######## design 1 ########
Fig. 1: design 1, routed metal, one color a layer
Bar = 50 um. Two of the layers only.
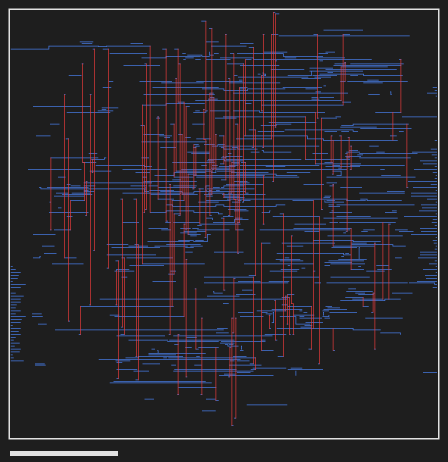

### config.mk
export PLATFORM = sky130hd
export DESIGN_NAME = muldiv_hilo
export DESIGN_NICKNAME = d
export VERILOG_FILES = /design/src/rtl/muldiv_hilo_pkg.sv /design/src/rtl/muldiv_hilo_hilo_reg.sv /design/src/rtl/muldiv_hilo.sv
export SDC_FILE = /design/constraint.sdc
export NUM_CORES = 1
export LEC_CHECK = 0
export CORE_MARGIN = 2
export CORE_UTILIZATION = 55
export DETAILED_ROUTE_END_ITERATION = 8
export PLACE_DENSITY = 0.85
export SETUP_SLACK_MARGIN = 0.3
export SYNTH_ARGS = -nofsm -noshare
export SYNTH_HDL_FRONTEND = slang
export SYNTH_SLANG_ARGS = --single-unit
### constraint.sdc
create_clock -name clk -period 6.4 [get_ports clk]
set_clock_uncertainty 0.2 [all_clocks]
set_input_delay 1.28 -clock clk [delete_from_list [all_inputs] [get_ports clk]]
set_output_delay 1.28 -clock clk [all_outputs]
set_load 0.05 [all_outputs]
### src/rtl/muldiv_hilo_pkg.sv
`default_nettype none
// ============================================================================
// Module   : muldiv_hilo_pkg
// Purpose  : Shared op-code and FSM state encodings for the HI/LO
//            multiply/divide unit.
// Contents : c_OP_* operation codes (3 bits), c_ST_* FSM states (1 bit).
// Revision : 1.0 - initial release
// ============================================================================
package muldiv_hilo_pkg;

  // Operation codes carried on opE; 110 and 111 are no-ops.
  localparam logic [2:0] c_OP_MULT  = 3'b000;
  localparam logic [2:0] c_OP_MULTU = 3'b001;
  localparam logic [2:0] c_OP_DIV   = 3'b010;
  localparam logic [2:0] c_OP_DIVU  = 3'b011;
  localparam logic [2:0] c_OP_MTHI  = 3'b100;
  localparam logic [2:0] c_OP_MTLO  = 3'b101;

  // FSM state encodings.
  localparam logic [0:0] c_ST_IDLE = 1'b0;
  localparam logic [0:0] c_ST_RUN  = 1'b1;

endpackage : muldiv_hilo_pkg
`default_nettype wire

### src/rtl/muldiv_hilo_hilo_reg.sv
`default_nettype none
// ============================================================================
// Module   : hilo_reg
// Purpose  : Architectural HI/LO storage with independent write enables.
// Ports    : clk, rst (async, active-low)
//            hi_we / hi_d : write strobe and data for HI
//            lo_we / lo_d : write strobe and data for LO
//            hi / lo      : current register contents
// Revision : 1.0 - initial release
// ============================================================================
module hilo_reg #(
  parameter int WIDTH = 32
) (
  input  logic             clk,
  input  logic             rst,
  input  logic             hi_we,
  input  logic [WIDTH-1:0] hi_d,
  input  logic             lo_we,
  input  logic [WIDTH-1:0] lo_d,
  output logic [WIDTH-1:0] hi,
  output logic [WIDTH-1:0] lo
);

  logic [WIDTH-1:0] r_hi;
  logic [WIDTH-1:0] r_lo;

  always_ff @(posedge clk or negedge rst) begin
    if (!rst) begin
      r_hi <= '0;
      r_lo <= '0;
    end else begin
      if (hi_we) r_hi <= hi_d;
      if (lo_we) r_lo <= lo_d;
    end
  end

  assign hi = r_hi;
  assign lo = r_lo;

endmodule : hilo_reg
`default_nettype wire

### src/rtl/muldiv_hilo.sv
`default_nettype none
// ============================================================================
// Module   : muldiv_hilo
// Purpose  : Iterative multiply/divide unit owning the HI/LO registers.
//            MULT/MULTU run shift-add, DIV/DIVU run restoring division,
//            each taking WIDTH cycles; MTHI/MTLO write in a single edge.
// Ports    : clk, rst (async, active-low)
//            startE, opE, srcaE, srcbE : E-stage request
//            cancel                    : abort in-flight op / suppress accept
//            busy                      : iterative op in progress
//            hi, lo                    : HI/LO register contents
// Revision : 1.0 - initial release
// ============================================================================
module muldiv_hilo #(
  parameter int WIDTH = 32,
  parameter int CNT_W = 6
) (
  input  logic             clk,
  input  logic             rst,
  input  logic             startE,
  input  logic [2:0]       opE,
  input  logic [WIDTH-1:0] srcaE,
  input  logic [WIDTH-1:0] srcbE,
  input  logic             cancel,
  output logic             busy,
  output logic [WIDTH-1:0] hi,
  output logic [WIDTH-1:0] lo
);
  import muldiv_hilo_pkg::*;

  // FSM
  logic [0:0]         r_state;
  logic [0:0]         w_stateNext;
  logic [CNT_W-1:0]   r_cnt;

  // Operand / iteration state
  logic [2*WIDTH-1:0] r_acc;      // multiply accumulator {partial, multiplier}
  logic [WIDTH-1:0]   r_rem;      // divide partial remainder
  logic [WIDTH-1:0]   r_quo;      // divide dividend shifting into quotient
  logic [WIDTH-1:0]   r_opB;      // multiplicand / divisor magnitude
  logic [WIDTH-1:0]   r_rawA;     // raw srcaE, needed for divide-by-zero HI
  logic               r_isDiv;
  logic               r_negRes;   // product / quotient needs negation
  logic               r_negRem;   // remainder takes dividend sign
  logic               r_divZero;

  // Decode
  logic               w_accept;
  logic               w_isMul;
  logic               w_isDiv;
  logic               w_signed;
  logic               w_negA;
  logic               w_negB;
  logic [WIDTH-1:0]   w_absA;
  logic [WIDTH-1:0]   w_absB;

  // Iteration datapath
  logic [WIDTH:0]     w_mulSum;
  logic [2*WIDTH-1:0] w_accNext;
  logic [WIDTH:0]     w_shift;
  logic [WIDTH-1:0]   w_diff;
  logic               w_ge;
  logic [WIDTH-1:0]   w_remNext;
  logic [WIDTH-1:0]   w_quoNext;
  logic               w_last;

  // Fixed-up results
  logic [2*WIDTH-1:0] w_prod;
  logic [WIDTH-1:0]   w_quoFix;
  logic [WIDTH-1:0]   w_remFix;

  // HI/LO write port
  logic               w_hiWe;
  logic               w_loWe;
  logic [WIDTH-1:0]   w_hiD;
  logic [WIDTH-1:0]   w_loD;

  // --------------------------------------------------------------------------
  // Request decode
  // --------------------------------------------------------------------------
  assign w_accept = (r_state == c_ST_IDLE) && startE && !cancel;
  assign w_isMul  = (opE == c_OP_MULT) || (opE == c_OP_MULTU);
  assign w_isDiv  = (opE == c_OP_DIV)  || (opE == c_OP_DIVU);
  assign w_signed = (opE == c_OP_MULT) || (opE == c_OP_DIV);
  assign w_negA   = w_signed && srcaE[WIDTH-1];
  assign w_negB   = w_signed && srcbE[WIDTH-1];
  // Two's-complement negation read as unsigned yields the exact magnitude,
  // including the most-negative value (2^(WIDTH-1) needs WIDTH+1 bits signed
  // but fits WIDTH bits unsigned).
  assign w_absA   = w_negA ? (~srcaE + 1'b1) : srcaE;
  assign w_absB   = w_negB ? (~srcbE + 1'b1) : srcbE;

  // --------------------------------------------------------------------------
  // One iteration of each algorithm
  // --------------------------------------------------------------------------
  // Shift-add: add multiplicand into the upper half when the current
  // multiplier LSB is set, then shift the whole accumulator right with carry.
  assign w_mulSum  = {1'b0, r_acc[2*WIDTH-1:WIDTH]}
                   + {1'b0, (r_acc[0] ? r_opB : {WIDTH{1'b0}})};
  assign w_accNext = {w_mulSum, r_acc[WIDTH-1:1]};

  // Restoring divide on a WIDTH+1-bit shifted partial remainder.
  assign w_shift   = {r_rem, r_quo[WIDTH-1]};
  assign w_ge      = w_shift >= {1'b0, r_opB};
  assign w_diff    = w_shift[WIDTH-1:0] - r_opB;
  assign w_remNext = w_ge ? w_diff : w_shift[WIDTH-1:0];
  assign w_quoNext = {r_quo[WIDTH-2:0], w_ge};

  assign w_last    = (r_cnt == CNT_W'(WIDTH - 1));

  assign w_prod    = r_negRes ? (~w_accNext + 1'b1) : w_accNext;
  assign w_quoFix  = r_negRes ? (~w_quoNext + 1'b1) : w_quoNext;
  assign w_remFix  = r_negRem ? (~w_remNext + 1'b1) : w_remNext;

  // --------------------------------------------------------------------------
  // FSM: state register
  // --------------------------------------------------------------------------
  always_ff @(posedge clk or negedge rst) begin
    if (!rst) r_state <= c_ST_IDLE;
    else      r_state <= w_stateNext;
  end

  // FSM: next state
  always_comb begin
    w_stateNext = r_state;
    case (r_state)
      c_ST_IDLE: if (w_accept && (w_isMul || w_isDiv)) w_stateNext = c_ST_RUN;
      c_ST_RUN:  if (cancel || w_last)                 w_stateNext = c_ST_IDLE;
      default:   w_stateNext = c_ST_IDLE;
    endcase
  end

  // FSM: outputs (HI/LO write port)
  always_comb begin
    w_hiWe = 1'b0;
    w_loWe = 1'b0;
    w_hiD  = '0;
    w_loD  = '0;
    case (r_state)
      c_ST_IDLE: begin
        if (w_accept && (opE == c_OP_MTHI)) begin
          w_hiWe = 1'b1;
          w_hiD  = srcaE;
        end
        if (w_accept && (opE == c_OP_MTLO)) begin
          w_loWe = 1'b1;
          w_loD  = srcaE;
        end
      end
      c_ST_RUN: begin
        // cancel on the final edge suppresses the write
        if (w_last && !cancel) begin
          w_hiWe = 1'b1;
          w_loWe = 1'b1;
          if (!r_isDiv) begin
            w_hiD = w_prod[2*WIDTH-1:WIDTH];
            w_loD = w_prod[WIDTH-1:0];
          end else if (r_divZero) begin
            w_hiD = r_rawA;
            w_loD = {WIDTH{1'b1}};
          end else begin
            w_hiD = w_remFix;
            w_loD = w_quoFix;
          end
        end
      end
      default: ;
    endcase
  end

  // --------------------------------------------------------------------------
  // Operand latch and iteration registers
  // --------------------------------------------------------------------------
  always_ff @(posedge clk or negedge rst) begin
    if (!rst) begin
      r_cnt     <= '0;
      r_acc     <= '0;
      r_rem     <= '0;
      r_quo     <= '0;
      r_opB     <= '0;
      r_rawA    <= '0;
      r_isDiv   <= 1'b0;
      r_negRes  <= 1'b0;
      r_negRem  <= 1'b0;
      r_divZero <= 1'b0;
    end else if (w_accept && (w_isMul || w_isDiv)) begin
      r_cnt     <= '0;
      r_acc     <= {{WIDTH{1'b0}}, w_absA};
      r_rem     <= '0;
      r_quo     <= w_absA;
      r_opB     <= w_absB;
      r_rawA    <= srcaE;
      r_isDiv   <= w_isDiv;
      r_negRes  <= w_negA ^ w_negB;
      r_negRem  <= w_negA;
      r_divZero <= (srcbE == '0);
    end else if (r_state == c_ST_RUN) begin
      // Both datapaths step each cycle; only the one matching r_isDiv is
      // used at the final write.
      r_cnt <= r_cnt + CNT_W'(1);
      r_acc <= w_accNext;
      r_rem <= w_remNext;
      r_quo <= w_quoNext;
    end
  end

  assign busy = (r_state == c_ST_RUN);

  hilo_reg #(
    .WIDTH (WIDTH)
  ) u_hiloReg (
    .clk   (clk),
    .rst   (rst),
    .hi_we (w_hiWe),
    .hi_d  (w_hiD),
    .lo_we (w_loWe),
    .lo_d  (w_loD),
    .hi    (hi),
    .lo    (lo)
  );

endmodule : muldiv_hilo
`default_nettype wire

######## design 2 ########
<file path="src/rtl/alu_fu_arbiter.sv">
// Round-robin arbiter that shares one in-order ALU functional unit among
// NUM_REQ requesters. Issue goes through a valid/ready handshake. An in-order
// tag FIFO records each winner so every FU result returns to its issuer.

// Per-requester grant/response decode: compares this lane's ID with the
// current grant and with the tag at the FIFO head.
module alu_fu_arbiter_lane #(
  parameter int IW = 1,
  parameter int ID = 0
) (
  input  logic [IW-1:0] sel_i,
  input  logic [IW-1:0] head_i,
  input  logic          push_i,
  input  logic          rsp_vld_i,
  output logic          req_ready_o,
  output logic          rsp_valid_o
);
  assign req_ready_o = push_i    && (sel_i  == IW'(ID));
  assign rsp_valid_o = rsp_vld_i && (head_i == IW'(ID));
endmodule

module alu_fu_arbiter #(
  parameter int NUM_REQ   = 2,
  parameter int DATA_W    = 32,
  parameter int OP_W      = 4,
  parameter int TAG_DEPTH = 4
) (
  input  logic                            clk,
  input  logic                            reset,
  input  logic [NUM_REQ-1:0]              req_valid,
  output logic [NUM_REQ-1:0]              req_ready,
  input  logic [NUM_REQ-1:0][OP_W-1:0]    req_op,
  input  logic [NUM_REQ-1:0][DATA_W-1:0]  req_a,
  input  logic [NUM_REQ-1:0][DATA_W-1:0]  req_b,
  output logic                            fu_valid,
  input  logic                            fu_ready,
  output logic [OP_W-1:0]                 fu_op,
  output logic [DATA_W-1:0]               fu_a,
  output logic [DATA_W-1:0]               fu_b,
  input  logic                            fu_rsp_valid,
  output logic                            fu_rsp_ready,
  input  logic [DATA_W-1:0]               fu_rsp_data,
  output logic [NUM_REQ-1:0]              rsp_valid,
  input  logic [NUM_REQ-1:0]              rsp_ready,
  output logic [DATA_W-1:0]               rsp_data,
  output logic                            busy,
  output logic                            err_orphan
);
  localparam int IW = (NUM_REQ > 1) ? $clog2(NUM_REQ) : 1;
  localparam int TW = (TAG_DEPTH > 1) ? $clog2(TAG_DEPTH) : 1;
  localparam int PW = TW + 1;

  typedef enum logic {ARB, HOLD} state_e;

  state_e          state_q, state_d;
  logic [IW-1:0]   win_q, win_d;
  logic [IW-1:0]   rr_q, rr_d;
  logic [PW-1:0]   wr_q, rd_q;
  logic [IW-1:0]   tag_q [TAG_DEPTH];
  logic            err_q;

  logic [PW-1:0]   count;
  logic            full, empty, push, pop, found;
  logic [IW-1:0]   sel, head;

  // Extra pointer bit separates full from empty when the indices match.
  assign count = wr_q - rd_q;
  assign full  = (count == PW'(TAG_DEPTH));
  assign empty = (wr_q == rd_q);
  assign head  = tag_q[rd_q[TW-1:0]];

  // Arbitration FSM: pick a winner in ARB, stay locked on it in HOLD.
  always_comb begin
    state_d  = state_q;
    win_d    = win_q;
    rr_d     = rr_q;
    sel      = '0;
    fu_valid = 1'b0;
    push     = 1'b0;
    found    = 1'b0;
    case (state_q)
      ARB: begin
        if (!full) begin
          for (int i = 0; i < NUM_REQ; i++) begin
            if (!found && req_valid[(int'(rr_q) + i) % NUM_REQ]) begin
              found = 1'b1;
              sel   = IW'((int'(rr_q) + i) % NUM_REQ);
            end
          end
          if (found) begin
            fu_valid = 1'b1;
            if (fu_ready) begin
              push = 1'b1;
            end else begin
              state_d = HOLD;
              win_d   = sel;
            end
          end
        end
      end
      HOLD: begin
        sel = win_q;
        if (req_valid[win_q]) begin
          fu_valid = 1'b1;
          if (fu_ready) begin
            push    = 1'b1;
            state_d = ARB;
          end
        end else begin
          // Requester withdrew mid-handshake: abandon without issuing.
          state_d = ARB;
        end
      end
      default: state_d = ARB;
    endcase
    if (push) rr_d = IW'((int'(sel) + 1) % NUM_REQ);
  end

  // Operand mux is quiet (zero) whenever nothing is offered to the FU.
  always_comb begin
    fu_op = '0;
    fu_a  = '0;
    fu_b  = '0;
    if (fu_valid) begin
      fu_op = req_op[sel];
      fu_a  = req_a[sel];
      fu_b  = req_b[sel];
    end
  end

  // With no tags outstanding any response is an orphan; sink it.
  assign fu_rsp_ready = empty ? 1'b1 : rsp_ready[head];
  assign pop          = fu_rsp_valid && fu_rsp_ready && !empty;
  assign rsp_data     = fu_rsp_data;
  assign busy         = !empty || fu_valid;
  assign err_orphan   = err_q;

  for (genvar g = 0; g < NUM_REQ; g++) begin : g_lane
    alu_fu_arbiter_lane #(.IW(IW), .ID(g)) u_lane (
      .sel_i       (sel),
      .head_i      (head),
      .push_i      (push),
      .rsp_vld_i   (fu_rsp_valid && !empty),
      .req_ready_o (req_ready[g]),
      .rsp_valid_o (rsp_valid[g])
    );
  end

  // FSM state, latched winner and round-robin pointer.
  always_ff @(posedge clk or negedge reset) begin
    if (!reset) begin
      state_q <= ARB;
      win_q   <= '0;
      rr_q    <= '0;
    end else begin
      state_q <= state_d;
      win_q   <= win_d;
      rr_q    <= rr_d;
    end
  end

  // Tag FIFO: winner IDs in issue order, pointers wrap naturally.
  always_ff @(posedge clk or negedge reset) begin
    if (!reset) begin
      wr_q <= '0;
      rd_q <= '0;
      for (int i = 0; i < TAG_DEPTH; i++) tag_q[i] <= '0;
    end else begin
      if (push) begin
        tag_q[wr_q[TW-1:0]] <= sel;
        wr_q <= wr_q + 1'b1;
      end
      if (pop) rd_q <= rd_q + 1'b1;
    end
  end

  // Sticky orphan flag, cleared only by reset.
  always_ff @(posedge clk or negedge reset) begin
    if (!reset)                     err_q <= 1'b0;
    else if (fu_rsp_valid && empty) err_q <= 1'b1;
  end
endmodule
</file>
<file path="config.mk">
export PLATFORM = sky130hd
export DESIGN_NAME = alu_fu_arbiter
export DESIGN_NICKNAME = d
export VERILOG_FILES = /design/src/rtl/alu_fu_arbiter.sv
export SDC_FILE = /design/constraint.sdc
export NUM_CORES = 1
export LEC_CHECK = 0
export CAP_MARGIN = 15
export CORE_AREA = 3 3 111 113
export DETAILED_ROUTE_END_ITERATION = 10
export DIE_AREA = 0 0 114 116
export PLACE_DENSITY = 0.67
export SLEW_MARGIN = 30
export SYNTH_ARGS = -nofsm -noshare
export SYNTH_HDL_FRONTEND = slang
export SYNTH_SLANG_ARGS = --single-unit
</file>
<file path="constraint.sdc">
create_clock -name clk -period 3.7 [get_ports clk]
set_input_delay 0.37 -clock clk [delete_from_list [all_inputs] [get_ports clk]]
set_output_delay 0.37 -clock clk [all_outputs]
set_load 0.1 [all_outputs]
</file>
######## design 3 ########
==> config.mk <==
export PLATFORM = sky130hd
export DESIGN_NAME = neopixel_decoder
export DESIGN_NICKNAME = d
export VERILOG_FILES = /design/src/rtl/neopixel_pkg.sv /design/src/rtl/neopixel_decoder_sync_edge.sv /design/src/rtl/neopixel_decoder.sv
export SDC_FILE = /design/constraint.sdc
export NUM_CORES = 1
export LEC_CHECK = 0
export CORE_MARGIN = 5
export CORE_UTILIZATION = 40
export CTS_BUF_LIST = sky130_fd_sc_hd__clkbuf_2 sky130_fd_sc_hd__clkbuf_4 sky130_fd_sc_hd__clkbuf_8
export CTS_CLUSTER_DIAMETER = 150
export DETAILED_ROUTE_END_ITERATION = 12
export PLACE_DENSITY = 0.68
export RECOVER_POWER = 50
export SLEW_MARGIN = 20
export SYNTH_ARGS = -nofsm -noshare
export SYNTH_HDL_FRONTEND = slang
export SYNTH_SLANG_ARGS = --single-unit
==> constraint.sdc <==
create_clock -name clk_i -period 4 [get_ports clk_i]
set_clock_uncertainty 0.15 [all_clocks]
set_input_delay 1 -clock clk_i [delete_from_list [all_inputs] [get_ports clk_i]]
set_output_delay 1 -clock clk_i [all_outputs]
set_load 0.03 [all_outputs]
==> src/rtl/neopixel_pkg.sv <==
// neopixel_pkg: shared state encoding and default timing constants for the NeoPixel receiver.
package neopixel_pkg;
    typedef enum logic [1:0] {SYNC, IDLE, HIGH, LOW} dec_state_t;
    localparam int NEO_RST_CYC = 4000;
    localparam int NEO_HIGH_MAX_CYC = 255;
endpackage

==> src/rtl/neopixel_decoder_sync_edge.sv <==
// sync_edge: 2-flop synchronizer plus delay flop; edge pulses are derived from the synchronized level.
module sync_edge (
    input  logic clk_i,
    input  logic rst_i,
    input  logic din,
    output logic s,
    output logic rise,
    output logic fall
);
    logic meta, dly;
    always_ff @(posedge clk_i) begin
        if (rst_i) begin
            meta <= 1'b0;
            s    <= 1'b0;
            dly  <= 1'b0;
        end else begin
            meta <= din;
            s    <= meta;
            dly  <= s;
        end
    end
    assign rise = s & ~dly;
    assign fall = ~s & dly;
endmodule

==> src/rtl/neopixel_decoder.sv <==
// neopixel_decoder: classifies high-pulse widths into bits, packs MSB-first bytes, detects latch and framing errors.
module neopixel_decoder
    import neopixel_pkg::*;
#(
    parameter int RST_CYC      = NEO_RST_CYC,
    parameter int HIGH_MAX_CYC = NEO_HIGH_MAX_CYC,
    parameter int LEN_W        = 16
) (
    input  logic             clk_i,
    input  logic             rst_i,
    input  logic             bit_code_i,
    input  logic [7:0]       reg_thr_time_i,
    output logic             byte_vld_o,
    output logic [7:0]       byte_data_o,
    output logic             frame_done_o,
    output logic [LEN_W-1:0] frame_len_o,
    output logic             bit_err_o
);
    localparam int LW = $clog2(RST_CYC + 1);
    localparam logic [LW-1:0] LCNT_MAX = LW'(RST_CYC);
    localparam logic [8:0] HMAX = 9'(HIGH_MAX_CYC);

    dec_state_t state, state_n;
    logic [LW-1:0] lcnt, lcnt_n;
    logic [7:0] hcnt, hcnt_n, sreg, sreg_n, data_n;
    logic [2:0] bitcnt, bitcnt_n;
    logic [LEN_W-1:0] flen, flen_n, len_n;
    logic vld_n, done_n, err_n, bit_v;
    logic s, rise, fall;

    sync_edge u_sync (
        .clk_i(clk_i),
        .rst_i(rst_i),
        .din  (bit_code_i),
        .s    (s),
        .rise (rise),
        .fall (fall)
    );

    always_comb begin
        state_n  = state;
        lcnt_n   = lcnt;
        hcnt_n   = hcnt;
        sreg_n   = sreg;
        bitcnt_n = bitcnt;
        flen_n   = flen;
        data_n   = byte_data_o;
        len_n    = frame_len_o;
        vld_n    = 1'b0;
        done_n   = 1'b0;
        err_n    = 1'b0;
        bit_v    = hcnt >= reg_thr_time_i;
        unique case (state)
            SYNC: begin
                if (s) lcnt_n = '0;
                else if (lcnt == LCNT_MAX) state_n = IDLE;
                else lcnt_n = lcnt + 1'b1;
            end
            IDLE: begin
                if (rise) begin
                    state_n = HIGH;
                    hcnt_n  = 8'd1;
                end
            end
            HIGH: begin
                if (fall) begin
                    sreg_n   = {sreg[6:0], bit_v};
                    bitcnt_n = bitcnt + 1'b1;
                    if (bitcnt == 3'd7) begin
                        data_n = {sreg[6:0], bit_v};
                        vld_n  = 1'b1;
                        flen_n = &flen ? flen : flen + 1'b1;
                    end
                    state_n = LOW;
                    lcnt_n  = LW'(1);
                end else if ({1'b0, hcnt} + 9'd1 == HMAX) begin
                    // over-long pulse: drop the frame and demand a fresh latch-length low
                    err_n    = 1'b1;
                    sreg_n   = '0;
                    bitcnt_n = '0;
                    flen_n   = '0;
                    lcnt_n   = '0;
                    state_n  = SYNC;
                end else begin
                    hcnt_n = &hcnt ? hcnt : hcnt + 1'b1;
                end
            end
            LOW: begin
                if (rise) begin
                    state_n = HIGH;
                    hcnt_n  = 8'd1;
                end else if (lcnt == LCNT_MAX) begin
                    err_n    = bitcnt != 3'd0;
                    done_n   = 1'b1;
                    len_n    = flen;
                    flen_n   = '0;
                    bitcnt_n = '0;
                    sreg_n   = '0;
                    state_n  = IDLE;
                end else begin
                    lcnt_n = lcnt + 1'b1;
                end
            end
            default: state_n = SYNC;
        endcase
    end

    always_ff @(posedge clk_i) begin
        if (rst_i) begin
            state        <= SYNC;
            lcnt         <= '0;
            hcnt         <= '0;
            sreg         <= '0;
            bitcnt       <= '0;
            flen         <= '0;
            byte_vld_o   <= 1'b0;
            byte_data_o  <= '0;
            frame_done_o <= 1'b0;
            frame_len_o  <= '0;
            bit_err_o    <= 1'b0;
        end else begin
            state        <= state_n;
            lcnt         <= lcnt_n;
            hcnt         <= hcnt_n;
            sreg         <= sreg_n;
            bitcnt       <= bitcnt_n;
            flen         <= flen_n;
            byte_vld_o   <= vld_n;
            byte_data_o  <= data_n;
            frame_done_o <= done_n;
            frame_len_o  <= len_n;
            bit_err_o    <= err_n;
        end
    end
endmodule
Fig. 2: design 1, routing congestion
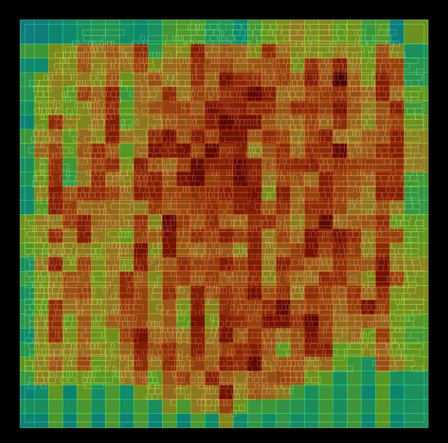
Routed wire per std cell: 23.2 um
grt met3 use: 0.0601
GR met2 Demand/Resource: 0.580

## Picture notes: Fig. 1
[red] metal 4 | wire length: 4270 um
[blue] metal 3 | wire length: 6600 um
DRT Wirelength: 71900 um
via total after detailed routing: 20631
Global Route Usage Sum: 0.362

==> flow_summary.toml, design 1 <==
# flow metrics
[synth]
syn_area_mm2 = 0.0207
ff_type = "dfrtp_1"
top_cell_area_share = 0.323
topCellsByArea = "dfrtp_1 32%, nand2_1 7.1%, xnor2_1 5.6%"
yosys.area.top_type = "dfrtp_1"
avgSynthCellArea_um2 = 8.17
top_cell = "nand2_1"
synth-edff-count = 0
floorplan.nets = 2675

[critical_path]
worst-path-buf-inv = 1
crit_chain = "and2_1 -> ha_1 -> inv_1 -> fa_1 -> nand2b_1 -> a21o_1 -> and2_1 -> xnor2_1 -> or4b_1 -> a211oi_1 -> nand4_1 -> o41ai_1 -> xor2_1 -> o221ai_1 -> o21ai_1"
critical_path.max_fanout = 33
rrSetupSlack_ns = 0.56

[timing]
whs_ns = 0.279
worst_pin_slew_ns = 1.33
period_minus_slack_ns = 5.84
rsz0062_at_grt = "no"
fin_ws_ns = 0.563

[clock_tree]
path_clk_slew_ns = 0.06
clk_path_buf_depth = 3
cts_made_buffers = 30
postCtsHoldBufs = 0
root_buffer = "clkbuf_16"

[routing]
drtAntennaViolNets = 0

[final_layout]
largest_register = "r_acc"
fin_util = 0.623

[placed_design]
numPortBuffers = 135

[min_path]
min_path_type = "flip-flop to flip-flop"
hp-start = "r_rawA[4]$_DFFE_PN0P_"

[die]
pin_count = 136
core_area_mm2 = 0.0374

[global_route]
antenna_found_initial = 2
grt_pass1_wl_um = 111000

[outcome]
status = "finished clean"
## design 1: layer usage
layer | GRT usage | wire length, um | vias to the layer above | part of all wire
met3 | 0.0601 | 6600 | 237 | 0.092
met4 | 0.189 | 4270 | 0 | 0.059
met2 | 0.580 | 32600 | 1213 | 0.45
met1 | 0.471 | 28400 | 9877 | 0.39
met5 | 0 | 0 | - | 0
li1 | - | - | 9304 | -
## design 1: layout make-up
| class | instances | area (um2) |
|---|---|---|
| inverter | 66 | 248 |
| sequential | 267 | 6690 |
| antenna | 2 | 5.00 |
| fill | 3285 | 14100 |
| multi-input combinational | 2043 | 13200 |
| clock buffer | 41 | 862 |
| clock inverter | 12 | 170 |
| timing repair buffer | 154 | 1520 |
| tap | 511 | 639 |
## design 1: cell families (layout without fill, tap and decap cells)
family          after synthesis  in the layout  synth area share
other cells                   0              2                 0
buf+inv                     222            273            0.0419
fa+ha+maj                    72             72            0.0443
simple gates                870            870             0.199
xor+xnor                    214            214            0.0906
compound gates              783            783             0.251
flops                       267            267             0.323
mux                         104            104            0.0505
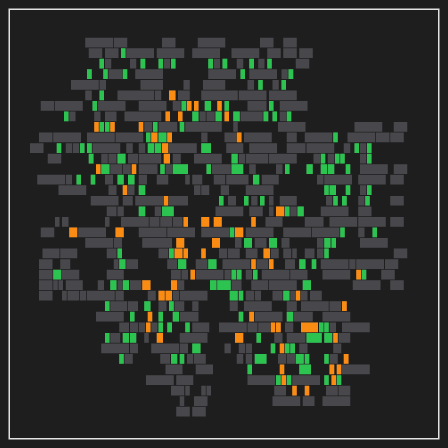
Fig. 3. Gate families picked out (design 3).
[green] NAND gates | cells: 145 | most used: nand2_1
[orange] NOR gates | cells: 61 | most used: nor2_1

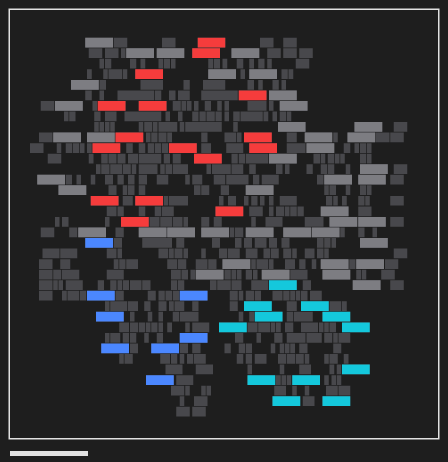
Fig. 4. Where the registers sit (design 3).
Bar = 20 um. Other sequential cells in the stronger gray, the rest of the logic in the fainter gray.
[blue] hcnt | flops: 8
[red] flen | flops: 16
[cyan] lcnt | flops: 12
flop share of the area: 0.340
Finished Core Util: 0.468

==> flow_summary.toml, design 3 <==
# flow metrics
[outcome]
status = "complete, but fails checks"
violations = "max-capacitance violations, max-slew violations"

[die]
die_h_um = 110
pin_count = 38

[synth]
syn_area_mm2 = 0.00403
yosys.area.top_type = "dfxtp_1"
synth_cells = 499

[routing]
dr.pass1.iters = 5
top_layer_used = "met4"
routed_via_density = 5.59

[job]
cap_violations = 1

[global_route]
met2_usage = 0.250
grtUsageTotal = 0.158

[critical_path]
cp.arrival_ns = 3.03
slowest_stage = "nand3_2"
endpoint_kind = "flip-flop"
cp.depth = 8
crit_chain = "inv_1 -> ha_1 -> nand3_1 -> or2_1 -> o31ai_4 -> nand3_2 -> o311ai_1 -> o41ai_2"
cp.required_ns = 4.03
worst-path-buf-inv = 1

[clock_tree]
cts_made_buffers = 9

[timing]
slew_viol_final = 78
finalHoldViolCount = 0

[placed_design]
place_area_mm2 = 0.00443

[min_path]
hp-start = "sreg[6]$_SDFFE_PP0P_"
## design 3: cells in the final DEF, fill, tap and decap left out, types with 6 or more instances in the layout
master           synthesis  routed
o21ai_0                 12      12
ha_1                    16      16
o31ai_1                  7       7
nand2b_1                 6       6
clkbuf_8                 0       9
a311oi_1                 8       8
nor2_1                  40      40
dfxtp_1                 78      78
or4_1                    6       6
o41ai_2                  6       6
nor3_1                   9       9
nand4_1                  6       6
a31oi_1                 12      12
a21oi_1                 51      51
clkdlybuf4s50_1          0      13
inv_1                   17      17
dlygate4sd3_1            0      23
nand2_1                 94      94
nand3_1                 30      30
nor2b_1                  8       8
## design 3: registers in the layout, summed over array words and instances (netlist names), 2 cells and up
register,count
bitcnt,3
byte_data_o,8
flen,16
frame_len_o,16
hcnt,8
lcnt,12
sreg,7
state,2
## design 3: final cells by class
cell class / instances / area, um2
clock buffer: 12 / 146
clock inverter: 4 / 23.8
fill: 1008 / 5230
inverter: 17 / 63.8
multi-input combinational: 373 / 2250
sequential: 78 / 1560
tap: 133 / 166
timing repair buffer: 40 / 384
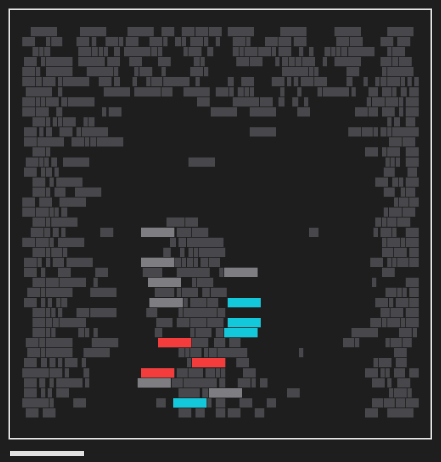
Fig. 5. Where the registers sit (design 2).
Bar = 20 um. Other sequential cells in the stronger gray, the rest of the logic in the fainter gray.
[cyan] tag_q | flops: 4 | where: bottom center
[red] rd_q | flops: 3
not colored: 7

==> flow_summary.toml, design 2 <==
# flow metrics
[critical_path]
cp.depth = 9
slowest_stage = "o41a_2"
r2r-end = "rr_q$_DFFE_PN0N_"
crit_family = "buffers and inverters"

[synth]
yosysUniqueCellTypes = 32
top_cell = "nand2_1"
yosysChipArea_mm2 = 0.00221
synth_cells = 341
synth-cells-yosys = 341
ff_type = "dfrtp_1"
yosys_warnings = 0

[global_route]
grt_pass1_wl_um = 14100
grtUsageTotal = 0.130
grt.busiest_layer = "met2"

[min_path]
hp-start = "err_orphan$_DFFE_PN0P_"

[outcome]
status = "finished clean"

[clock_tree]
cts_num_sinks = 14
cts_setup_buffers = 0
clock_latency_ns = 0.24
root_buffer = "clkbuf_16"
cts_made_buffers = 3

[placed_design]
numPortBuffers = 219
place_area_mm2 = 0.00469
dp.final_hpwl_um = 7860

[final_layout]
instances_no_fill = 652

[routing]
remaining_drc_errors = 0

[timing]
max_freq_mhz = 299
report.final.setup_viol = 0
slew_viol_final = 0
worst_pin_slew_ns = 0.961

[die]
die_h_um = 116
die_area_mm2 = 0.0132
pin_count = 284
fp_util = 0.194
==> design 2: registers in the layout, summed over array words and instances (netlist names) <==
name,flops
rr_q,1
rd_q,3
tag_q,4
win_q,1
state_q,1
err_orphan,1
wr_q,3
==> design 2: layout make-up <==
type / instances / area [um2] / area share
timing repair buffer: 224 / 2730 / 0.571
multi-input combinational: 260 / 1410 / 0.294
sequential: 14 / 350 / 0.0733
tap: 143 / 179 / 0.0374
clock buffer: 4 / 88.8 / 0.0186
inverter: 7 / 26.3 / 0.00550
==> design 2: metal layers <==
metal  part of all wire  wire length, um
met1               0.34             3270
met2               0.49             4660
met3               0.15             1410
met4              0.016              156
met5             0.0014               13
==> design 2: cell families after synthesis <==
group | synth area share
flops | 0.159
compound gates | 0.252
xor+xnor | 0.0272
simple gates | 0.283
fa+ha+maj | 0.0396
buf+inv | 0.206
mux | 0.0334

######## design 4 ########
Fig. 6: design 4, routed metal, one color a layer
Bar = 50 um. Two of the layers only.
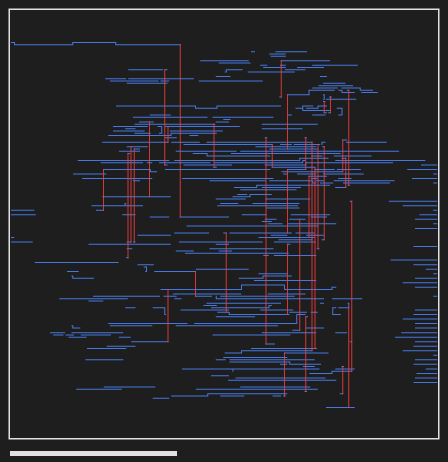

==> config.mk <==
export PLATFORM = sky130hd
export DESIGN_NAME = alu_writeback_regfile
export DESIGN_NICKNAME = d
export VERILOG_FILES = /design/src/rtl/cpu_pkg.sv /design/src/rtl/regfile_array.sv /design/src/rtl/alu_writeback_regfile.sv
export SDC_FILE = /design/constraint.sdc
export NUM_CORES = 1
export LEC_CHECK = 0
export CAP_MARGIN = 40
export CORE_MARGIN = 3
export CORE_UTILIZATION = 52
export CTS_BUF_LIST = sky130_fd_sc_hd__clkbuf_8
export CTS_CLUSTER_DIAMETER = 150
export DETAILED_ROUTE_END_ITERATION = 6
export PLACE_DENSITY_LB_ADDON = 0.15
export RECOVER_POWER = 25
export SYNTH_ARGS = -nofsm -noshare
export SYNTH_HDL_FRONTEND = slang
export SYNTH_HIERARCHICAL = 1
export SYNTH_SLANG_ARGS = --single-unit
export TNS_END_PERCENT = 1
==> constraint.sdc <==
create_clock -name clk -period 5.5 [get_ports clk]
set_clock_uncertainty 0.15 [all_clocks]
set_input_delay 1.375 -clock clk [delete_from_list [all_inputs] [get_ports clk]]
set_output_delay 1.375 -clock clk [all_outputs]
set_load 0.005 [all_outputs]
==> src/rtl/cpu_pkg.sv <==
// Shared CPU constants: datapath sizes, flag bit positions and ALU mode codes.
// Imported by the register file stage and by the instruction decoder.
package cpu_pkg;

  localparam int NREGS = 16;
  localparam int DW    = 8;
  localparam int AW    = $clog2(NREGS);

  // Bit positions inside the packed {C,Z,N} flag vector.
  localparam int FLAG_C = 2;
  localparam int FLAG_Z = 1;
  localparam int FLAG_N = 0;

  // ALU operation codes, shared with the decoder.
  localparam logic [3:0] ALU_ADD = 4'd0;
  localparam logic [3:0] ALU_ADC = 4'd1;
  localparam logic [3:0] ALU_SUB = 4'd2;
  localparam logic [3:0] ALU_SBC = 4'd3;
  localparam logic [3:0] ALU_AND = 4'd4;
  localparam logic [3:0] ALU_OR  = 4'd5;
  localparam logic [3:0] ALU_XOR = 4'd6;
  localparam logic [3:0] ALU_NOT = 4'd7;
  localparam logic [3:0] ALU_SHL = 4'd8;
  localparam logic [3:0] ALU_SHR = 4'd9;
  localparam logic [3:0] ALU_CMP = 4'd10;
  localparam logic [3:0] ALU_MOV = 4'd11;

  function automatic logic [2:0] pack_flags(input logic c, input logic z, input logic n);
    logic [2:0] f;
    f         = '0;
    f[FLAG_C] = c;
    f[FLAG_Z] = z;
    f[FLAG_N] = n;
    return f;
  endfunction

endpackage

==> src/rtl/regfile_array.sv <==
// NREGS x DW register storage: two asynchronous read ports, one synchronous
// write port, synchronous clear on rst.
module regfile_array
  import cpu_pkg::*;
#(
  parameter int NREGS_P = NREGS,
  parameter int DW_P    = DW,
  parameter int AW_P    = $clog2(NREGS_P)
) (
  input  logic            clk,
  input  logic            rst,
  input  logic            we,
  input  logic [AW_P-1:0] waddr,
  input  logic [DW_P-1:0] wdata,
  input  logic [AW_P-1:0] raddr_a,
  input  logic [AW_P-1:0] raddr_b,
  output logic [DW_P-1:0] rdata_a,
  output logic [DW_P-1:0] rdata_b
);

  logic [NREGS_P-1:0][DW_P-1:0] mem_q;
  logic [NREGS_P-1:0][DW_P-1:0] mem_d;

  always_comb begin
    mem_d = mem_q;
    if (we) begin
      mem_d[waddr] = wdata;
    end
  end

  always_ff @(posedge clk) begin
    if (rst) begin
      mem_q <= '0;
    end else begin
      mem_q <= mem_d;
    end
  end

  assign rdata_a = mem_q[raddr_a];
  assign rdata_b = mem_q[raddr_b];

endmodule

==> src/rtl/alu_writeback_regfile.sv <==
// Register file and status-flag stage around the 8-bit ALU: operand read ports
// with forwarding, one-deep writeback pipeline register, and the C/Z/N flags.
module alu_writeback_regfile
  import cpu_pkg::*;
#(
  parameter int NREGS_P = NREGS,
  parameter int DW_P    = DW,
  parameter int AW_P    = $clog2(NREGS_P)
) (
  input  logic            clk,
  input  logic            rst,
  input  logic [AW_P-1:0] rd_addr_a,
  input  logic [AW_P-1:0] rd_addr_b,
  output logic [DW_P-1:0] rd_data_a,
  output logic [DW_P-1:0] rd_data_b,
  input  logic [DW_P-1:0] alu_out,
  input  logic            alu_cout,
  input  logic            alu_zout,
  input  logic            alu_nout,
  input  logic            wb_valid,
  input  logic            wb_reg_en,
  input  logic            wb_flags_en,
  input  logic [AW_P-1:0] wb_addr,
  input  logic            stall,
  input  logic            flags_restore_en,
  input  logic [2:0]      flags_restore,
  output logic            flag_c,
  output logic            flag_z,
  output logic            flag_n
);

  // Handshake: wb_valid qualifies the ALU inputs in a cycle; stall=1 means the
  // stage does not accept them and upstream holds them until stall=0.
  logic            stage_valid_q, stage_valid_d;
  logic [AW_P-1:0] stage_addr_q,  stage_addr_d;
  logic [DW_P-1:0] stage_data_q,  stage_data_d;
  logic [2:0]      flags_q,       flags_d;

  logic [DW_P-1:0] arr_data_a;
  logic [DW_P-1:0] arr_data_b;

  always_comb begin
    stage_valid_d = stage_valid_q;
    stage_addr_d  = stage_addr_q;
    stage_data_d  = stage_data_q;
    if (!stall) begin
      stage_valid_d = wb_valid & wb_reg_en;
      stage_addr_d  = wb_addr;
      stage_data_d  = alu_out;
    end
  end

  // Restore beats a same-cycle ALU update; flags bypass the stage register
  // so the very next instruction's carry-in already sees them.
  always_comb begin
    flags_d = flags_q;
    if (flags_restore_en) begin
      flags_d = flags_restore;
    end else if (!stall && wb_valid && wb_flags_en) begin
      flags_d = pack_flags(alu_cout, alu_zout, alu_nout);
    end
  end

  always_ff @(posedge clk) begin
    if (rst) begin
      stage_valid_q <= 1'b0;
      stage_addr_q  <= '0;
      stage_data_q  <= '0;
      flags_q       <= 3'b000;
    end else begin
      stage_valid_q <= stage_valid_d;
      stage_addr_q  <= stage_addr_d;
      stage_data_q  <= stage_data_d;
      flags_q       <= flags_d;
    end
  end

  // While stalled the held stage commits again each cycle, which is harmless.
  regfile_array #(
    .NREGS_P (NREGS_P),
    .DW_P    (DW_P),
    .AW_P    (AW_P)
  ) u_array (
    .clk     (clk),
    .rst     (rst),
    .we      (stage_valid_q),
    .waddr   (stage_addr_q),
    .wdata   (stage_data_q),
    .raddr_a (rd_addr_a),
    .raddr_b (rd_addr_b),
    .rdata_a (arr_data_a),
    .rdata_b (arr_data_b)
  );

  assign rd_data_a = (stage_valid_q && stage_addr_q == rd_addr_a) ? stage_data_q : arr_data_a;
  assign rd_data_b = (stage_valid_q && stage_addr_q == rd_addr_b) ? stage_data_q : arr_data_b;

  assign flag_c = flags_q[FLAG_C];
  assign flag_z = flags_q[FLAG_Z];
  assign flag_n = flags_q[FLAG_N];

endmodule

######## design 5 ########
===== config.mk =====
export PLATFORM = sky130hd
export DESIGN_NAME = deinterleaver_multimode
export DESIGN_NICKNAME = d
export VERILOG_FILES = /design/src/rtl/deinterleaver_multimode.sv
export SDC_FILE = /design/constraint.sdc
export NUM_CORES = 1
export LEC_CHECK = 0
export CAP_MARGIN = 5
export CORE_UTILIZATION = 45
export CTS_BUF_LIST = sky130_fd_sc_hd__clkbuf_4
export CTS_CLUSTER_DIAMETER = 150
export DETAILED_ROUTE_END_ITERATION = 16
export GPL_ROUTABILITY_DRIVEN = 1
export PLACE_DENSITY = 0.59
export REMOVE_ABC_BUFFERS = 1
export SLEW_MARGIN = 20
export SYNTH_ARGS = -nofsm -noshare
export SYNTH_HDL_FRONTEND = slang
export SYNTH_SLANG_ARGS = --single-unit

===== constraint.sdc =====
create_clock -name i_clk -period 12.72 [get_ports i_clk]
set_input_delay 1.272 -clock i_clk [delete_from_list [all_inputs] [get_ports i_clk]]
set_output_delay 1.272 -clock i_clk [all_outputs]
set_load 0.02 [all_outputs]

===== src/rtl/deinterleaver_multimode.sv =====
// ---------------------------------------------------------------------------
// deinterleaver_multimode
// Double-buffered 802.11a bit deinterleaver for BPSK/QPSK/16-QAM/64-QAM.
// One coded bit per clock goes in, in received order. Each completed symbol
// is read back in original coded order through a registered bank read.
//
// Ports
//   i_clk       system clock, rising edge
//   i_rst       asynchronous active-high reset
//   i_data      received coded bit
//   i_valid     i_data offered; accepted when o_ready=1
//   i_mode      modulation, sampled with the first bit of each symbol
//                 00 BPSK (48,s=1)  01 QPSK (96,s=1)
//                 10 16-QAM (192,s=2)  11 64-QAM (288,s=3)
//   o_ready     current write bank is free
//   o_data      deinterleaved bit
//   o_valid     o_data carries a valid bit
//   o_first     first output bit of a symbol
//   o_overflow  sticky: a bit was offered while o_ready=0
//
// Read FSM
//   state  | meaning
//   S_IDLE | no full bank; when one appears, go to S_READ and issue k=0
//   S_READ | issue one read address per cycle for bank r_rb
// ---------------------------------------------------------------------------
module deinterleaver_multimode #(
   parameter int MAX_NCBPS = 288,
   parameter int ADDR_W    = 9
) (
   input  logic       i_clk,
   input  logic       i_rst,
   input  logic       i_data,
   input  logic       i_valid,
   input  logic [1:0] i_mode,
   output logic       o_ready,
   output logic       o_data,
   output logic       o_valid,
   output logic       o_first,
   output logic       o_overflow
);

   localparam int AW1 = ADDR_W + 1;

   typedef enum logic {S_IDLE = 1'b0, S_READ = 1'b1} state_t;

   function automatic logic [AW1-1:0] f_ncbps(input logic [1:0] m);
      case (m)
         2'b00:   return AW1'(48);
         2'b01:   return AW1'(96);
         2'b10:   return AW1'(192);
         default: return AW1'(288);
      endcase
   endfunction

   function automatic logic [1:0] f_s(input logic [1:0] m);
      case (m)
         2'b10:   return 2'd2;
         2'b11:   return 2'd3;
         default: return 2'd1;
      endcase
   endfunction

   logic [MAX_NCBPS-1:0] r_mem [2];

   // write side
   logic [ADDR_W-1:0] r_wc;
   logic              r_wb;
   logic [1:0]        r_full;
   logic [1:0]        r_tag [2];
   logic              r_ovf;

   // read side
   state_t            r_state;
   logic [ADDR_W-1:0] r_k;
   logic              r_rb;
   logic [1:0]        r_rd_mode;
   logic [ADDR_W-1:0] r_ra;
   logic              r_rab;
   logic              r_iv;
   logic              r_if;
   logic              r_odata;
   logic              r_ovalid;
   logic              r_ofirst;

   logic              w_accept;
   logic [1:0]        w_wmode;
   logic [AW1-1:0]    w_wn;
   logic              w_wlast;
   logic [1:0]        w_rmode;
   logic [ADDR_W-1:0] w_k;
   logic [AW1-1:0]    w_rn;
   logic [1:0]        w_rs;
   logic              w_rlast;
   logic [ADDR_W-1:0] w_j;

   assign o_ready    = ~r_full[r_wb];
   assign o_data     = r_odata;
   assign o_valid    = r_ovalid;
   assign o_first    = r_ofirst;
   assign o_overflow = r_ovf;

   // The mode tag of the bank being filled is only valid after its first bit,
   // so the first bit uses the live mode input.
   assign w_accept = i_valid & ~r_full[r_wb];
   assign w_wmode  = (r_wc == '0) ? i_mode : r_tag[r_wb];
   assign w_wn     = f_ncbps(w_wmode);
   assign w_wlast  = ({1'b0, r_wc} == (w_wn - AW1'(1)));

   // In S_IDLE the k=0 address is issued on the same edge that enters S_READ,
   // taking the geometry straight from the bank tag.
   assign w_rmode = (r_state == S_IDLE) ? r_tag[r_rb] : r_rd_mode;
   assign w_k     = (r_state == S_IDLE) ? '0 : r_k;
   assign w_rn    = f_ncbps(w_rmode);
   assign w_rs    = f_s(w_rmode);
   assign w_rlast = ({1'b0, w_k} == (w_rn - AW1'(1)));

   // j(k). Since floor(k/16) < N/16, floor(16*i/N) reduces to k mod 16.
   always_comb begin
      logic [AW1-1:0] v_k, v_k16, v_i, v_v, v_r, v_t;
      v_k   = {1'b0, w_k};
      v_k16 = {{(AW1-4){1'b0}}, v_k[3:0]};
      v_i   = (w_rn >> 4) * v_k16 + (v_k >> 4);
      v_v   = v_i + w_rn - v_k16;
      case (w_rs)
         2'd2: begin
            v_r = AW1'(v_i[0]);
            v_t = AW1'(v_v[0]);
         end
         2'd3: begin
            v_r = v_i % AW1'(3);
            v_t = v_v % AW1'(3);
         end
         default: begin
            v_r = '0;
            v_t = '0;
         end
      endcase
      w_j = ADDR_W'(v_i - v_r + v_t);
   end

   always_ff @(posedge i_clk) begin
      if (w_accept) r_mem[r_wb][r_wc] <= i_data;
   end

   always_ff @(posedge i_clk or posedge i_rst) begin
      if (i_rst) begin
         r_wc      <= '0;
         r_wb      <= 1'b0;
         r_full    <= '0;
         r_tag[0]  <= '0;
         r_tag[1]  <= '0;
         r_ovf     <= 1'b0;
         r_state   <= S_IDLE;
         r_k       <= '0;
         r_rb      <= 1'b0;
         r_rd_mode <= '0;
         r_ra      <= '0;
         r_rab     <= 1'b0;
         r_iv      <= 1'b0;
         r_if      <= 1'b0;
         r_odata   <= 1'b0;
         r_ovalid  <= 1'b0;
         r_ofirst  <= 1'b0;
      end else begin
         if (i_valid && r_full[r_wb]) r_ovf <= 1'b1;

         if (w_accept) begin
            if (r_wc == '0) r_tag[r_wb] <= i_mode;
            if (w_wlast) begin
               r_wc         <= '0;
               r_full[r_wb] <= 1'b1;
               r_wb         <= ~r_wb;
            end else begin
               r_wc <= r_wc + ADDR_W'(1);
            end
         end

         // Address issue stage; a full read bank means an address goes out.
         r_iv <= 1'b0;
         r_if <= 1'b0;
         if (r_full[r_rb]) begin
            r_ra  <= w_j;
            r_rab <= r_rb;
            r_iv  <= 1'b1;
            r_if  <= (w_k == '0);
         end

         case (r_state)
            S_IDLE: begin
               if (r_full[r_rb]) begin
                  r_state   <= S_READ;
                  r_rd_mode <= r_tag[r_rb];
                  r_k       <= ADDR_W'(1);
               end
            end
            S_READ: begin
               if (w_rlast) begin
                  r_full[r_rb] <= 1'b0;
                  r_rb         <= ~r_rb;
                  r_k          <= '0;
                  if (r_full[~r_rb]) r_rd_mode <= r_tag[~r_rb];
                  else               r_state   <= S_IDLE;
               end else begin
                  r_k <= r_k + ADDR_W'(1);
               end
            end
            default: r_state <= S_IDLE;
         endcase

         // Registered bank read.
         r_ovalid <= r_iv;
         r_ofirst <= r_if;
         r_odata  <= r_iv ? r_mem[r_rab][r_ra] : 1'b0;
      end
   end

endmodule


Fig. 7: design 5, gate families picked out
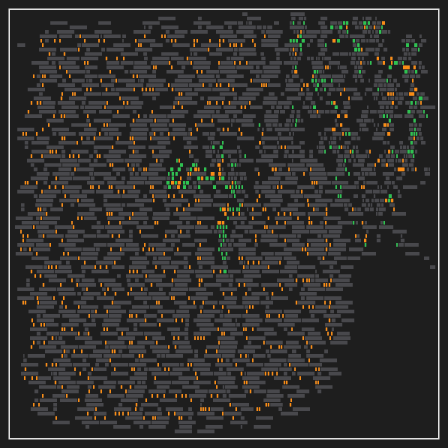
[green] NAND gates | cells: 158 | most used: nand2_1
[orange] NOR gates | cells: 671 | most used: nor2_1 | where: spread over the die
most numerous logic cell after layout: nor2_1
fraction of area in multi-input gates: 0.336
Final Non-Filler Cells: 3307

==> flow_summary.toml, design 5 <==
# flow metrics
[power]
p_sw_mw = 1.94
seq_power_mw = 2.31
leakagePower_nw = 10.9
p_sw_frac = 0.327
p_int_mw = 4.00
p_comb_frac = 0.315
p_clk_frac = 0.296

[clock_tree]
cts_num_sinks = 621
clock_latency_ns = 0.96
clk_path_buf_depth = 3

[critical_path]
r2r_start = "r_rb$_DFFE_PP0P_"
reg2reg_depth = 48
crit_type = "flip-flop to flip-flop"
rrSetupSlack_ns = 0.83

[synth]
yosysUniqueCellTypes = 80
synth_seq_share = 0.604
ff_type = "edfxtp_1"

[final_layout]
fin_util = 0.501
comb_area_mm2 = 0.0113
diodes = 1
largest_register = "r_mem"
fin_nets = 2410
seqCellArea_mm2 = 0.0184
nMultiInputCombCells = 1418

[placed_design]
place_area_mm2 = 0.0314
dp.final_hpwl_um = 43300

[min_path]
min_path_type = "flip-flop to flip-flop"
hold_end = "o_valid$_DFF_PP0_"

[timing]
max_freq_mhz = 84.1
period_minus_slack_ns = 11.89
whs_ns = 0.386
min_period_over_period = 0.935

[routing]
wl_per_cell_um = 22.6
remaining_drc_errors = 0
via_count = 19197

[global_route]
grt_max_degree = 165
grt_pass1_vias = 19348

[job]
log.warning_count = 46

[outcome]
status = "finished clean"
## design 5: cells by family after synthesis
logic type | after synthesis | share of synthesized area
AND/OR/NAND/NOR | 886 | 0.121
XOR/XNOR | 57 | 0.0168
flip-flops | 621 | 0.604
buffers and inverters | 222 | 0.0278
AND-OR/OR-AND | 170 | 0.0391
multiplexers | 222 | 0.152
adder cells (fa/ha/maj) | 83 | 0.0385
## design 5: worst max-delay path, delay by kind of cell (launching register included)
family | cells | cell delay [ns]
multiplexers | 5 | 1.15
AND/OR/NAND/NOR | 9 | 1.56
AND-OR/OR-AND | 15 | 2.84
adder cells (fa/ha/maj) | 11 | 4.64
flip-flops | 1 | 0.49
buffers and inverters | 4 | 0.24
XOR/XNOR | 4 | 0.88
## design 5: repair_timing
item	in CTS	in global routing
pin swaps	0	3
setup buffers	0	4
endpoints found under the setup margin	1	4
resized	1	13
endpoints found under the hold margin	0	0
## design 5: per-layer routing
metal / global-route usage / share of wire / wire length (um) / up-vias
met2: 0.368 / 0.51 / 37700 / 671
met1: 0.283 / 0.41 / 30200 / 9853
met5: 0 / 0 / 0 / -
met4: 0.0828 / 0.026 / 1950 / 0
li1: - / - / - / 8540
met3: 0.0468 / 0.063 / 4680 / 133
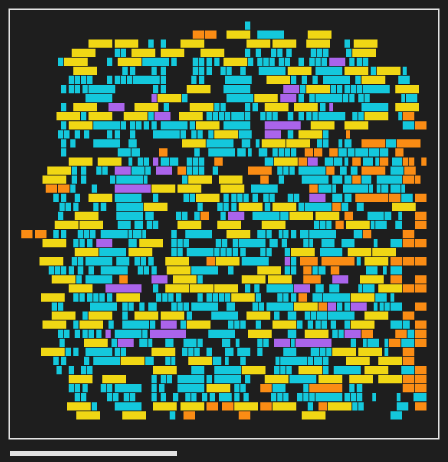
Fig. 8. Placement by cell class (design 4).
Bar = 50 um.
[orange] other buffers and delay cells | cells: 86 | share of their area: 10%
[purple] clock drivers and dummy loads | cells: 31 | share of their area: 5.2%
[yellow] flops | cells: 144 | share of their area: 33%
[cyan] combinational and other logic | cells: 586 | share of their area: 51%
flop share of the area: 0.326
Finished Core Util: 0.606
FP Rows: 44

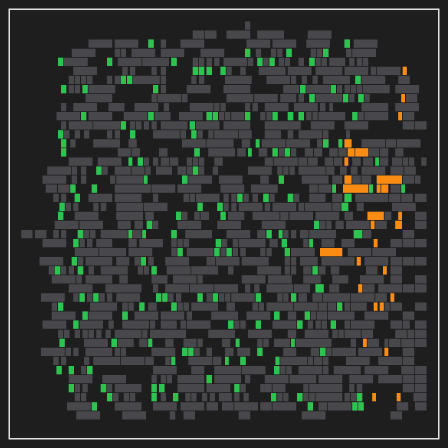
Fig. 9. Gate families picked out (design 4).
[orange] NOR gates | cells: 28 | most used: nor2_1
[green] NAND gates | cells: 152 | most used: nand3_1 | where: spread over the die

Notes on Fig. 6 above:
[red] metal 4 | wire length: 819 um
[blue] metal 3 | wire length: 3260 um

==> flow_summary.toml, design 4 <==
# flow metrics
[outcome]
status = "complete, but fails checks"
violations = "max-capacitance violations, max-slew violations"

[clock_tree]
cts_made_buffers = 17
cts_num_sinks = 144
root_buffer = "clkbuf_8"

[die]
core_area_mm2 = 0.0146

[final_layout]
largest_class = "combinational gates"
fillers = 1197
final-clk-cell-share = 0.0511
diodes = 0
mostFrequentLayoutCell = "dfxtp_1"

[synth]
floorplan.nets = 873
synthTopLogicFamily = "multiplexers"
fa_ha_area_frac = 0
ff_type = "dfxtp_1"

[critical_path]
critical-path-max-stage-delay_ns = 0.58
cp.required_ns = 3.97
critical_path.max_fanout = 5

[routing]
drtAntennaViolNets = 0

[timing]
min_period_over_period = 0.934
slew_viol_final = 122
final.setup.tns_ns = 0

[placed_design]
numPortBuffers = 51
gp_congestion = 0.852

[power]
powerDensity_mw_per_mm2 = 256
leakagePower_nw = 2.93

[job]
cap_violations = 4

[min_path]
min_path_cells = 2
[design 4: report_power, final]
| group | switching [mW] | leakage (nW) | internal [mW] | total (mW) |
|---|---|---|---|---|
| registers | 0.0296 | 1.16 | 1.05 | 1.08 |
| clock network | 0.409 | 0.233 | 0.557 | 0.966 |
| logic | 0.141 | 1.53 | 0.0810 | 0.222 |
| total | 0.579 | 2.93 | 1.69 | 2.27 |
[design 4: metrics by stage]
stage / hold WS (ns) / std cells
after floorplan: 0.310 / 840
after global placement: 0.318 / 987
after CTS: 0.339 / 1031
after detailed placement: 0.328 / 1000
after global routing: 0.364 / 1031
final: 0.339 / 1031
[design 4: sequential cells by signal, indices dropped and copies added, names as in the netlist]
| signal | flops |
|---|---|
| flags_q | 3 |
| stage_addr_q | 4 |
| stage_data_q | 8 |
| stage_valid_q | 1 |
| u_array/mem_q | 128 |
[design 4: metal layers]
metal	share of wire	vias up	GRT usage
met2	0.45	571	0.475
li1	-	3112	-
met5	0	-	0
met1	0.39	3580	0.417
met3	0.13	80	0.0735
met4	0.032	0	0.134
[design 4: tightest hold or removal path, stage by stage (launching register included)]
cell     delay, ns
dfxtp_1       0.32
o21ai_0       0.07
a21oi_1       0.06

## Gallery

Routing congestion.
image #1
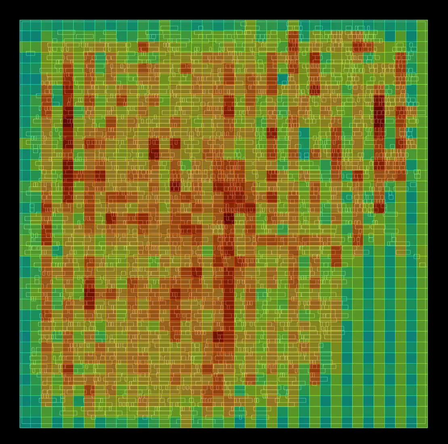
image #2
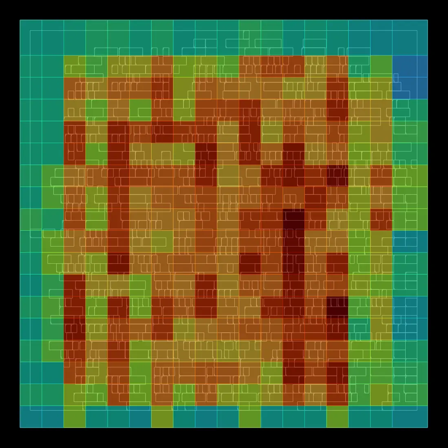
The one with the highest utilization is image #2.
The one with the highest track usage is image #2.
| picture | from |
|---|---|
| image #2 | design 4 |
| image #1 | design 5 |


######## design 6 ########
==> src/rtl/dpram_access_arbiter.sv <==
// Round-robin arbiter sharing a synchronous dual-port RAM among four requesters.
// Port 0 carries the single write per cycle; port 1 only ever reads.
module dpram_access_arbiter #(
  parameter int ADDR_WIDTH = 4,
  parameter int DATA_WIDTH = 8,
  parameter int NUM_REQ    = 4
) (
  input  logic                          i_clk,
  input  logic                          i_rst_n,
  input  logic [NUM_REQ-1:0]            i_req,
  input  logic [NUM_REQ-1:0]            i_we,
  input  logic [NUM_REQ*ADDR_WIDTH-1:0] i_addr,
  input  logic [NUM_REQ*DATA_WIDTH-1:0] i_wdata,
  output logic [NUM_REQ-1:0]            o_gnt,
  output logic [NUM_REQ-1:0]            o_rvalid,
  output logic [NUM_REQ*DATA_WIDTH-1:0] o_rdata,
  output logic                          o_ram_cs_0,
  output logic                          o_ram_wr_0,
  output logic                          o_ram_oe_0,
  output logic [ADDR_WIDTH-1:0]         o_ram_addr_0,
  output logic [DATA_WIDTH-1:0]         o_ram_wdata_0,
  input  logic [DATA_WIDTH-1:0]         i_ram_rdata_0,
  output logic                          o_ram_cs_1,
  output logic                          o_ram_wr_1,
  output logic                          o_ram_oe_1,
  output logic [ADDR_WIDTH-1:0]         o_ram_addr_1,
  output logic [DATA_WIDTH-1:0]         o_ram_wdata_1,
  input  logic [DATA_WIDTH-1:0]         i_ram_rdata_1
);

  localparam int IW = $clog2(NUM_REQ);

  logic [ADDR_WIDTH-1:0] w_addr  [NUM_REQ];
  logic [DATA_WIDTH-1:0] w_wdata [NUM_REQ];

  logic [IW-1:0]         r_ptr;
  logic [IW-1:0]         w_scanIdx;
  logic                  w_foundA;
  logic                  w_foundB;
  logic [IW-1:0]         w_idxA;
  logic [IW-1:0]         w_idxB;
  logic [IW-1:0]         w_p0Idx;
  logic [IW-1:0]         w_p1Idx;
  logic                  w_bIsWrite;

  logic                  r_cs0, r_wr0, r_oe0, r_cs1, r_oe1;
  logic [ADDR_WIDTH-1:0] r_addr0, r_addr1;
  logic [DATA_WIDTH-1:0] r_wdata0;

  logic                  r_tag0V1, r_tag0V2, r_tag1V1, r_tag1V2;
  logic [IW-1:0]         r_tag0Id1, r_tag0Id2, r_tag1Id1, r_tag1Id2;
  logic [DATA_WIDTH-1:0] r_rdataHold [NUM_REQ];

  for (genvar g = 0; g < NUM_REQ; g++) begin : g_unpack
    assign w_addr[g]  = i_addr[g*ADDR_WIDTH +: ADDR_WIDTH];
    assign w_wdata[g] = i_wdata[g*DATA_WIDTH +: DATA_WIDTH];
  end

  // A is the first requester from the pointer; B is the first later one that
  // neither hits A's address nor pairs a second write with A's write.
  always_comb begin
    w_scanIdx = '0;
    w_foundA  = 1'b0;
    w_foundB  = 1'b0;
    w_idxA    = '0;
    w_idxB    = '0;
    o_gnt     = '0;
    for (int k = 0; k < NUM_REQ; k++) begin
      w_scanIdx = r_ptr + IW'(k);
      if (i_req[w_scanIdx]) begin
        if (!w_foundA) begin
          w_foundA = 1'b1;
          w_idxA   = w_scanIdx;
        end else if (!w_foundB && (w_addr[w_scanIdx] != w_addr[w_idxA]) &&
                     !(i_we[w_scanIdx] && i_we[w_idxA])) begin
          w_foundB = 1'b1;
          w_idxB   = w_scanIdx;
        end
      end
    end
    if (i_rst_n) begin
      if (w_foundA) o_gnt[w_idxA] = 1'b1;
      if (w_foundB) o_gnt[w_idxB] = 1'b1;
    end
  end

  assign w_bIsWrite = w_foundB && i_we[w_idxB];
  assign w_p0Idx    = w_bIsWrite ? w_idxB : w_idxA;
  assign w_p1Idx    = w_bIsWrite ? w_idxA : w_idxB;

  always_ff @(posedge i_clk) begin
    if (!i_rst_n) begin
      r_ptr     <= '0;
      r_cs0     <= 1'b0;
      r_wr0     <= 1'b0;
      r_oe0     <= 1'b0;
      r_addr0   <= '0;
      r_wdata0  <= '0;
      r_cs1     <= 1'b0;
      r_oe1     <= 1'b0;
      r_addr1   <= '0;
      r_tag0V1  <= 1'b0;
      r_tag0V2  <= 1'b0;
      r_tag1V1  <= 1'b0;
      r_tag1V2  <= 1'b0;
      r_tag0Id1 <= '0;
      r_tag0Id2 <= '0;
      r_tag1Id1 <= '0;
      r_tag1Id2 <= '0;
      for (int i = 0; i < NUM_REQ; i++) r_rdataHold[i] <= '0;
    end else begin
      if (w_foundA) r_ptr <= (w_foundB ? w_idxB : w_idxA) + IW'(1);

      r_cs0    <= w_foundA;
      r_wr0    <= w_foundA && i_we[w_p0Idx];
      r_oe0    <= w_foundA && !i_we[w_p0Idx];
      r_addr0  <= w_foundA ? w_addr[w_p0Idx] : '0;
      r_wdata0 <= (w_foundA && i_we[w_p0Idx]) ? w_wdata[w_p0Idx] : '0;
      r_cs1    <= w_foundB;
      r_oe1    <= w_foundB;
      r_addr1  <= w_foundB ? w_addr[w_p1Idx] : '0;

      // Stage 1 tracks the issue cycle, stage 2 the cycle RAM data appears.
      r_tag0V1  <= w_foundA && !i_we[w_p0Idx];
      r_tag0Id1 <= w_p0Idx;
      r_tag0V2  <= r_tag0V1;
      r_tag0Id2 <= r_tag0Id1;
      r_tag1V1  <= w_foundB;
      r_tag1Id1 <= w_p1Idx;
      r_tag1V2  <= r_tag1V1;
      r_tag1Id2 <= r_tag1Id1;

      for (int i = 0; i < NUM_REQ; i++)
        if (o_rvalid[i]) r_rdataHold[i] <= o_rdata[i*DATA_WIDTH +: DATA_WIDTH];
    end
  end

  always_comb begin
    o_rvalid = '0;
    for (int i = 0; i < NUM_REQ; i++) o_rdata[i*DATA_WIDTH +: DATA_WIDTH] = r_rdataHold[i];
    if (r_tag0V2) begin
      o_rvalid[r_tag0Id2] = 1'b1;
      o_rdata[r_tag0Id2*DATA_WIDTH +: DATA_WIDTH] = i_ram_rdata_0;
    end
    if (r_tag1V2) begin
      o_rvalid[r_tag1Id2] = 1'b1;
      o_rdata[r_tag1Id2*DATA_WIDTH +: DATA_WIDTH] = i_ram_rdata_1;
    end
  end

  assign o_ram_cs_0    = r_cs0;
  assign o_ram_wr_0    = r_wr0;
  assign o_ram_oe_0    = r_oe0;
  assign o_ram_addr_0  = r_addr0;
  assign o_ram_wdata_0 = r_wdata0;
  assign o_ram_cs_1    = r_cs1;
  assign o_ram_wr_1    = 1'b0;
  assign o_ram_oe_1    = r_oe1;
  assign o_ram_addr_1  = r_addr1;
  assign o_ram_wdata_1 = '0;

endmodule
==> config.mk <==
export PLATFORM = sky130hd
export DESIGN_NAME = dpram_access_arbiter
export DESIGN_NICKNAME = d
export VERILOG_FILES = /design/src/rtl/dpram_access_arbiter.sv
export SDC_FILE = /design/constraint.sdc
export NUM_CORES = 1
export LEC_CHECK = 0
export ABC_AREA = 0
export ABC_CLOCK_PERIOD_IN_PS = 5300
export CORE_AREA = 2 2 112 114
export CTS_BUF_LIST = sky130_fd_sc_hd__clkbuf_4 sky130_fd_sc_hd__clkbuf_8
export CTS_CLUSTER_DIAMETER = 40
export DETAILED_ROUTE_END_ITERATION = 16
export DIE_AREA = 0 0 114 116
export GPL_ROUTABILITY_DRIVEN = 1
export PLACE_DENSITY = 0.87
export SYNTH_ARGS = -nofsm -noshare
export SYNTH_HDL_FRONTEND = slang
export SYNTH_SLANG_ARGS = --single-unit
==> constraint.sdc <==
create_clock -name i_clk -period 5.3 [get_ports i_clk]
set_input_delay 0.795 -clock i_clk [delete_from_list [all_inputs] [get_ports i_clk]]
set_output_delay 0.795 -clock i_clk [all_outputs]
set_load 0.005 [all_outputs]
######## design 7 ########
<file path="config.mk">
export PLATFORM = sky130hd
export DESIGN_NAME = mu0_control
export DESIGN_NICKNAME = d
export VERILOG_FILES = /design/src/rtl/mu0_control.sv
export SDC_FILE = /design/constraint.sdc
export NUM_CORES = 1
export LEC_CHECK = 0
export ABC_CLOCK_PERIOD_IN_PS = 4000
export CAP_MARGIN = 20
export CORE_ASPECT_RATIO = 0.6
export CORE_MARGIN = 3
export CORE_UTILIZATION = 30
export CTS_BUF_LIST = sky130_fd_sc_hd__clkbuf_8
export CTS_CLUSTER_DIAMETER = 60
export DETAILED_ROUTE_END_ITERATION = 6
export PLACE_DENSITY = 0.68
export SLEW_MARGIN = 10
export SYNTH_ARGS = -nofsm -noshare
export SYNTH_HDL_FRONTEND = slang
export SYNTH_SLANG_ARGS = --single-unit
</file>
<file path="constraint.sdc">
create_clock -name Clk -period 4 [get_ports Clk]
set_clock_uncertainty 0.1 [all_clocks]
set_input_delay 0.4 -clock Clk [delete_from_list [all_inputs] [get_ports Clk]]
set_output_delay 0.4 -clock Clk [all_outputs]
set_load 0.005 [all_outputs]
</file>
<file path="src/rtl/mu0_control.sv">
`default_nettype none
// ============================================================================
// mu0_control : MU0 fetch/execute sequencer, opcode decode, memory-wait
//               stretching and retired-instruction counter.
// Revision    : 1.0
// ============================================================================
module mu0_control (
  input  logic        Clk,
  input  logic        Reset,
  input  logic [3:0]  F,
  input  logic        N,
  input  logic        Z,
  input  logic        Mem_Ack,
  output logic        X_sel,
  output logic        Y_sel,
  output logic        Addr_sel,
  output logic        PC_En,
  output logic        IR_En,
  output logic        Acc_En,
  output logic [1:0]  M,
  output logic        MEM_rd,
  output logic        MEM_wr,
  output logic        Halted,
  output logic [15:0] Instr_Count
);

  typedef enum logic [1:0] {
    S_FETCH = 2'd0,
    S_EXEC  = 2'd1,
    S_HALT  = 2'd2
  } state_t;

  localparam logic [3:0] OP_LDA = 4'd0;
  localparam logic [3:0] OP_STA = 4'd1;
  localparam logic [3:0] OP_ADD = 4'd2;
  localparam logic [3:0] OP_SUB = 4'd3;
  localparam logic [3:0] OP_JMP = 4'd4;
  localparam logic [3:0] OP_JGE = 4'd5;
  localparam logic [3:0] OP_JNE = 4'd6;
  localparam logic [3:0] OP_STP = 4'd7;

  localparam logic [1:0] ALU_PASS_Y = 2'b00;
  localparam logic [1:0] ALU_ADD    = 2'b01;
  localparam logic [1:0] ALU_INC_X  = 2'b10;
  localparam logic [1:0] ALU_SUB    = 2'b11;

  state_t      state_q, state_d;
  logic [15:0] count_q, count_d;
  logic        mem_op;
  logic        exec_done;

  always_comb begin
    X_sel     = 1'b0;
    Y_sel     = 1'b0;
    Addr_sel  = 1'b0;
    PC_En     = 1'b0;
    IR_En     = 1'b0;
    Acc_En    = 1'b0;
    M         = ALU_PASS_Y;
    MEM_rd    = 1'b0;
    MEM_wr    = 1'b0;
    state_d   = state_q;
    count_d   = count_q;
    mem_op    = (F == OP_LDA) || (F == OP_STA) || (F == OP_ADD) || (F == OP_SUB);
    exec_done = 1'b0;

    case (state_q)
      S_FETCH: begin
        // Instruction read from PC while the ALU computes PC+1.
        Addr_sel = 1'b0;
        MEM_rd   = 1'b1;
        X_sel    = 1'b1;
        M        = ALU_INC_X;
        if (Mem_Ack) begin
          IR_En   = 1'b1;
          PC_En   = 1'b1;
          state_d = S_EXEC;
        end
      end

      S_EXEC: begin
        case (F)
          OP_LDA: begin
            Addr_sel = 1'b1;
            MEM_rd   = 1'b1;
            Acc_En   = Mem_Ack;
          end
          OP_STA: begin
            Addr_sel = 1'b1;
            MEM_wr   = 1'b1;
          end
          OP_ADD: begin
            Addr_sel = 1'b1;
            MEM_rd   = 1'b1;
            M        = ALU_ADD;
            Acc_En   = Mem_Ack;
          end
          OP_SUB: begin
            Addr_sel = 1'b1;
            MEM_rd   = 1'b1;
            M        = ALU_SUB;
            Acc_En   = Mem_Ack;
          end
          OP_JMP: begin
            Y_sel = 1'b1;
            PC_En = 1'b1;
          end
          OP_JGE: begin
            Y_sel = 1'b1;
            PC_En = ~N;
          end
          OP_JNE: begin
            Y_sel = 1'b1;
            PC_En = ~Z;
          end
          default: begin
          end
        endcase

        // Memory opcodes stall here; F comes from IR so outputs stay stable.
        exec_done = mem_op ? Mem_Ack : 1'b1;
        if (exec_done) begin
          count_d = count_q + 16'd1;
          state_d = (F == OP_STP) ? S_HALT : S_FETCH;
        end
      end

      S_HALT: begin
        state_d = S_HALT;
      end

      default: begin
        state_d = S_FETCH;
      end
    endcase
  end

  always_ff @(posedge Clk) begin
    if (Reset) begin
      state_q <= S_FETCH;
      count_q <= 16'd0;
    end else begin
      state_q <= state_d;
      count_q <= count_d;
    end
  end

  assign Halted      = (state_q == S_HALT);
  assign Instr_Count = count_q;

endmodule
`default_nettype wire

</file>
######## design 8 ########
$ cat src/rtl/alu_arbiter.sv
// alu_arbiter: two-requester round-robin front end for one shared
// combinational ALU, with a single-entry response register.
// Optional build macro ALU_ARB_PERF_EN adds saturating per-requester
// grant counters (grant_cnt0, grant_cnt1).
module alu_arbiter #(
  parameter bit PRIO_INIT = 1'b0
) (
  input  logic        clk,
  input  logic        rst,
  input  logic        req0_valid,
  output logic        req0_ready,
  input  logic [4:0]  req0_opcode,
  input  logic [31:0] req0_a,
  input  logic [31:0] req0_b,
  input  logic        req1_valid,
  output logic        req1_ready,
  input  logic [4:0]  req1_opcode,
  input  logic [31:0] req1_a,
  input  logic [31:0] req1_b,
  output logic [31:0] alu_a,
  output logic [31:0] alu_b,
  output logic [4:0]  alu_opcode,
  input  logic [31:0] alu_result,
`ifdef ALU_ARB_PERF_EN
  output logic [15:0] grant_cnt0,
  output logic [15:0] grant_cnt1,
`endif
  output logic        rsp_valid,
  input  logic        rsp_ready,
  output logic        rsp_id,
  output logic [31:0] rsp_data
);

  typedef enum logic {
    EMPTY = 1'b0,
    FULL  = 1'b1
  } state_t;

  state_t state_q, state_d;
  logic   last_q;      // requester granted most recently
  logic   can_accept;
  logic   sel;
  logic   grant;

  assign rsp_valid = (state_q == FULL);

  // Arbitration, ALU operand steering and next-state decode.
  always_comb begin
    // NOTE: every output of this block gets a default first so no latch is inferred.
    state_d    = state_q;
    can_accept = (state_q == EMPTY) || rsp_ready;
    sel        = 1'b0;
    grant      = 1'b0;
    req0_ready = 1'b0;
    req1_ready = 1'b0;
    alu_a      = '0;
    alu_b      = '0;
    alu_opcode = '0;

    // Contention goes to whoever did not win last; otherwise the lone valid one.
    if (req0_valid && req1_valid) sel = ~last_q;
    else                          sel = req1_valid;

    grant = !rst && can_accept && (req0_valid || req1_valid);

    if (grant) begin
      req0_ready = ~sel;
      req1_ready = sel;
      alu_a      = sel ? req1_a      : req0_a;
      alu_b      = sel ? req1_b      : req0_b;
      alu_opcode = sel ? req1_opcode : req0_opcode;
      state_d    = FULL;
    end else if (state_q == FULL && rsp_ready) begin
      state_d    = EMPTY;
    end
  end

  // FSM state register.
  always_ff @(posedge clk) begin
    // NOTE: sequential state uses non-blocking assignments so all registers update together.
    if (rst) state_q <= EMPTY;
    else     state_q <= state_d;
  end

  // Response register and round-robin history; data is cleared on reset
  // because a reset-time value of zero is observable on rsp_data.
  always_ff @(posedge clk) begin
    if (rst) begin
      rsp_data <= '0;
      rsp_id   <= 1'b0;
      last_q   <= ~PRIO_INIT;
    end else if (grant) begin
      rsp_data <= alu_result;
      rsp_id   <= sel;
      last_q   <= sel;
    end
  end

`ifdef ALU_ARB_PERF_EN
  // Per-requester grant counters, saturating at all-ones.
  always_ff @(posedge clk) begin
    if (rst) begin
      grant_cnt0 <= '0;
      grant_cnt1 <= '0;
    end else if (grant) begin
      if (!sel && grant_cnt0 != 16'hFFFF) grant_cnt0 <= grant_cnt0 + 16'd1;
      if ( sel && grant_cnt1 != 16'hFFFF) grant_cnt1 <= grant_cnt1 + 16'd1;
    end
  end
`endif

endmodule
$ cat config.mk
export PLATFORM = sky130hd
export DESIGN_NAME = alu_arbiter
export DESIGN_NICKNAME = d
export VERILOG_FILES = /design/src/rtl/alu_arbiter.sv
export SDC_FILE = /design/constraint.sdc
export NUM_CORES = 1
export LEC_CHECK = 0
export CAP_MARGIN = 20
export CORE_AREA = 2 2 110 112
export DETAILED_ROUTE_END_ITERATION = 10
export DIE_AREA = 0 0 112 114
export GPL_ROUTABILITY_DRIVEN = 0
export GPL_TIMING_DRIVEN = 1
export SKIP_CTS_REPAIR_TIMING = 1
export SLEW_MARGIN = 20
export SYNTH_ARGS = -nofsm -noshare
export SYNTH_HDL_FRONTEND = slang
export SYNTH_SLANG_ARGS = --single-unit
$ cat constraint.sdc
create_clock -name clk -period 2.9 [get_ports clk]
set_input_delay 0.87 -clock clk [delete_from_list [all_inputs] [get_ports clk]]
set_output_delay 0.87 -clock clk [all_outputs]
set_load 0.01 [all_outputs]

==> gallery <==
Routing congestion.
panel A
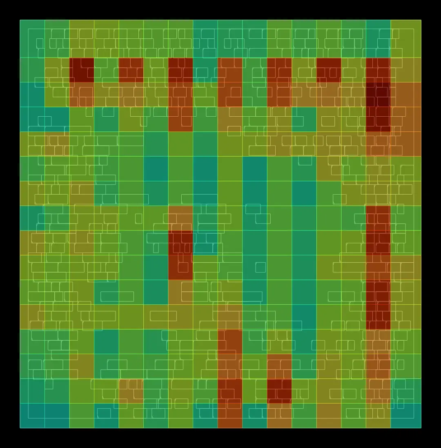
panel B
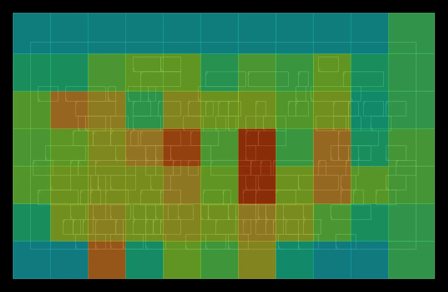
panel C
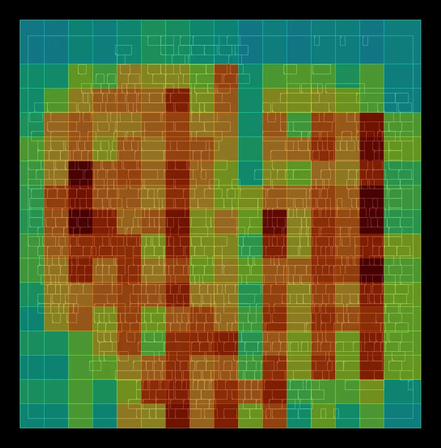
Panel B is design 7.
Panel C is design 6.
Panel A is design 8.
- highest utilization: panel C
- lowest track usage: panel B

Fig. 10: design 8, placement by cell class
Bar = 20 um.
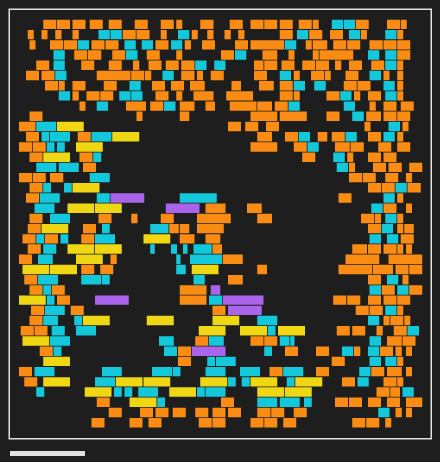
[cyan] combinational and other logic | cells: 145 | share of their area: 26%
[yellow] flops | cells: 35 | share of their area: 13%
[orange] other buffers and delay cells | cells: 322 | share of their area: 58%
[purple] clock drivers and dummy loads | cells: 7 | share of their area: 3.0%

==> flow_summary.toml, design 8 <==
# flow metrics
[critical_path]
critical-path-max-stage-delay_ns = 0.35
r2r-end = "rsp_data[12]$_SDFFE_PP0P_"
endpoint_kind = "output port"
crit_path_frequent_cell = "buf_6"

[die]
core_area_mm2 = 0.0117
num_tap_cells = 147
pin_count = 280
rows = 40

[power]
powerDensity_mw_per_mm2 = 353

[outcome]
violations = "negative setup slack"
status = "complete, but fails checks"

[final_layout]
instances_no_fill = 657
fin_util = 0.474
final-clk-cell-share = 0.0293
fillers = 1145
comb_area_mm2 = 0.00140

[min_path]
min_path_cells = 2
hp-start = "rsp_id$_SDFFE_PP0P_"

[routing]
top_layer_used = "met4"

[timing]
rsz0062_at_grt = "yes"
period_minus_slack_ns = 3.09
final.setup.tns_ns = -4.82
fin_ws_ns = -0.188
whs_ns = 0.451
report.final.setup_viol = 46
finalHoldViolCount = 0

[placed_design]
place_area_mm2 = 0.00525

[synth]
synth_cells = 202
yosysChipArea_mm2 = 0.00228
mux_share = 0.204

[clock_tree]
cts_made_buffers = 5
## design 8: registers in the layout, summed over array words and instances (netlist names)
register and cells:
last_q 1, rsp_data 32, rsp_id 1, rsp_valid 1
## design 8: power by group through the flow
stage / clock, mW / combinational, mW / sequential [mW]
2_1_floorplan: 0 / 0.261 / 0.578
3_3_place_gp: 0 / 0.769 / 0.558
3_5_place_dp: 0 / 0.775 / 0.558
4_1_cts: 0.636 / 0.778 / 0.550
5_1_grt: 0.649 / 0.837 / 0.556
6_report: 0.615 / 0.793 / 0.550
## design 8: cell usage after synthesis
cell type	number	area, um2
buf_2	1	5.00
or3_1	1	6.26
buf_6	11	124
nor2b_1	28	175
inv_1	2	7.51
nor2b_4	1	13.8
dfxtp_1	35	701
nor2_1	2	7.51
mux2_1	4	45.0
a2111oi_4	1	27.5
a211o_1	1	8.76
nor4b_4	1	23.8
dlygate4sd1_1	3	26.3
a211oi_1	1	7.51
clkbuf_1	7	26.3
and2b_4	5	50.1
nor3_1	1	5.00
a22o_1	69	604
mux2_4	28	420
## design 8: worst register-to-register path: stages (launching register included)
cell     delay [ns]
dfxtp_1        0.31
nor2b_4        0.15
or3_2          0.52
buf_12         0.20
mux2_1         0.32
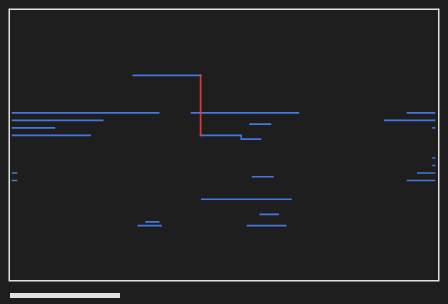
Fig. 11. Routed metal, one color a layer (design 7).
Bar = 20 um. Two of the layers only.
[blue] metal 3 | wire length: 171 um
[red] metal 4 | wire length: 10.9 um
Routed wire per std cell: 13.7 um
Global Route Usage Sum: 0.134
DRT Wirelength: 2580 um
via total after detailed routing: 973

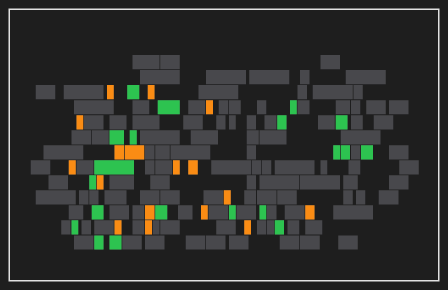
Fig. 12. Gate families picked out (design 7).
[orange] NOR gates | cells: 17 | most used: nor2_1
[green] NAND gates | cells: 20 | most used: nand2_1

==> flow_summary.toml, design 7 <==
# flow metrics
[synth]
avgSynthCellArea_um2 = 8.14
synth-edff-count = 0
topCellsByArea = "dfxtp_1 39%, a21oi_1 6.5%, o21ai_0 6.0%"
synth-cells-yosys = 113
top_cell = "dfxtp_1"
synth_flop_count = 18
yosys.area.top_type = "dfxtp_1"
syn_area_um2 = 920
synth_cells = 113

[placed_design]
dp.final_hpwl_um = 2030
place_ws_ns = 1.53
place_area_mm2 = 0.00130
numPortBuffers = 35

[min_path]
min_path_cells = 2

[power]
p_sw_frac = 0.219
p_comb_frac = 0.107
finalPower_uw = 373
p_sw_uw = 81.7
p_clk_frac = 0.399
ir_worst_vdd_mv = 0.127
power_frac_seq = 0.494

[timing]
worst_pin_slew_ns = 0.814

[clock_tree]
cts_made_buffers = 3
path_clk_slew_ns = 0.07
tritoncts = "yes"
cts_setup_buffers = 0
postCtsHoldBufs = 0
clock_latency_ns = 0.25

[final_layout]
seqCellArea_um2 = 360
fin_util = 0.503
fin_nets = 159
area_delta_synth_final_pct = 47.6
diodes = 0
fillers = 273
instances_no_fill = 188
mostFrequentLayoutCell = "clkdlybuf4s50_1"

[critical_path]
critPathLaunchType = "flip-flop"
crit_chain = "or2b_1 -> nand2b_1 -> inv_1 -> and3_1 -> clkdlybuf4s50_1"
cp.required_ns = 3.50
cp.depth = 5
endpoint = "Acc_En"
worst-path-buf-inv = 2
startpoint = "state_q[0]$_SDFFE_PP0P_"
rrSetupSlack_ns = 1.95
crit_type = "flip-flop to output port"

[routing]
remaining_drc_errors = 0
routed_via_density = 5.18
top_layer_used = "met4"

[outcome]
status = "finished clean"

[global_route]
grt.busiest_layer = "met1"

[die]
die_area_mm2 = 0.00379
core_area_mm2 = 0.00270

[job]
log.warning_count = 26
-- design 7: tightest hold or removal path, stage by stage, from the launching register on --
cell and delay [ns]:
dfxtp_1 0.33, o21ai_0 0.07, a21oi_1 0.06
-- design 7: power by group through the flow --
stage,logic (mW),clock network [mW],registers (mW)
detailed placement,0.0397,0,0.188
CTS,0.0399,0.154,0.184
floorplan,0.0152,0,0.188
finish,0.0397,0.149,0.184
global placement,0.0395,0,0.188
global route,0.0432,0.160,0.185
-- design 7: state kept, by name, summed over array words and instances, names as in the netlist --
signal       cells
Instr_Count     16
state_q          2
-- design 7: kinds of logic after synthesis --
group | count (synthesis) | share of synthesized area
AOI/OAI and AO/OA | 27 | 0.159
xor gates and xnor gates | 6 | 0.0571
adders and majority gates | 1 | 0.0136
buffers and inverters | 8 | 0.0354
DFF | 18 | 0.392
and+or+nand+nor | 53 | 0.343
-- design 7: area by class of cell --
type / instances / share of cell area
multi-input combinational: 87 / 0.388
sequential: 18 / 0.265
inverter: 4 / 0.0111
timing repair buffer: 35 / 0.258
clock buffer: 4 / 0.0406
tap: 40 / 0.0369
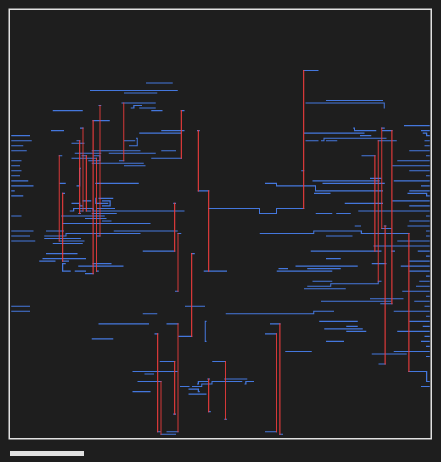
Fig. 13. Routed metal, one color a layer (design 6).
Bar = 20 um. Two of the layers only.
[red] metal 4 | wire length: 739 um
[blue] metal 3 | wire length: 1370 um
Global Route Usage Sum: 0.266
Routed wire per std cell: 19.1 um
via total after detailed routing: 5749

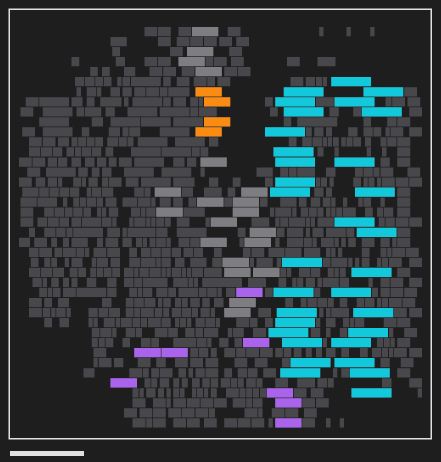
Fig. 14. Where the registers sit (design 6).
Bar = 20 um. Other sequential cells in the stronger gray, the rest of the logic in the fainter gray.
[purple] o_ram_wdata_0 | flops: 8
[cyan] r_rdataHold | flops: 32 | where: a vertical strip on the right
[orange] o_ram_addr_1 | flops: 4 | where: top center
flop share of the area: 0.213
Finished Core Util: 0.631
register area: 0.00160 mm2

==> flow_summary.toml, design 6 <==
# flow metrics
[outcome]
status = "finished clean"

[timing]
period_minus_slack_ns = 5.16
min_period_over_period = 0.974
rsz0062_at_grt = "no"
whs_ns = 0.433

[synth]
yosysUniqueCellTypes = 71
synthTopLogicFamily = "simple AND/OR/NAND/NOR gates"
avgSynthCellArea_um2 = 8.81
synth-cells-yosys = 611

[power]
p_sw_frac = 0.414
comb_cell_power_mw = 3.06
p_sw_mw = 1.74

[critical_path]
critical-path-max-stage-delay_ns = 0.43

[placed_design]
place_ws_ns = -0.357
place_area_mm2 = 0.00718

[min_path]
min_path_type = "flip-flop to flip-flop"

[routing]
remaining_drc_errors = 0

[global_route]
grt_max_degree = 41

[die]
rows = 40

[final_layout]
largest_register_ffs = 32
mostFrequentLayoutCell = "clkdlybuf4s50_1"
design 6: worst paths after layout:
kind / from / endpoint / slack [ns] / cells past startpoint
worst min register to register: r_tag1Id1[1]$_SDFF_PN0_ / r_tag1Id2[1]$_SDFF_PN0_ / 0.43 / 1
worst max register to register: r_ptr[0]$_SDFFE_PN0N_ / o_ram_addr_1[0]$_SDFF_PN0_ / 0.59 / 21
worst max-delay path: i_req[1] / o_gnt[0] / 0.14 / 17
worst min-delay path: r_tag1Id1[1]$_SDFF_PN0_ / r_tag1Id2[1]$_SDFF_PN0_ / 0.43 / 1
design 6: metal layers:
layer  routed length (um)  vias to the layer above  part of all wire
li1                     -                     2631                 -
met5                    0                        -                 0
met2                 9190                      340              0.51
met4                  739                        0             0.041
met1                 6560                     2712              0.37
met3                 1370                       66             0.077
design 6: area by class of cell:
class / instances / area [um2] / share of cell area
repair buffers: 203 / 1860 / 0.247
well taps: 147 / 184 / 0.0245
clock inverters: 4 / 67.6 / 0.00899
inverters: 13 / 48.8 / 0.00649
multi-input cells: 493 / 3610 / 0.480
flip-flops and latches: 64 / 1600 / 0.213
clock buffers: 12 / 153 / 0.0203

######## design 9 ########
Fig. 15: design 9, routing congestion
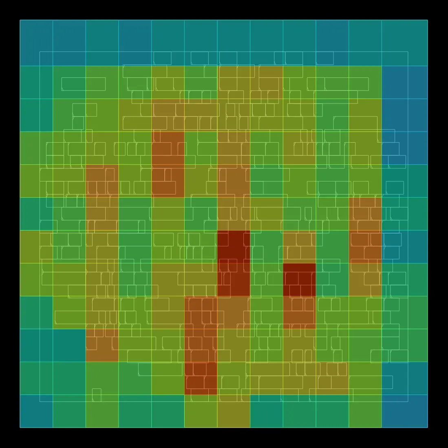

==> config.mk <==
export PLATFORM = sky130hd
export DESIGN_NAME = pipeline_ctrl_flat
export DESIGN_NICKNAME = d
export VERILOG_FILES = /design/src/rtl/pipeline_ctrl_if.sv /design/src/rtl/pipeline_ctrl.sv /design/src/flat_wrapper.sv
export SDC_FILE = /design/constraint.sdc
export NUM_CORES = 1
export LEC_CHECK = 0
export ABC_CLOCK_PERIOD_IN_PS = 5700
export CAP_MARGIN = 20
export CORE_MARGIN = 4
export CORE_UTILIZATION = 40
export CTS_BUF_LIST = sky130_fd_sc_hd__clkbuf_4 sky130_fd_sc_hd__clkbuf_8 sky130_fd_sc_hd__clkbuf_16
export DETAILED_ROUTE_END_ITERATION = 8
export GPL_ROUTABILITY_DRIVEN = 0
export PLACE_DENSITY = 0.67
export SLEW_MARGIN = 20
export SYNTH_ARGS = -nofsm -noshare
export SYNTH_HDL_FRONTEND = slang
export SYNTH_SLANG_ARGS = --single-unit
==> constraint.sdc <==
create_clock -name clk_i -period 5.7 [get_ports clk_i]
set_input_delay 0.855 -clock clk_i [delete_from_list [all_inputs] [get_ports clk_i]]
set_output_delay 0.855 -clock clk_i [all_outputs]
set_load 0.01 [all_outputs]
==> src/rtl/pipeline_ctrl_if.sv <==
`default_nettype none
// ============================================================================
// Module : pipeline_ctrl_if
// Brief  : Hazard/branch/halt inputs and stall/flush/counter outputs of
//          the pipeline controller.
// Rev    : 1.0  initial release
// ============================================================================
interface pipeline_ctrl_if;
  logic [4:0]  ID_rs1_i;
  logic [4:0]  ID_rs2_i;
  logic [4:0]  EX_rd_i;
  logic        EX_MemRead_i;
  logic        branch_taken_i;
  logic        halt_req_i;
  logic        clr_cnt_i;
  logic        PCWrite_o;
  logic        IFID_Write_o;
  logic        IFID_Flush_o;
  logic        NoOp_o;
  logic        halt_ack_o;
  logic [15:0] stall_cnt_o;
  logic [15:0] flush_cnt_o;

  // Pipeline side: drives the status inputs, consumes the controls.
  modport master (
    output ID_rs1_i, ID_rs2_i, EX_rd_i, EX_MemRead_i, branch_taken_i,
           halt_req_i, clr_cnt_i,
    input  PCWrite_o, IFID_Write_o, IFID_Flush_o, NoOp_o, halt_ack_o,
           stall_cnt_o, flush_cnt_o
  );

  // Controller side.
  modport slave (
    input  ID_rs1_i, ID_rs2_i, EX_rd_i, EX_MemRead_i, branch_taken_i,
           halt_req_i, clr_cnt_i,
    output PCWrite_o, IFID_Write_o, IFID_Flush_o, NoOp_o, halt_ack_o,
           stall_cnt_o, flush_cnt_o
  );
endinterface
`default_nettype wire

==> src/rtl/pipeline_ctrl.sv <==
`default_nettype none
// ============================================================================
// Module : pipeline_ctrl
// Brief  : Load-use stall, branch flush and debug halt/drain control with
//          saturating stall/flush performance counters.
// Rev    : 1.0  initial release
// ============================================================================
module pipeline_ctrl (
  input  wire logic        clk_i,
  input  wire logic        rst_i,
  pipeline_ctrl_if.slave   bus
);

  typedef enum logic [1:0] {
    S_RUN    = 2'd0,
    S_DRAIN  = 2'd1,
    S_HALTED = 2'd2
  } state_t;

  localparam logic [15:0] c_cnt_max    = 16'hFFFF;
  localparam logic [1:0]  c_drain_load = 2'd2;

  state_t      r_state;
  state_t      w_state_next;
  logic [1:0]  r_drain_cnt;
  logic [1:0]  w_drain_cnt_next;
  logic        r_halt_ack;
  logic [15:0] r_stall_cnt;
  logic [15:0] r_flush_cnt;

  logic        w_hazard;
  logic        w_stall;
  logic        w_pc_write;
  logic        w_ifid_write;
  logic        w_ifid_flush;
  logic        w_noop;

  // A load into x0 never produces a usable value, so it cannot cause a hazard.
  assign w_hazard = bus.EX_MemRead_i && (bus.EX_rd_i != 5'd0) &&
                    ((bus.EX_rd_i == bus.ID_rs1_i) || (bus.EX_rd_i == bus.ID_rs2_i));

  always_ff @(posedge clk_i or negedge rst_i) begin
    if (!rst_i) begin
      r_state     <= S_RUN;
      r_drain_cnt <= 2'd0;
      r_halt_ack  <= 1'b0;
    end else begin
      r_state     <= w_state_next;
      r_drain_cnt <= w_drain_cnt_next;
      r_halt_ack  <= (w_state_next == S_HALTED);
    end
  end

  always_comb begin
    w_state_next     = r_state;
    w_drain_cnt_next = r_drain_cnt;
    w_stall          = 1'b0;
    w_pc_write       = 1'b1;
    w_ifid_write     = 1'b1;
    w_ifid_flush     = 1'b0;
    w_noop           = 1'b0;
    case (r_state)
      S_RUN: begin
        // Stall beats branch: branch operands are stale while a load is pending.
        if (w_hazard) begin
          w_stall      = 1'b1;
          w_pc_write   = 1'b0;
          w_ifid_write = 1'b0;
          w_noop       = 1'b1;
        end else if (bus.branch_taken_i) begin
          w_ifid_flush = 1'b1;
        end
        if (bus.halt_req_i) begin
          w_state_next     = S_DRAIN;
          w_drain_cnt_next = c_drain_load;
        end
      end
      S_DRAIN: begin
        w_pc_write   = 1'b0;
        w_ifid_write = 1'b0;
        w_noop       = 1'b1;
        if (!bus.halt_req_i) begin
          w_state_next     = S_RUN;
          w_drain_cnt_next = 2'd0;
        end else if (r_drain_cnt == 2'd0) begin
          w_state_next = S_HALTED;
        end else begin
          w_drain_cnt_next = r_drain_cnt - 2'd1;
        end
      end
      S_HALTED: begin
        w_pc_write   = 1'b0;
        w_ifid_write = 1'b0;
        w_noop       = 1'b1;
        if (!bus.halt_req_i) begin
          w_state_next = S_RUN;
        end
      end
      default: begin
        w_state_next     = S_RUN;
        w_drain_cnt_next = 2'd0;
      end
    endcase
  end

  // Clear wins over any increment in the same cycle; both counters stick at max.
  always_ff @(posedge clk_i or negedge rst_i) begin
    if (!rst_i) begin
      r_stall_cnt <= 16'd0;
      r_flush_cnt <= 16'd0;
    end else if (bus.clr_cnt_i) begin
      r_stall_cnt <= 16'd0;
      r_flush_cnt <= 16'd0;
    end else begin
      if (w_stall && (r_stall_cnt != c_cnt_max)) begin
        r_stall_cnt <= r_stall_cnt + 16'd1;
      end
      if (w_ifid_flush && (r_flush_cnt != c_cnt_max)) begin
        r_flush_cnt <= r_flush_cnt + 16'd1;
      end
    end
  end

  assign bus.PCWrite_o    = w_pc_write;
  assign bus.IFID_Write_o = w_ifid_write;
  assign bus.IFID_Flush_o = w_ifid_flush;
  assign bus.NoOp_o       = w_noop;
  assign bus.halt_ack_o   = r_halt_ack;
  assign bus.stall_cnt_o  = r_stall_cnt;
  assign bus.flush_cnt_o  = r_flush_cnt;

endmodule
`default_nettype wire

==> src/flat_wrapper.sv <==
// flat-port wrapper written by rule: the top's interface ports become plain ports
module pipeline_ctrl_flat 
  (clk_i, rst_i, bus_ID_rs1_i, bus_ID_rs2_i, bus_EX_rd_i, bus_EX_MemRead_i, bus_branch_taken_i, bus_halt_req_i, bus_clr_cnt_i, bus_PCWrite_o, bus_IFID_Write_o, bus_IFID_Flush_o, bus_NoOp_o, bus_halt_ack_o, bus_stall_cnt_o, bus_flush_cnt_o);
  pipeline_ctrl_if bus_i ();
  input  wire logic clk_i;
  input  wire logic rst_i;
  input wire logic [$bits(bus_i.ID_rs1_i)-1:0] bus_ID_rs1_i;
  input wire logic [$bits(bus_i.ID_rs2_i)-1:0] bus_ID_rs2_i;
  input wire logic [$bits(bus_i.EX_rd_i)-1:0] bus_EX_rd_i;
  input wire logic [$bits(bus_i.EX_MemRead_i)-1:0] bus_EX_MemRead_i;
  input wire logic [$bits(bus_i.branch_taken_i)-1:0] bus_branch_taken_i;
  input wire logic [$bits(bus_i.halt_req_i)-1:0] bus_halt_req_i;
  input wire logic [$bits(bus_i.clr_cnt_i)-1:0] bus_clr_cnt_i;
  output wire logic [$bits(bus_i.PCWrite_o)-1:0] bus_PCWrite_o;
  output wire logic [$bits(bus_i.IFID_Write_o)-1:0] bus_IFID_Write_o;
  output wire logic [$bits(bus_i.IFID_Flush_o)-1:0] bus_IFID_Flush_o;
  output wire logic [$bits(bus_i.NoOp_o)-1:0] bus_NoOp_o;
  output wire logic [$bits(bus_i.halt_ack_o)-1:0] bus_halt_ack_o;
  output wire logic [$bits(bus_i.stall_cnt_o)-1:0] bus_stall_cnt_o;
  output wire logic [$bits(bus_i.flush_cnt_o)-1:0] bus_flush_cnt_o;
  assign bus_i.ID_rs1_i = bus_ID_rs1_i;
  assign bus_i.ID_rs2_i = bus_ID_rs2_i;
  assign bus_i.EX_rd_i = bus_EX_rd_i;
  assign bus_i.EX_MemRead_i = bus_EX_MemRead_i;
  assign bus_i.branch_taken_i = bus_branch_taken_i;
  assign bus_i.halt_req_i = bus_halt_req_i;
  assign bus_i.clr_cnt_i = bus_clr_cnt_i;
  assign bus_PCWrite_o = bus_i.PCWrite_o;
  assign bus_IFID_Write_o = bus_i.IFID_Write_o;
  assign bus_IFID_Flush_o = bus_i.IFID_Flush_o;
  assign bus_NoOp_o = bus_i.NoOp_o;
  assign bus_halt_ack_o = bus_i.halt_ack_o;
  assign bus_stall_cnt_o = bus_i.stall_cnt_o;
  assign bus_flush_cnt_o = bus_i.flush_cnt_o;
  pipeline_ctrl u_core (.clk_i(clk_i), .rst_i(rst_i), .bus(bus_i));
endmodule
######## design 10 ########
===== src/rtl/cpu_pkg.sv =====
// Shared decode definitions: opcodes, instruction field positions, decoded-control record.
// Latency: n/a (types, constants and a pure combinational decode function only).
// Backpressure: n/a.
package cpu_pkg;

  localparam logic [5:0] OP_RTYPE = 6'h00;
  localparam logic [5:0] OP_ADDI  = 6'h08;
  localparam logic [5:0] OP_ANDI  = 6'h0C;
  localparam logic [5:0] OP_ORI   = 6'h0D;
  localparam logic [5:0] OP_LW    = 6'h23;
  localparam logic [5:0] OP_SW    = 6'h2B;
  localparam logic [5:0] OP_BEQ   = 6'h04;

  // LSB positions of the instruction fields (opcode/funct are 6 bits, regs 5, imm 16)
  localparam int OPC_LSB   = 26;
  localparam int RS_LSB    = 21;
  localparam int RT_LSB    = 16;
  localparam int RD_LSB    = 11;
  localparam int FUNCT_LSB = 0;
  localparam int IMM_LSB   = 0;

  typedef struct packed {
    logic       rd_rs;    // instruction reads rs
    logic       rd_rt;    // instruction reads rt
    logic       wr_en;    // instruction writes a non-zero register
    logic [4:0] wr_addr;  // destination, 0 when wr_en=0
    logic       illegal;  // unknown opcode
  } dec_ctrl_t;

  function automatic dec_ctrl_t decode_ctrl(input logic [31:0] instr);
    dec_ctrl_t  c;
    logic [4:0] dest;
    logic       writes;
    c      = '0;
    dest   = '0;
    writes = 1'b0;
    case (instr[OPC_LSB +: 6])
      OP_RTYPE: begin
        c.rd_rs = 1'b1;
        c.rd_rt = 1'b1;
        writes  = 1'b1;
        dest    = instr[RD_LSB +: 5];
      end
      OP_ADDI, OP_ANDI, OP_ORI, OP_LW: begin
        c.rd_rs = 1'b1;
        writes  = 1'b1;
        dest    = instr[RT_LSB +: 5];
      end
      OP_SW, OP_BEQ: begin
        c.rd_rs = 1'b1;
        c.rd_rt = 1'b1;
      end
      default: c.illegal = 1'b1;
    endcase
    // r0 is hardwired: a write to it is dropped and never tracked
    if (writes && (dest != 5'd0)) begin
      c.wr_en   = 1'b1;
      c.wr_addr = dest;
    end
    return c;
  endfunction

endpackage


===== src/rtl/issue_scoreboard.sv =====
// Pending-write scoreboard: one bit per architectural register, bit 0 always 0.
// Latency: set/clear take effect at the clock edge; pending is the registered vector.
// Backpressure: none; set has priority over both clears of the same register.
// Ports: clk, rst_n; set_en/set_addr (issue of a writer); clr_en/clr_addr (writeback);
//        flush_clr_en/flush_clr_addr (discarded writer); pending[31:0] output.
module issue_scoreboard (
  input  logic        clk,
  input  logic        rst_n,
  input  logic        set_en,
  input  logic [4:0]  set_addr,
  input  logic        clr_en,
  input  logic [4:0]  clr_addr,
  input  logic        flush_clr_en,
  input  logic [4:0]  flush_clr_addr,
  output logic [31:0] pending
);

  logic [31:0] pending_nxt;

  always_comb begin
    pending_nxt = pending;
    if (clr_en)       pending_nxt[clr_addr]       = 1'b0;
    if (flush_clr_en) pending_nxt[flush_clr_addr] = 1'b0;
    // applied last so a same-edge set beats a writeback clear
    if (set_en)       pending_nxt[set_addr]       = 1'b1;
    pending_nxt[0] = 1'b0;
  end

  always_ff @(posedge clk or negedge rst_n) begin
    if (!rst_n) pending <= '0;
    else        pending <= pending_nxt;
  end

endmodule


===== src/rtl/decode_issue_stage.sv =====
// Decode/issue stage: decodes, reads operands, stalls on RAW/WAW hazards, issues to execute.
// Latency: 1 cycle from acceptance to out_valid.
// Backpressure: in_ready drops on hazard, flush, or a held output not taken by out_ready.
// Ports: clk, rst_n; in_valid/in_ready/in_instr from fetch; rd1/rd2 addr/data to the
//        register file; wb_en/wb_addr writeback; flush; out_valid/out_ready plus out_* fields.
module decode_issue_stage
  import cpu_pkg::*;
(
  input  logic        clk,
  input  logic        rst_n,
  input  logic        in_valid,
  output logic        in_ready,
  input  logic [31:0] in_instr,
  output logic [4:0]  rd1_addr,
  output logic [4:0]  rd2_addr,
  input  logic [31:0] rd1_data,
  input  logic [31:0] rd2_data,
  input  logic        wb_en,
  input  logic [4:0]  wb_addr,
  input  logic        flush,
  output logic        out_valid,
  input  logic        out_ready,
  output logic [5:0]  out_opcode,
  output logic [5:0]  out_funct,
  output logic [31:0] out_op_a,
  output logic [31:0] out_op_b,
  output logic [31:0] out_imm,
  output logic        out_wr_en,
  output logic [4:0]  out_wr_addr,
  output logic        out_illegal
);

  dec_ctrl_t   ctrl;
  logic [31:0] pending;
  logic        hazard;
  logic        accept;

  assign ctrl     = decode_ctrl(in_instr);
  assign rd1_addr = in_instr[RS_LSB +: 5];
  assign rd2_addr = in_instr[RT_LSB +: 5];

  // Registered vector only: a writeback this cycle unblocks issue next cycle.
  assign hazard = in_valid && ((ctrl.rd_rs && pending[rd1_addr]) ||
                               (ctrl.rd_rt && pending[rd2_addr]) ||
                               (ctrl.wr_en && pending[ctrl.wr_addr]));

  assign in_ready = !hazard && !flush && (!out_valid || out_ready);
  assign accept   = in_valid && in_ready;

  issue_scoreboard u_sb (
    .clk            (clk),
    .rst_n          (rst_n),
    .set_en         (accept && ctrl.wr_en),
    .set_addr       (ctrl.wr_addr),
    .clr_en         (wb_en),
    .clr_addr       (wb_addr),
    // a flushed writer will never write back, so release its register here
    .flush_clr_en   (flush && out_valid && out_wr_en),
    .flush_clr_addr (out_wr_addr),
    .pending        (pending)
  );

  always_ff @(posedge clk or negedge rst_n) begin
    if (!rst_n) begin
      out_valid   <= 1'b0;
      out_opcode  <= '0;
      out_funct   <= '0;
      out_op_a    <= '0;
      out_op_b    <= '0;
      out_imm     <= '0;
      out_wr_en   <= 1'b0;
      out_wr_addr <= '0;
      out_illegal <= 1'b0;
    end else if (flush) begin
      out_valid <= 1'b0;
    end else if (accept) begin
      out_valid   <= 1'b1;
      out_opcode  <= in_instr[OPC_LSB +: 6];
      out_funct   <= in_instr[FUNCT_LSB +: 6];
      out_op_a    <= rd1_data;
      out_op_b    <= rd2_data;
      out_imm     <= {{16{in_instr[IMM_LSB + 15]}}, in_instr[IMM_LSB +: 16]};
      out_wr_en   <= ctrl.wr_en;
      out_wr_addr <= ctrl.wr_addr;
      out_illegal <= ctrl.illegal;
    end else if (out_ready) begin
      out_valid <= 1'b0;
    end
  end

endmodule


===== config.mk =====
export PLATFORM = sky130hd
export DESIGN_NAME = decode_issue_stage
export DESIGN_NICKNAME = d
export VERILOG_FILES = /design/src/rtl/cpu_pkg.sv /design/src/rtl/issue_scoreboard.sv /design/src/rtl/decode_issue_stage.sv
export SDC_FILE = /design/constraint.sdc
export NUM_CORES = 1
export LEC_CHECK = 0
export CAP_MARGIN = 20
export CORE_MARGIN = 2
export CORE_UTILIZATION = 46
export CTS_CLUSTER_DIAMETER = 150
export DETAILED_ROUTE_END_ITERATION = 16
export HOLD_SLACK_MARGIN = 0.03
export PLACE_DENSITY = 0.82
export SYNTH_ARGS = -nofsm -noshare
export SYNTH_HDL_FRONTEND = slang
export SYNTH_SLANG_ARGS = --single-unit

===== constraint.sdc =====
create_clock -name clk -period 6.9 [get_ports clk]
set_clock_uncertainty 0.1 [all_clocks]
set_input_delay 2.07 -clock clk [delete_from_list [all_inputs] [get_ports clk]]
set_output_delay 2.07 -clock clk [all_outputs]
set_load 0.02 [all_outputs]

######## design 11 ########
## config.mk

```make
export PLATFORM = sky130hd
export DESIGN_NAME = store_buffer_align
export DESIGN_NICKNAME = d
export VERILOG_FILES = /design/src/rtl/store_buffer_align_pkg.sv /design/src/rtl/store_buffer_align_wdata_align_logic.sv /design/src/rtl/store_buffer_align.sv
export SDC_FILE = /design/constraint.sdc
export NUM_CORES = 1
export LEC_CHECK = 0
export CORE_AREA = 8 8 225 227
export CTS_CLUSTER_SIZE = 16
export DETAILED_ROUTE_END_ITERATION = 6
export DIE_AREA = 0 0 233 235
export MAX_ROUTING_LAYER = met4
export SYNTH_ARGS = -nofsm -noshare
export SYNTH_HDL_FRONTEND = slang
export SYNTH_SLANG_ARGS = --single-unit
```

## constraint.sdc

```tcl
create_clock -name clk -period 4.5 [get_ports clk]
set_input_delay 0.9 -clock clk [delete_from_list [all_inputs] [get_ports clk]]
set_output_delay 0.9 -clock clk [all_outputs]
set_load 0.05 [all_outputs]
```

## src/rtl/store_buffer_align_pkg.sv

```systemverilog
// Shared RV32I types for the store path: store funct3 encoding, word type, queued store entry.
package rv32i_types;

  typedef logic [31:0] rv32i_word;

  typedef enum logic [2:0] {
    sb = 3'b000,
    sh = 3'b001,
    sw = 3'b010
  } store_funct3_t;

  typedef struct packed {
    logic [29:0] addr;
    rv32i_word   wdata;
    logic [3:0]  be;
  } st_entry_t;

  typedef enum logic {
    DRAIN_IDLE  = 1'b0,
    DRAIN_WRITE = 1'b1
  } drain_state_t;

endpackage

```

## src/rtl/store_buffer_align_wdata_align_logic.sv

```systemverilog
// Combinational store aligner: replicates rs2 data into byte lanes and builds the byte-enable mask.
module wdata_align_logic
  import rv32i_types::*;
(
  input  logic [1:0] off,
  input  logic [2:0] funct3,
  input  rv32i_word  data,
  output rv32i_word  wdata,
  output logic [3:0] be,
  output logic       misalign,
  output logic       legal
);

  always_comb begin
    wdata    = '0;
    be       = '0;
    misalign = 1'b0;
    legal    = 1'b1;
    case (store_funct3_t'(funct3))
      sb: begin
        wdata = {4{data[7:0]}};
        be    = 4'b0001 << off;
      end
      sh: begin
        wdata    = {2{data[15:0]}};
        be       = off[1] ? 4'b1100 : 4'b0011;
        misalign = off[0];
      end
      sw: begin
        wdata    = data;
        be       = 4'b1111;
        misalign = (off != 2'b00);
      end
      default: legal = 1'b0;
    endcase
  end

endmodule

```

## src/rtl/store_buffer_align.sv

```systemverilog
// Store buffer: aligns stores, queues them in a DEPTH-entry FIFO and drains them in order to the
// cache write port; flags loads that hit any pending store word (including the one in flight).
module store_buffer_align
  import rv32i_types::*;
#(
  parameter int DEPTH = 4
) (
  input  logic        clk,
  input  logic        rst,
  input  logic        st_valid,
  output logic        st_ready,
  input  logic [31:0] st_addr,
  input  logic [2:0]  st_funct3,
  input  logic [31:0] st_data,
  output logic        st_misalign,
  input  logic [31:0] ld_addr,
  output logic        ld_conflict,
  output logic [31:0] mem_address,
  output logic [31:0] mem_wdata,
  output logic [3:0]  mem_byte_enable,
  output logic        mem_write,
  input  logic        mem_resp,
  output logic        empty
);

  localparam int PW = $clog2(DEPTH);
  localparam int CW = PW + 1;

  st_entry_t    fifo [DEPTH];
  logic [PW:0]  wr_ptr, rd_ptr;
  logic [PW:0]  count;
  logic         fifo_empty, full, has_next;
  logic         accept, push, pop, load;
  drain_state_t state, next_state;
  st_entry_t    new_entry, load_entry;
  rv32i_word    al_wdata;
  logic [3:0]   al_be;
  logic         al_misalign, al_legal;

  wdata_align_logic u_align (
    .off      (st_addr[1:0]),
    .funct3   (st_funct3),
    .data     (st_data),
    .wdata    (al_wdata),
    .be       (al_be),
    .misalign (al_misalign),
    .legal    (al_legal)
  );

  assign count      = wr_ptr - rd_ptr;
  assign fifo_empty = (wr_ptr == rd_ptr);
  assign full       = (wr_ptr[PW] != rd_ptr[PW]) && (wr_ptr[PW-1:0] == rd_ptr[PW-1:0]);
  assign has_next   = (count > CW'(1));
  assign st_ready   = !full;
  assign accept     = st_valid && st_ready;
  assign push       = accept && al_legal && !al_misalign;
  assign new_entry  = '{addr: st_addr[31:2], wdata: al_wdata, be: al_be};
  assign empty      = fifo_empty && (state == DRAIN_IDLE);

  always_ff @(posedge clk or negedge rst) begin
    if (!rst) state <= DRAIN_IDLE;
    else      state <= next_state;
  end

  always_comb begin
    next_state = state;
    case (state)
      DRAIN_IDLE:  if (!fifo_empty) next_state = DRAIN_WRITE;
      DRAIN_WRITE: if (mem_resp && !has_next) next_state = DRAIN_IDLE;
      default:     next_state = DRAIN_IDLE;
    endcase
  end

  // The in-flight store stays at the FIFO head until acknowledged, so the next one is head+1.
  always_comb begin
    mem_write  = (state == DRAIN_WRITE);
    pop        = (state == DRAIN_WRITE) && mem_resp;
    load       = ((state == DRAIN_IDLE) && !fifo_empty) || (pop && has_next);
    load_entry = (state == DRAIN_WRITE) ? fifo[rd_ptr[PW-1:0] + PW'(1)] : fifo[rd_ptr[PW-1:0]];
  end

  always_ff @(posedge clk) begin
    if (push) fifo[wr_ptr[PW-1:0]] <= new_entry;
  end

  always_ff @(posedge clk or negedge rst) begin
    if (!rst) begin
      wr_ptr      <= '0;
      rd_ptr      <= '0;
      st_misalign <= 1'b0;
    end else begin
      if (push) wr_ptr <= wr_ptr + CW'(1);
      if (pop)  rd_ptr <= rd_ptr + CW'(1);
      st_misalign <= accept && al_legal && al_misalign;
    end
  end

  always_ff @(posedge clk or negedge rst) begin
    if (!rst) begin
      mem_address     <= '0;
      mem_wdata       <= '0;
      mem_byte_enable <= '0;
    end else if (load) begin
      mem_address     <= {load_entry.addr, 2'b00};
      mem_wdata       <= load_entry.wdata;
      mem_byte_enable <= load_entry.be;
    end
  end

  always_comb begin
    ld_conflict = 1'b0;
    for (int k = 0; k < DEPTH; k++) begin
      if ((CW'(k) < count) && (fifo[rd_ptr[PW-1:0] + PW'(k)].addr == ld_addr[31:2]))
        ld_conflict = 1'b1;
    end
  end

endmodule

```


==> screenshots <==
Where the registers sit.
picture 1
Bar = 20 um. Other sequential cells in the stronger gray, the rest of the logic in the fainter gray.
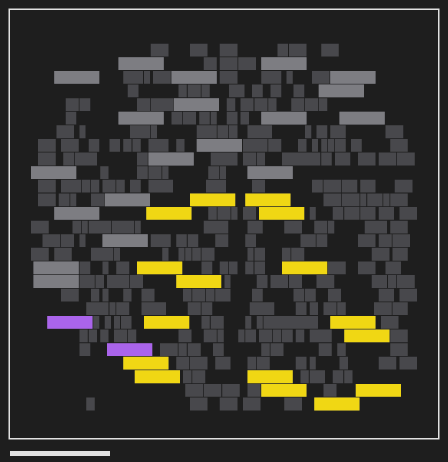
picture 2
Bar = 50 um. Other sequential cells in the stronger gray, the rest of the logic in the fainter gray.
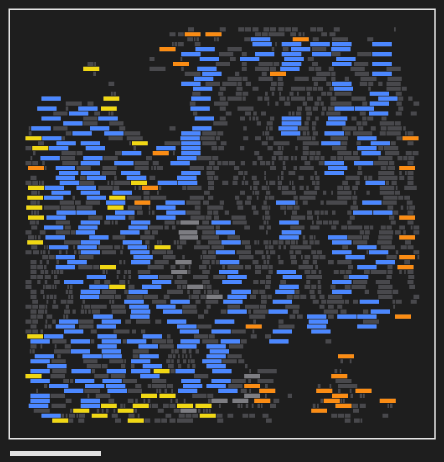
picture 3
Bar = 20 um. Other sequential cells in the stronger gray, the rest of the logic in the fainter gray.
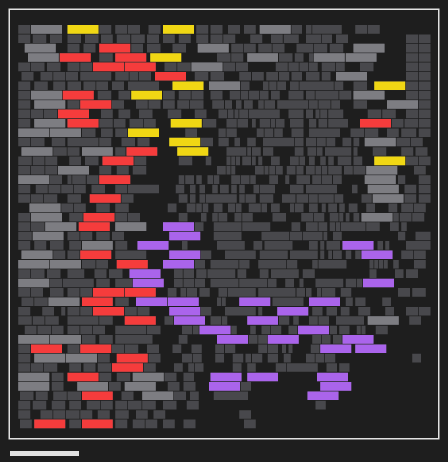
- fewest cells: picture 1
- fewest sequential cells: picture 1
picture 3: design 10
picture 2: design 11
picture 1: design 9

Key to picture 2:
[blue] fifo | flops: 264 | where: spread over the die
[orange] mem_address | flops: 30
[yellow] mem_wdata | flops: 32

Fig. 16: design 11, routed metal, one color a layer
Bar = 50 um. Two of the layers only.
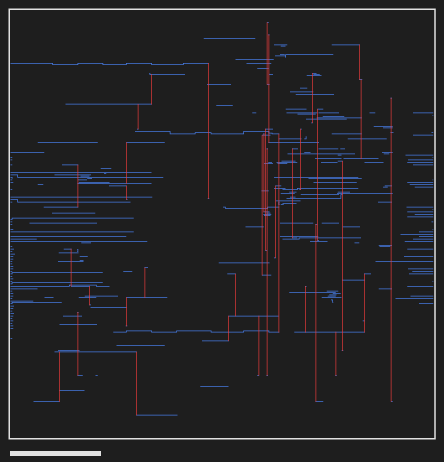
[red] metal 4 | wire length: 1630 um
[blue] metal 3 | wire length: 3420 um
Global Route Usage Sum: 0.205
Routed wire per std cell: 26.1 um
via total after detailed routing: 12131
DRT Wirelength: 55400 um

==> flow_summary.toml, design 11 <==
# flow metrics
[timing]
rsz0062_at_grt = "yes"
fin_ws_ns = -0.328
worst_pin_slew_ns = 0.806
report.final.setup_viol = 1
worst_clock_skew_ns = 0.0169

[clock_tree]
cts_made_buffers = 39
clk_path_buf_depth = 3

[critical_path]
crit_chain = "ha_4 -> buf_12 -> buf_16 -> buf_4 -> mux2i_1 -> a22o_1 -> o21ai_1 -> or4b_1 -> or4_1 -> or4_4 -> o211ai_4 -> buf_12"
crit_path_frequent_cell = "buf_12"
cp.required_ns = 3.60
reg2reg_depth = 12
r2r_start = "rd_ptr[0]$_DFFE_PN0P_"
crit_family = "simple AND/OR/NAND/NOR gates"
cp.depth = 12

[die]
die_w_um = 233
rows = 80

[placed_design]
dp.cells = 2033
numPortBuffers = 171
gp_congestion = 0.997

[final_layout]
fillers = 4118
final_cell_mix = "264 x edfxtp_1, 168 x clkdlybuf4s50_1, 163 x mux2i_1"
instances_no_fill = 2122

[job]
log.warning_count = 36

[outcome]
violations = "negative setup slack"
status = "complete, but fails checks"

[synth]
fa_ha_area_frac = 0.00580
top_cell_area_share = 0.427
synthTopLogicFamily = "multiplexers"
syn_area_mm2 = 0.0186

[global_route]
grt_overflow_total = 0

[power]
p_sw_mw = 7.36
powerClk_mw = 3.24
-- design 11: metal layers --
metal / GRT usage / routed length [um]
met4: 0.0576 / 1630
met5: - / 0
met1: 0.258 / 23000
met3: 0.0419 / 3420
met2: 0.334 / 27300
-- design 11: cells by family after synthesis --
kind of cell / after synthesis
flops: 338
mux: 325
simple gates: 204
compound gates: 163
buf+inv: 115
xor+xnor: 110
fa+ha+maj: 8
other cells: 1
-- design 11: flip-flops by register name, summed over array words and instances (netlist names) --
signal,count
fifo,264
mem_write,1
mem_wdata,32
st_misalign,1
wr_ptr,3
mem_byte_enable,4
mem_address,30
rd_ptr,3
-- design 11: repair_timing --
action                                  in CTS  in global routing
gates cloned                                 4                  1
pin swaps                                    9                  1
gates resized                               10                  7
buffers inserted                             5                  1
endpoints found under the setup margin       1                  1
-- design 11: cell type report --
class | count | area (um2) | share of cell area
clock inverter | 23 | 240 | 0.0105
multi-input combinational | 812 | 8330 | 0.363
clock buffer | 49 | 1060 | 0.0463
tap | 615 | 769 | 0.0335
sequential | 338 | 9790 | 0.426
antenna | 6 | 15.0 | 0.000654
inverter | 17 | 63.8 | 0.00278
timing repair buffer | 262 | 2700 | 0.117
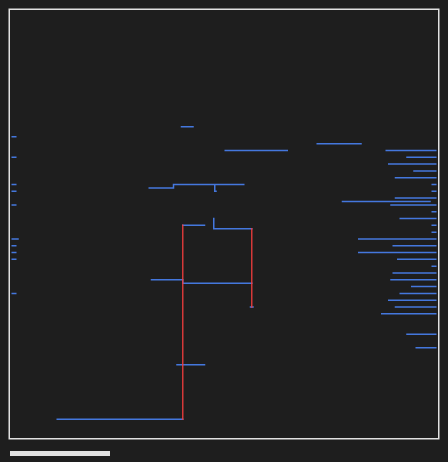
Fig. 17. Routed metal, one color a layer (design 9).
Bar = 20 um. Two of the layers only.
[blue] metal 3 | wire length: 315 um
[red] metal 4 | wire length: 54.4 um
via total after detailed routing: 2213
DRT Wirelength: 5900 um
Routed wire per std cell: 15.2 um
Global Route Usage Sum: 0.162

Notes on Fig. 15 above:
met1 Usage GRT: 0.226
busiest grt layer: met2
GR met2 Demand/Resource: 0.254
Finished Core Util: 0.550

==> flow_summary.toml, design 9 <==
# flow metrics
[final_layout]
instances_no_fill = 388
mostFrequentLayoutCell = "clkdlybuf4s50_1"
fillers = 537
area_delta_synth_final_pct = 29.9

[synth]
syn_area_mm2 = 0.00240
yosys.area.top_type = "dfrtp_1"
synth-edff-count = 0
synth_cells = 264
synthAoiAreaFrac = 0.168
synth-cells-yosys = 264
yosys.area_share.simple = 0.286
synth.cells.most_frequent = "37 x dfrtp_1, 20 x a21oi_1, 19 x nor2_1, 17 x or4_1, 16 x o31ai_1"

[critical_path]
r2r-end = "u_core.bus.stall_cnt_o[8]$_DFFE_PN0P_"
critical_path.max_fanout = 31
r2r_start = "u_core.r_state[0]$_DFF_PN0_"
endpoint_kind = "output port"
endpoint = "bus_IFID_Flush_o"
rrSetupSlack_ns = 3.28

[die]
core_area_mm2 = 0.00568
die_area_mm2 = 0.00732
die_w_um = 85.5
pin_count = 58

[placed_design]
dp.final_hpwl_um = 4060
numPortBuffers = 57
place_ws_ns = 1.25

[outcome]
status = "finished clean"

[timing]
max_freq_mhz = 224
worst_pin_slew_ns = 0.901
period_minus_slack_ns = 4.47

[clock_tree]
postCtsHoldBufs = 0
post_cts_resize_count = 0
cts_num_sinks = 37
cts_setup_buffers = 0

[routing]
dr.pass1.iters = 5

[global_route]
grt_pass1_wl_um = 9920

[min_path]
min_path_cells = 1

[power]
leakagePower_nw = 1.22
-- design 9: cell type report --
cell class                 count  share of cell area
clock buffer                   7              0.0288
clock inverter                 1             0.00962
inverter                       8             0.00962
multi-input combinational    204               0.441
sequential                    37               0.296
tap                           72              0.0288
timing repair buffer          59               0.186
-- design 9: report_power, final --
group | total (mW) | switching [mW] | internal [mW]
sequential | 0.297 | 0.0166 | 0.281
clock | 0.241 | 0.0940 | 0.147
combinational | 0.281 | 0.163 | 0.118
total | 0.820 | 0.274 | 0.546
-- design 9: state kept, by name (all words and copies together) (netlist names) --
name / cells
u_core.bus.flush_cnt_o: 16
u_core.bus.halt_ack_o: 1
u_core.bus.stall_cnt_o: 16
u_core.r_drain_cnt: 2
u_core.r_state: 2
-- design 9: layer usage --
metal  vias to the layer above  GRT usage  wire length, um
met3                         5     0.0327              315
met4                         0     0.0489               54
met2                        57      0.254             2660
met5                         -          0                0
li1                       1086          -                -
met1                      1065      0.226             2870
-- design 9: critical path, stage by stage --
cell	delay (ns)
clkdlybuf4s50_1	0.47
or4_1	0.57
o21ai_2	0.17
or2_1	0.72
and2_1	0.28
clkdlybuf4s50_1	0.56
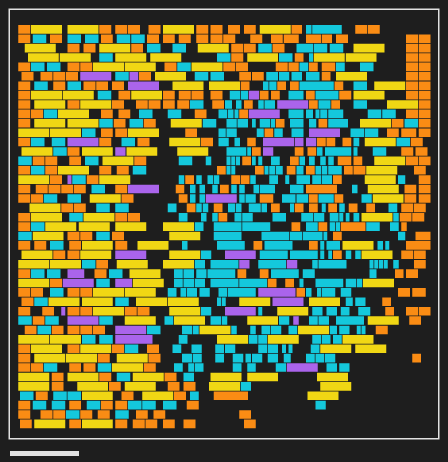
Fig. 18. Placement by cell class (design 10).
Bar = 20 um.
[purple] clock drivers and dummy loads | cells: 32 | share of their area: 6.1%
[cyan] combinational and other logic | cells: 343 | share of their area: 32%
[yellow] flops | cells: 125 | share of their area: 32%
[orange] other buffers and delay cells | cells: 305 | share of their area: 30%

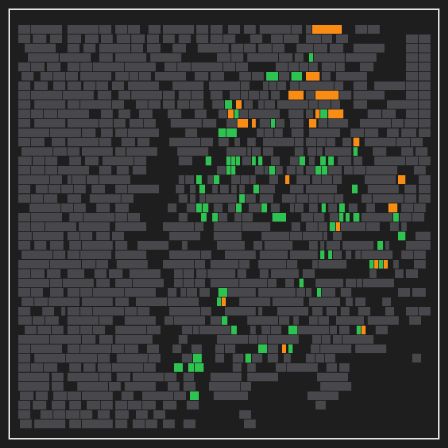
Fig. 19. Gate families picked out (design 10).
[green] NAND gates | cells: 66 | most used: nand3_1
[orange] NOR gates | cells: 21 | most used: nor2_1
Final Non-Filler Cells: 985
most numerous logic cell after layout: clkdlybuf4s50_1

==> flow_summary.toml, design 10 <==
# flow metrics
[critical_path]
cp.required_ns = 4.73
slowest_stage = "clkdlybuf4s50_1"

[power]
p_clk_frac = 0.358
finalPower_mw = 2.49
powerClk_uw = 890
p_sw_uw = 744
p_comb_frac = 0.279

[final_layout]
final_cell_mix = "224 x clkdlybuf4s50_1, 125 x dfrtp_1, 91 x mux2_1"
clock_buffers = 21
comb_share = 0.309
seqCellArea_mm2 = 0.00313
nMultiInputCombCells = 336
fin_util = 0.716

[die]
rows = 43
die_w_um = 124

[global_route]
grt.busiest_layer = "met2"

[timing]
worst_pin_slew_ns = 0.687
finalHoldViolCount = 0

[routing]
dr.pass1.iters = 8
via_count = 5808

[clock_tree]
cts_made_buffers = 17

[placed_design]
place_ws_ns = -0.635

[synth]
synth-edff-count = 0

[outcome]
status = "finished clean"
==> design 10: synthesized netlist by cell type, types with 10 or more instances <==
library cell and number:
o21ai_0 18, nor2_1 10, clkbuf_1 11, mux4_2 18, buf_4 37, dfrtp_1 125
nand3_1 28, o221ai_1 31, o31ai_1 25, buf_6 10, mux2_1 91, nand2_1 24
==> design 10: state kept, by name, summed over array words and instances, names as in the netlist <==
signal        count
u_sb.pending     31
out_funct         5
out_illegal       1
out_imm          11
out_wr_en         1
out_op_b         32
out_wr_addr       5
out_valid         1
out_op_a         32
out_opcode        6
==> design 10: worst paths after layout <==
check | end | startpoint | slack [ns] | cells past startpoint
max | in_ready | in_instr[22] | 0.07 | 8
min | out_op_a[26]$_DFFE_PN0P_ | out_op_a[26]$_DFFE_PN0P_ | 0.39 | 1
max reg2reg | out_op_a[1]$_DFFE_PN0P_ | u_sb.pending[7]$_DFF_PN0_ | 3.59 | 9
min reg2reg | out_op_a[26]$_DFFE_PN0P_ | out_op_a[26]$_DFFE_PN0P_ | 0.39 | 1
max in group asynchronous | out_op_b[0]$_DFFE_PN0P_ | rst_n | 4.54 | 2
min in group asynchronous | u_sb.pending[28]$_DFF_PN0_ | rst_n | 1.40 | 1


## Gallery

Routing congestion.
Plate I
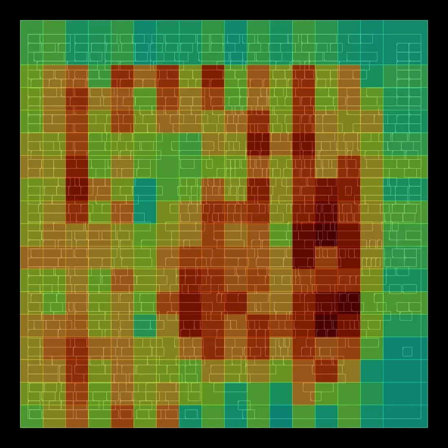
Plate II
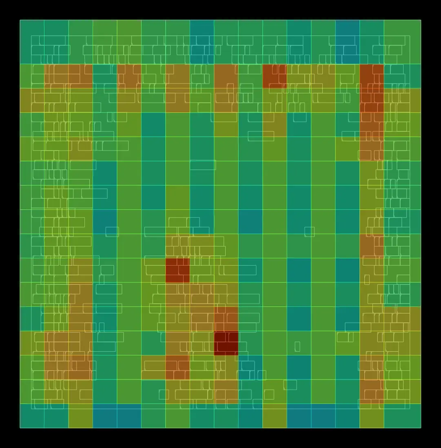
Plate III
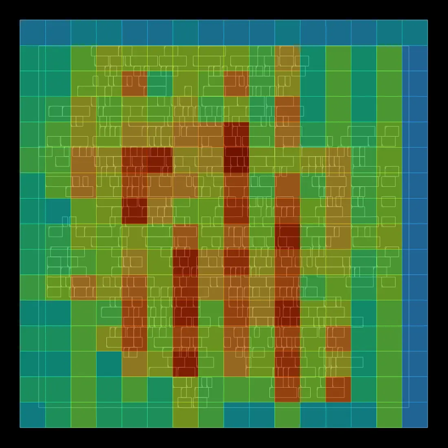
Plate IV
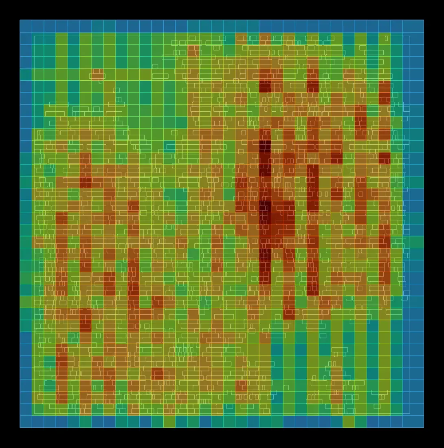
- design 11 = Plate IV
- design 2 = Plate II
- design 3 = Plate III
- design 10 = Plate I
The one with the most wire per cell is Plate IV.
The one with the highest utilization is Plate I.


==> gallery <==
Routed metal, one color a layer.
(a)
Bar = 20 um. Two of the layers only.
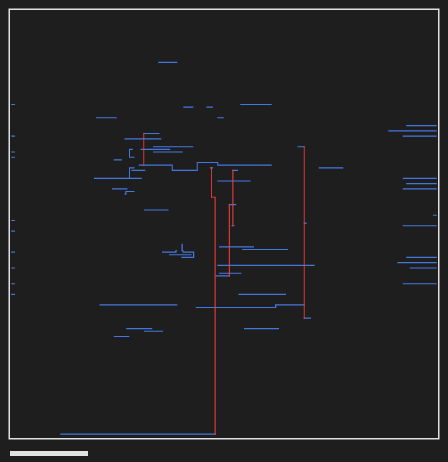
(b)
Bar = 20 um. Two of the layers only.
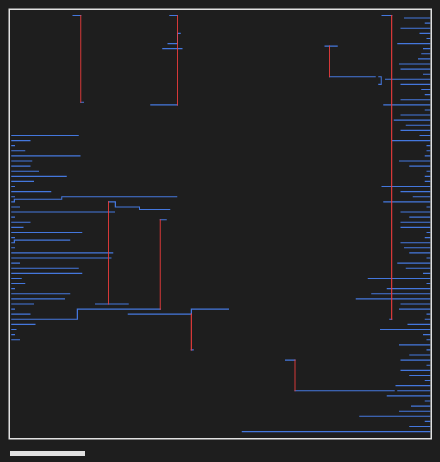
(c)
Bar = 20 um. Two of the layers only.
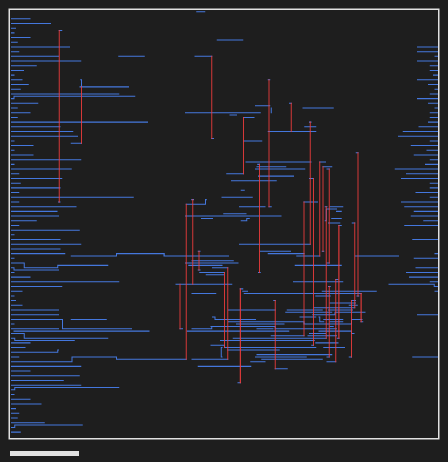
(d)
Bar = 100 um. Two of the layers only.
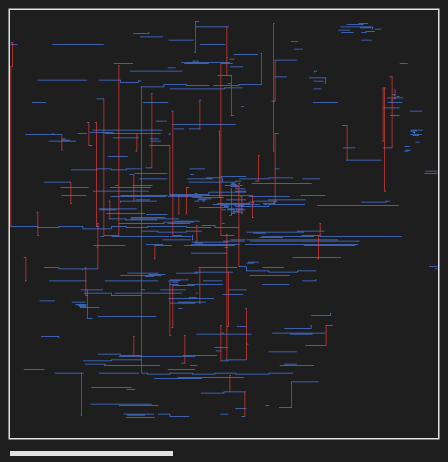
| from | picture |
|---|---|
| design 3 | (a) |
| design 5 | (d) |
| design 10 | (c) |
| design 8 | (b) |

Key to (b):
[blue] metal 3 | wire length: 1050 um
[red] metal 4 | wire length: 205 um

No activity file was given, so power comes from the tool's default toggle rates.
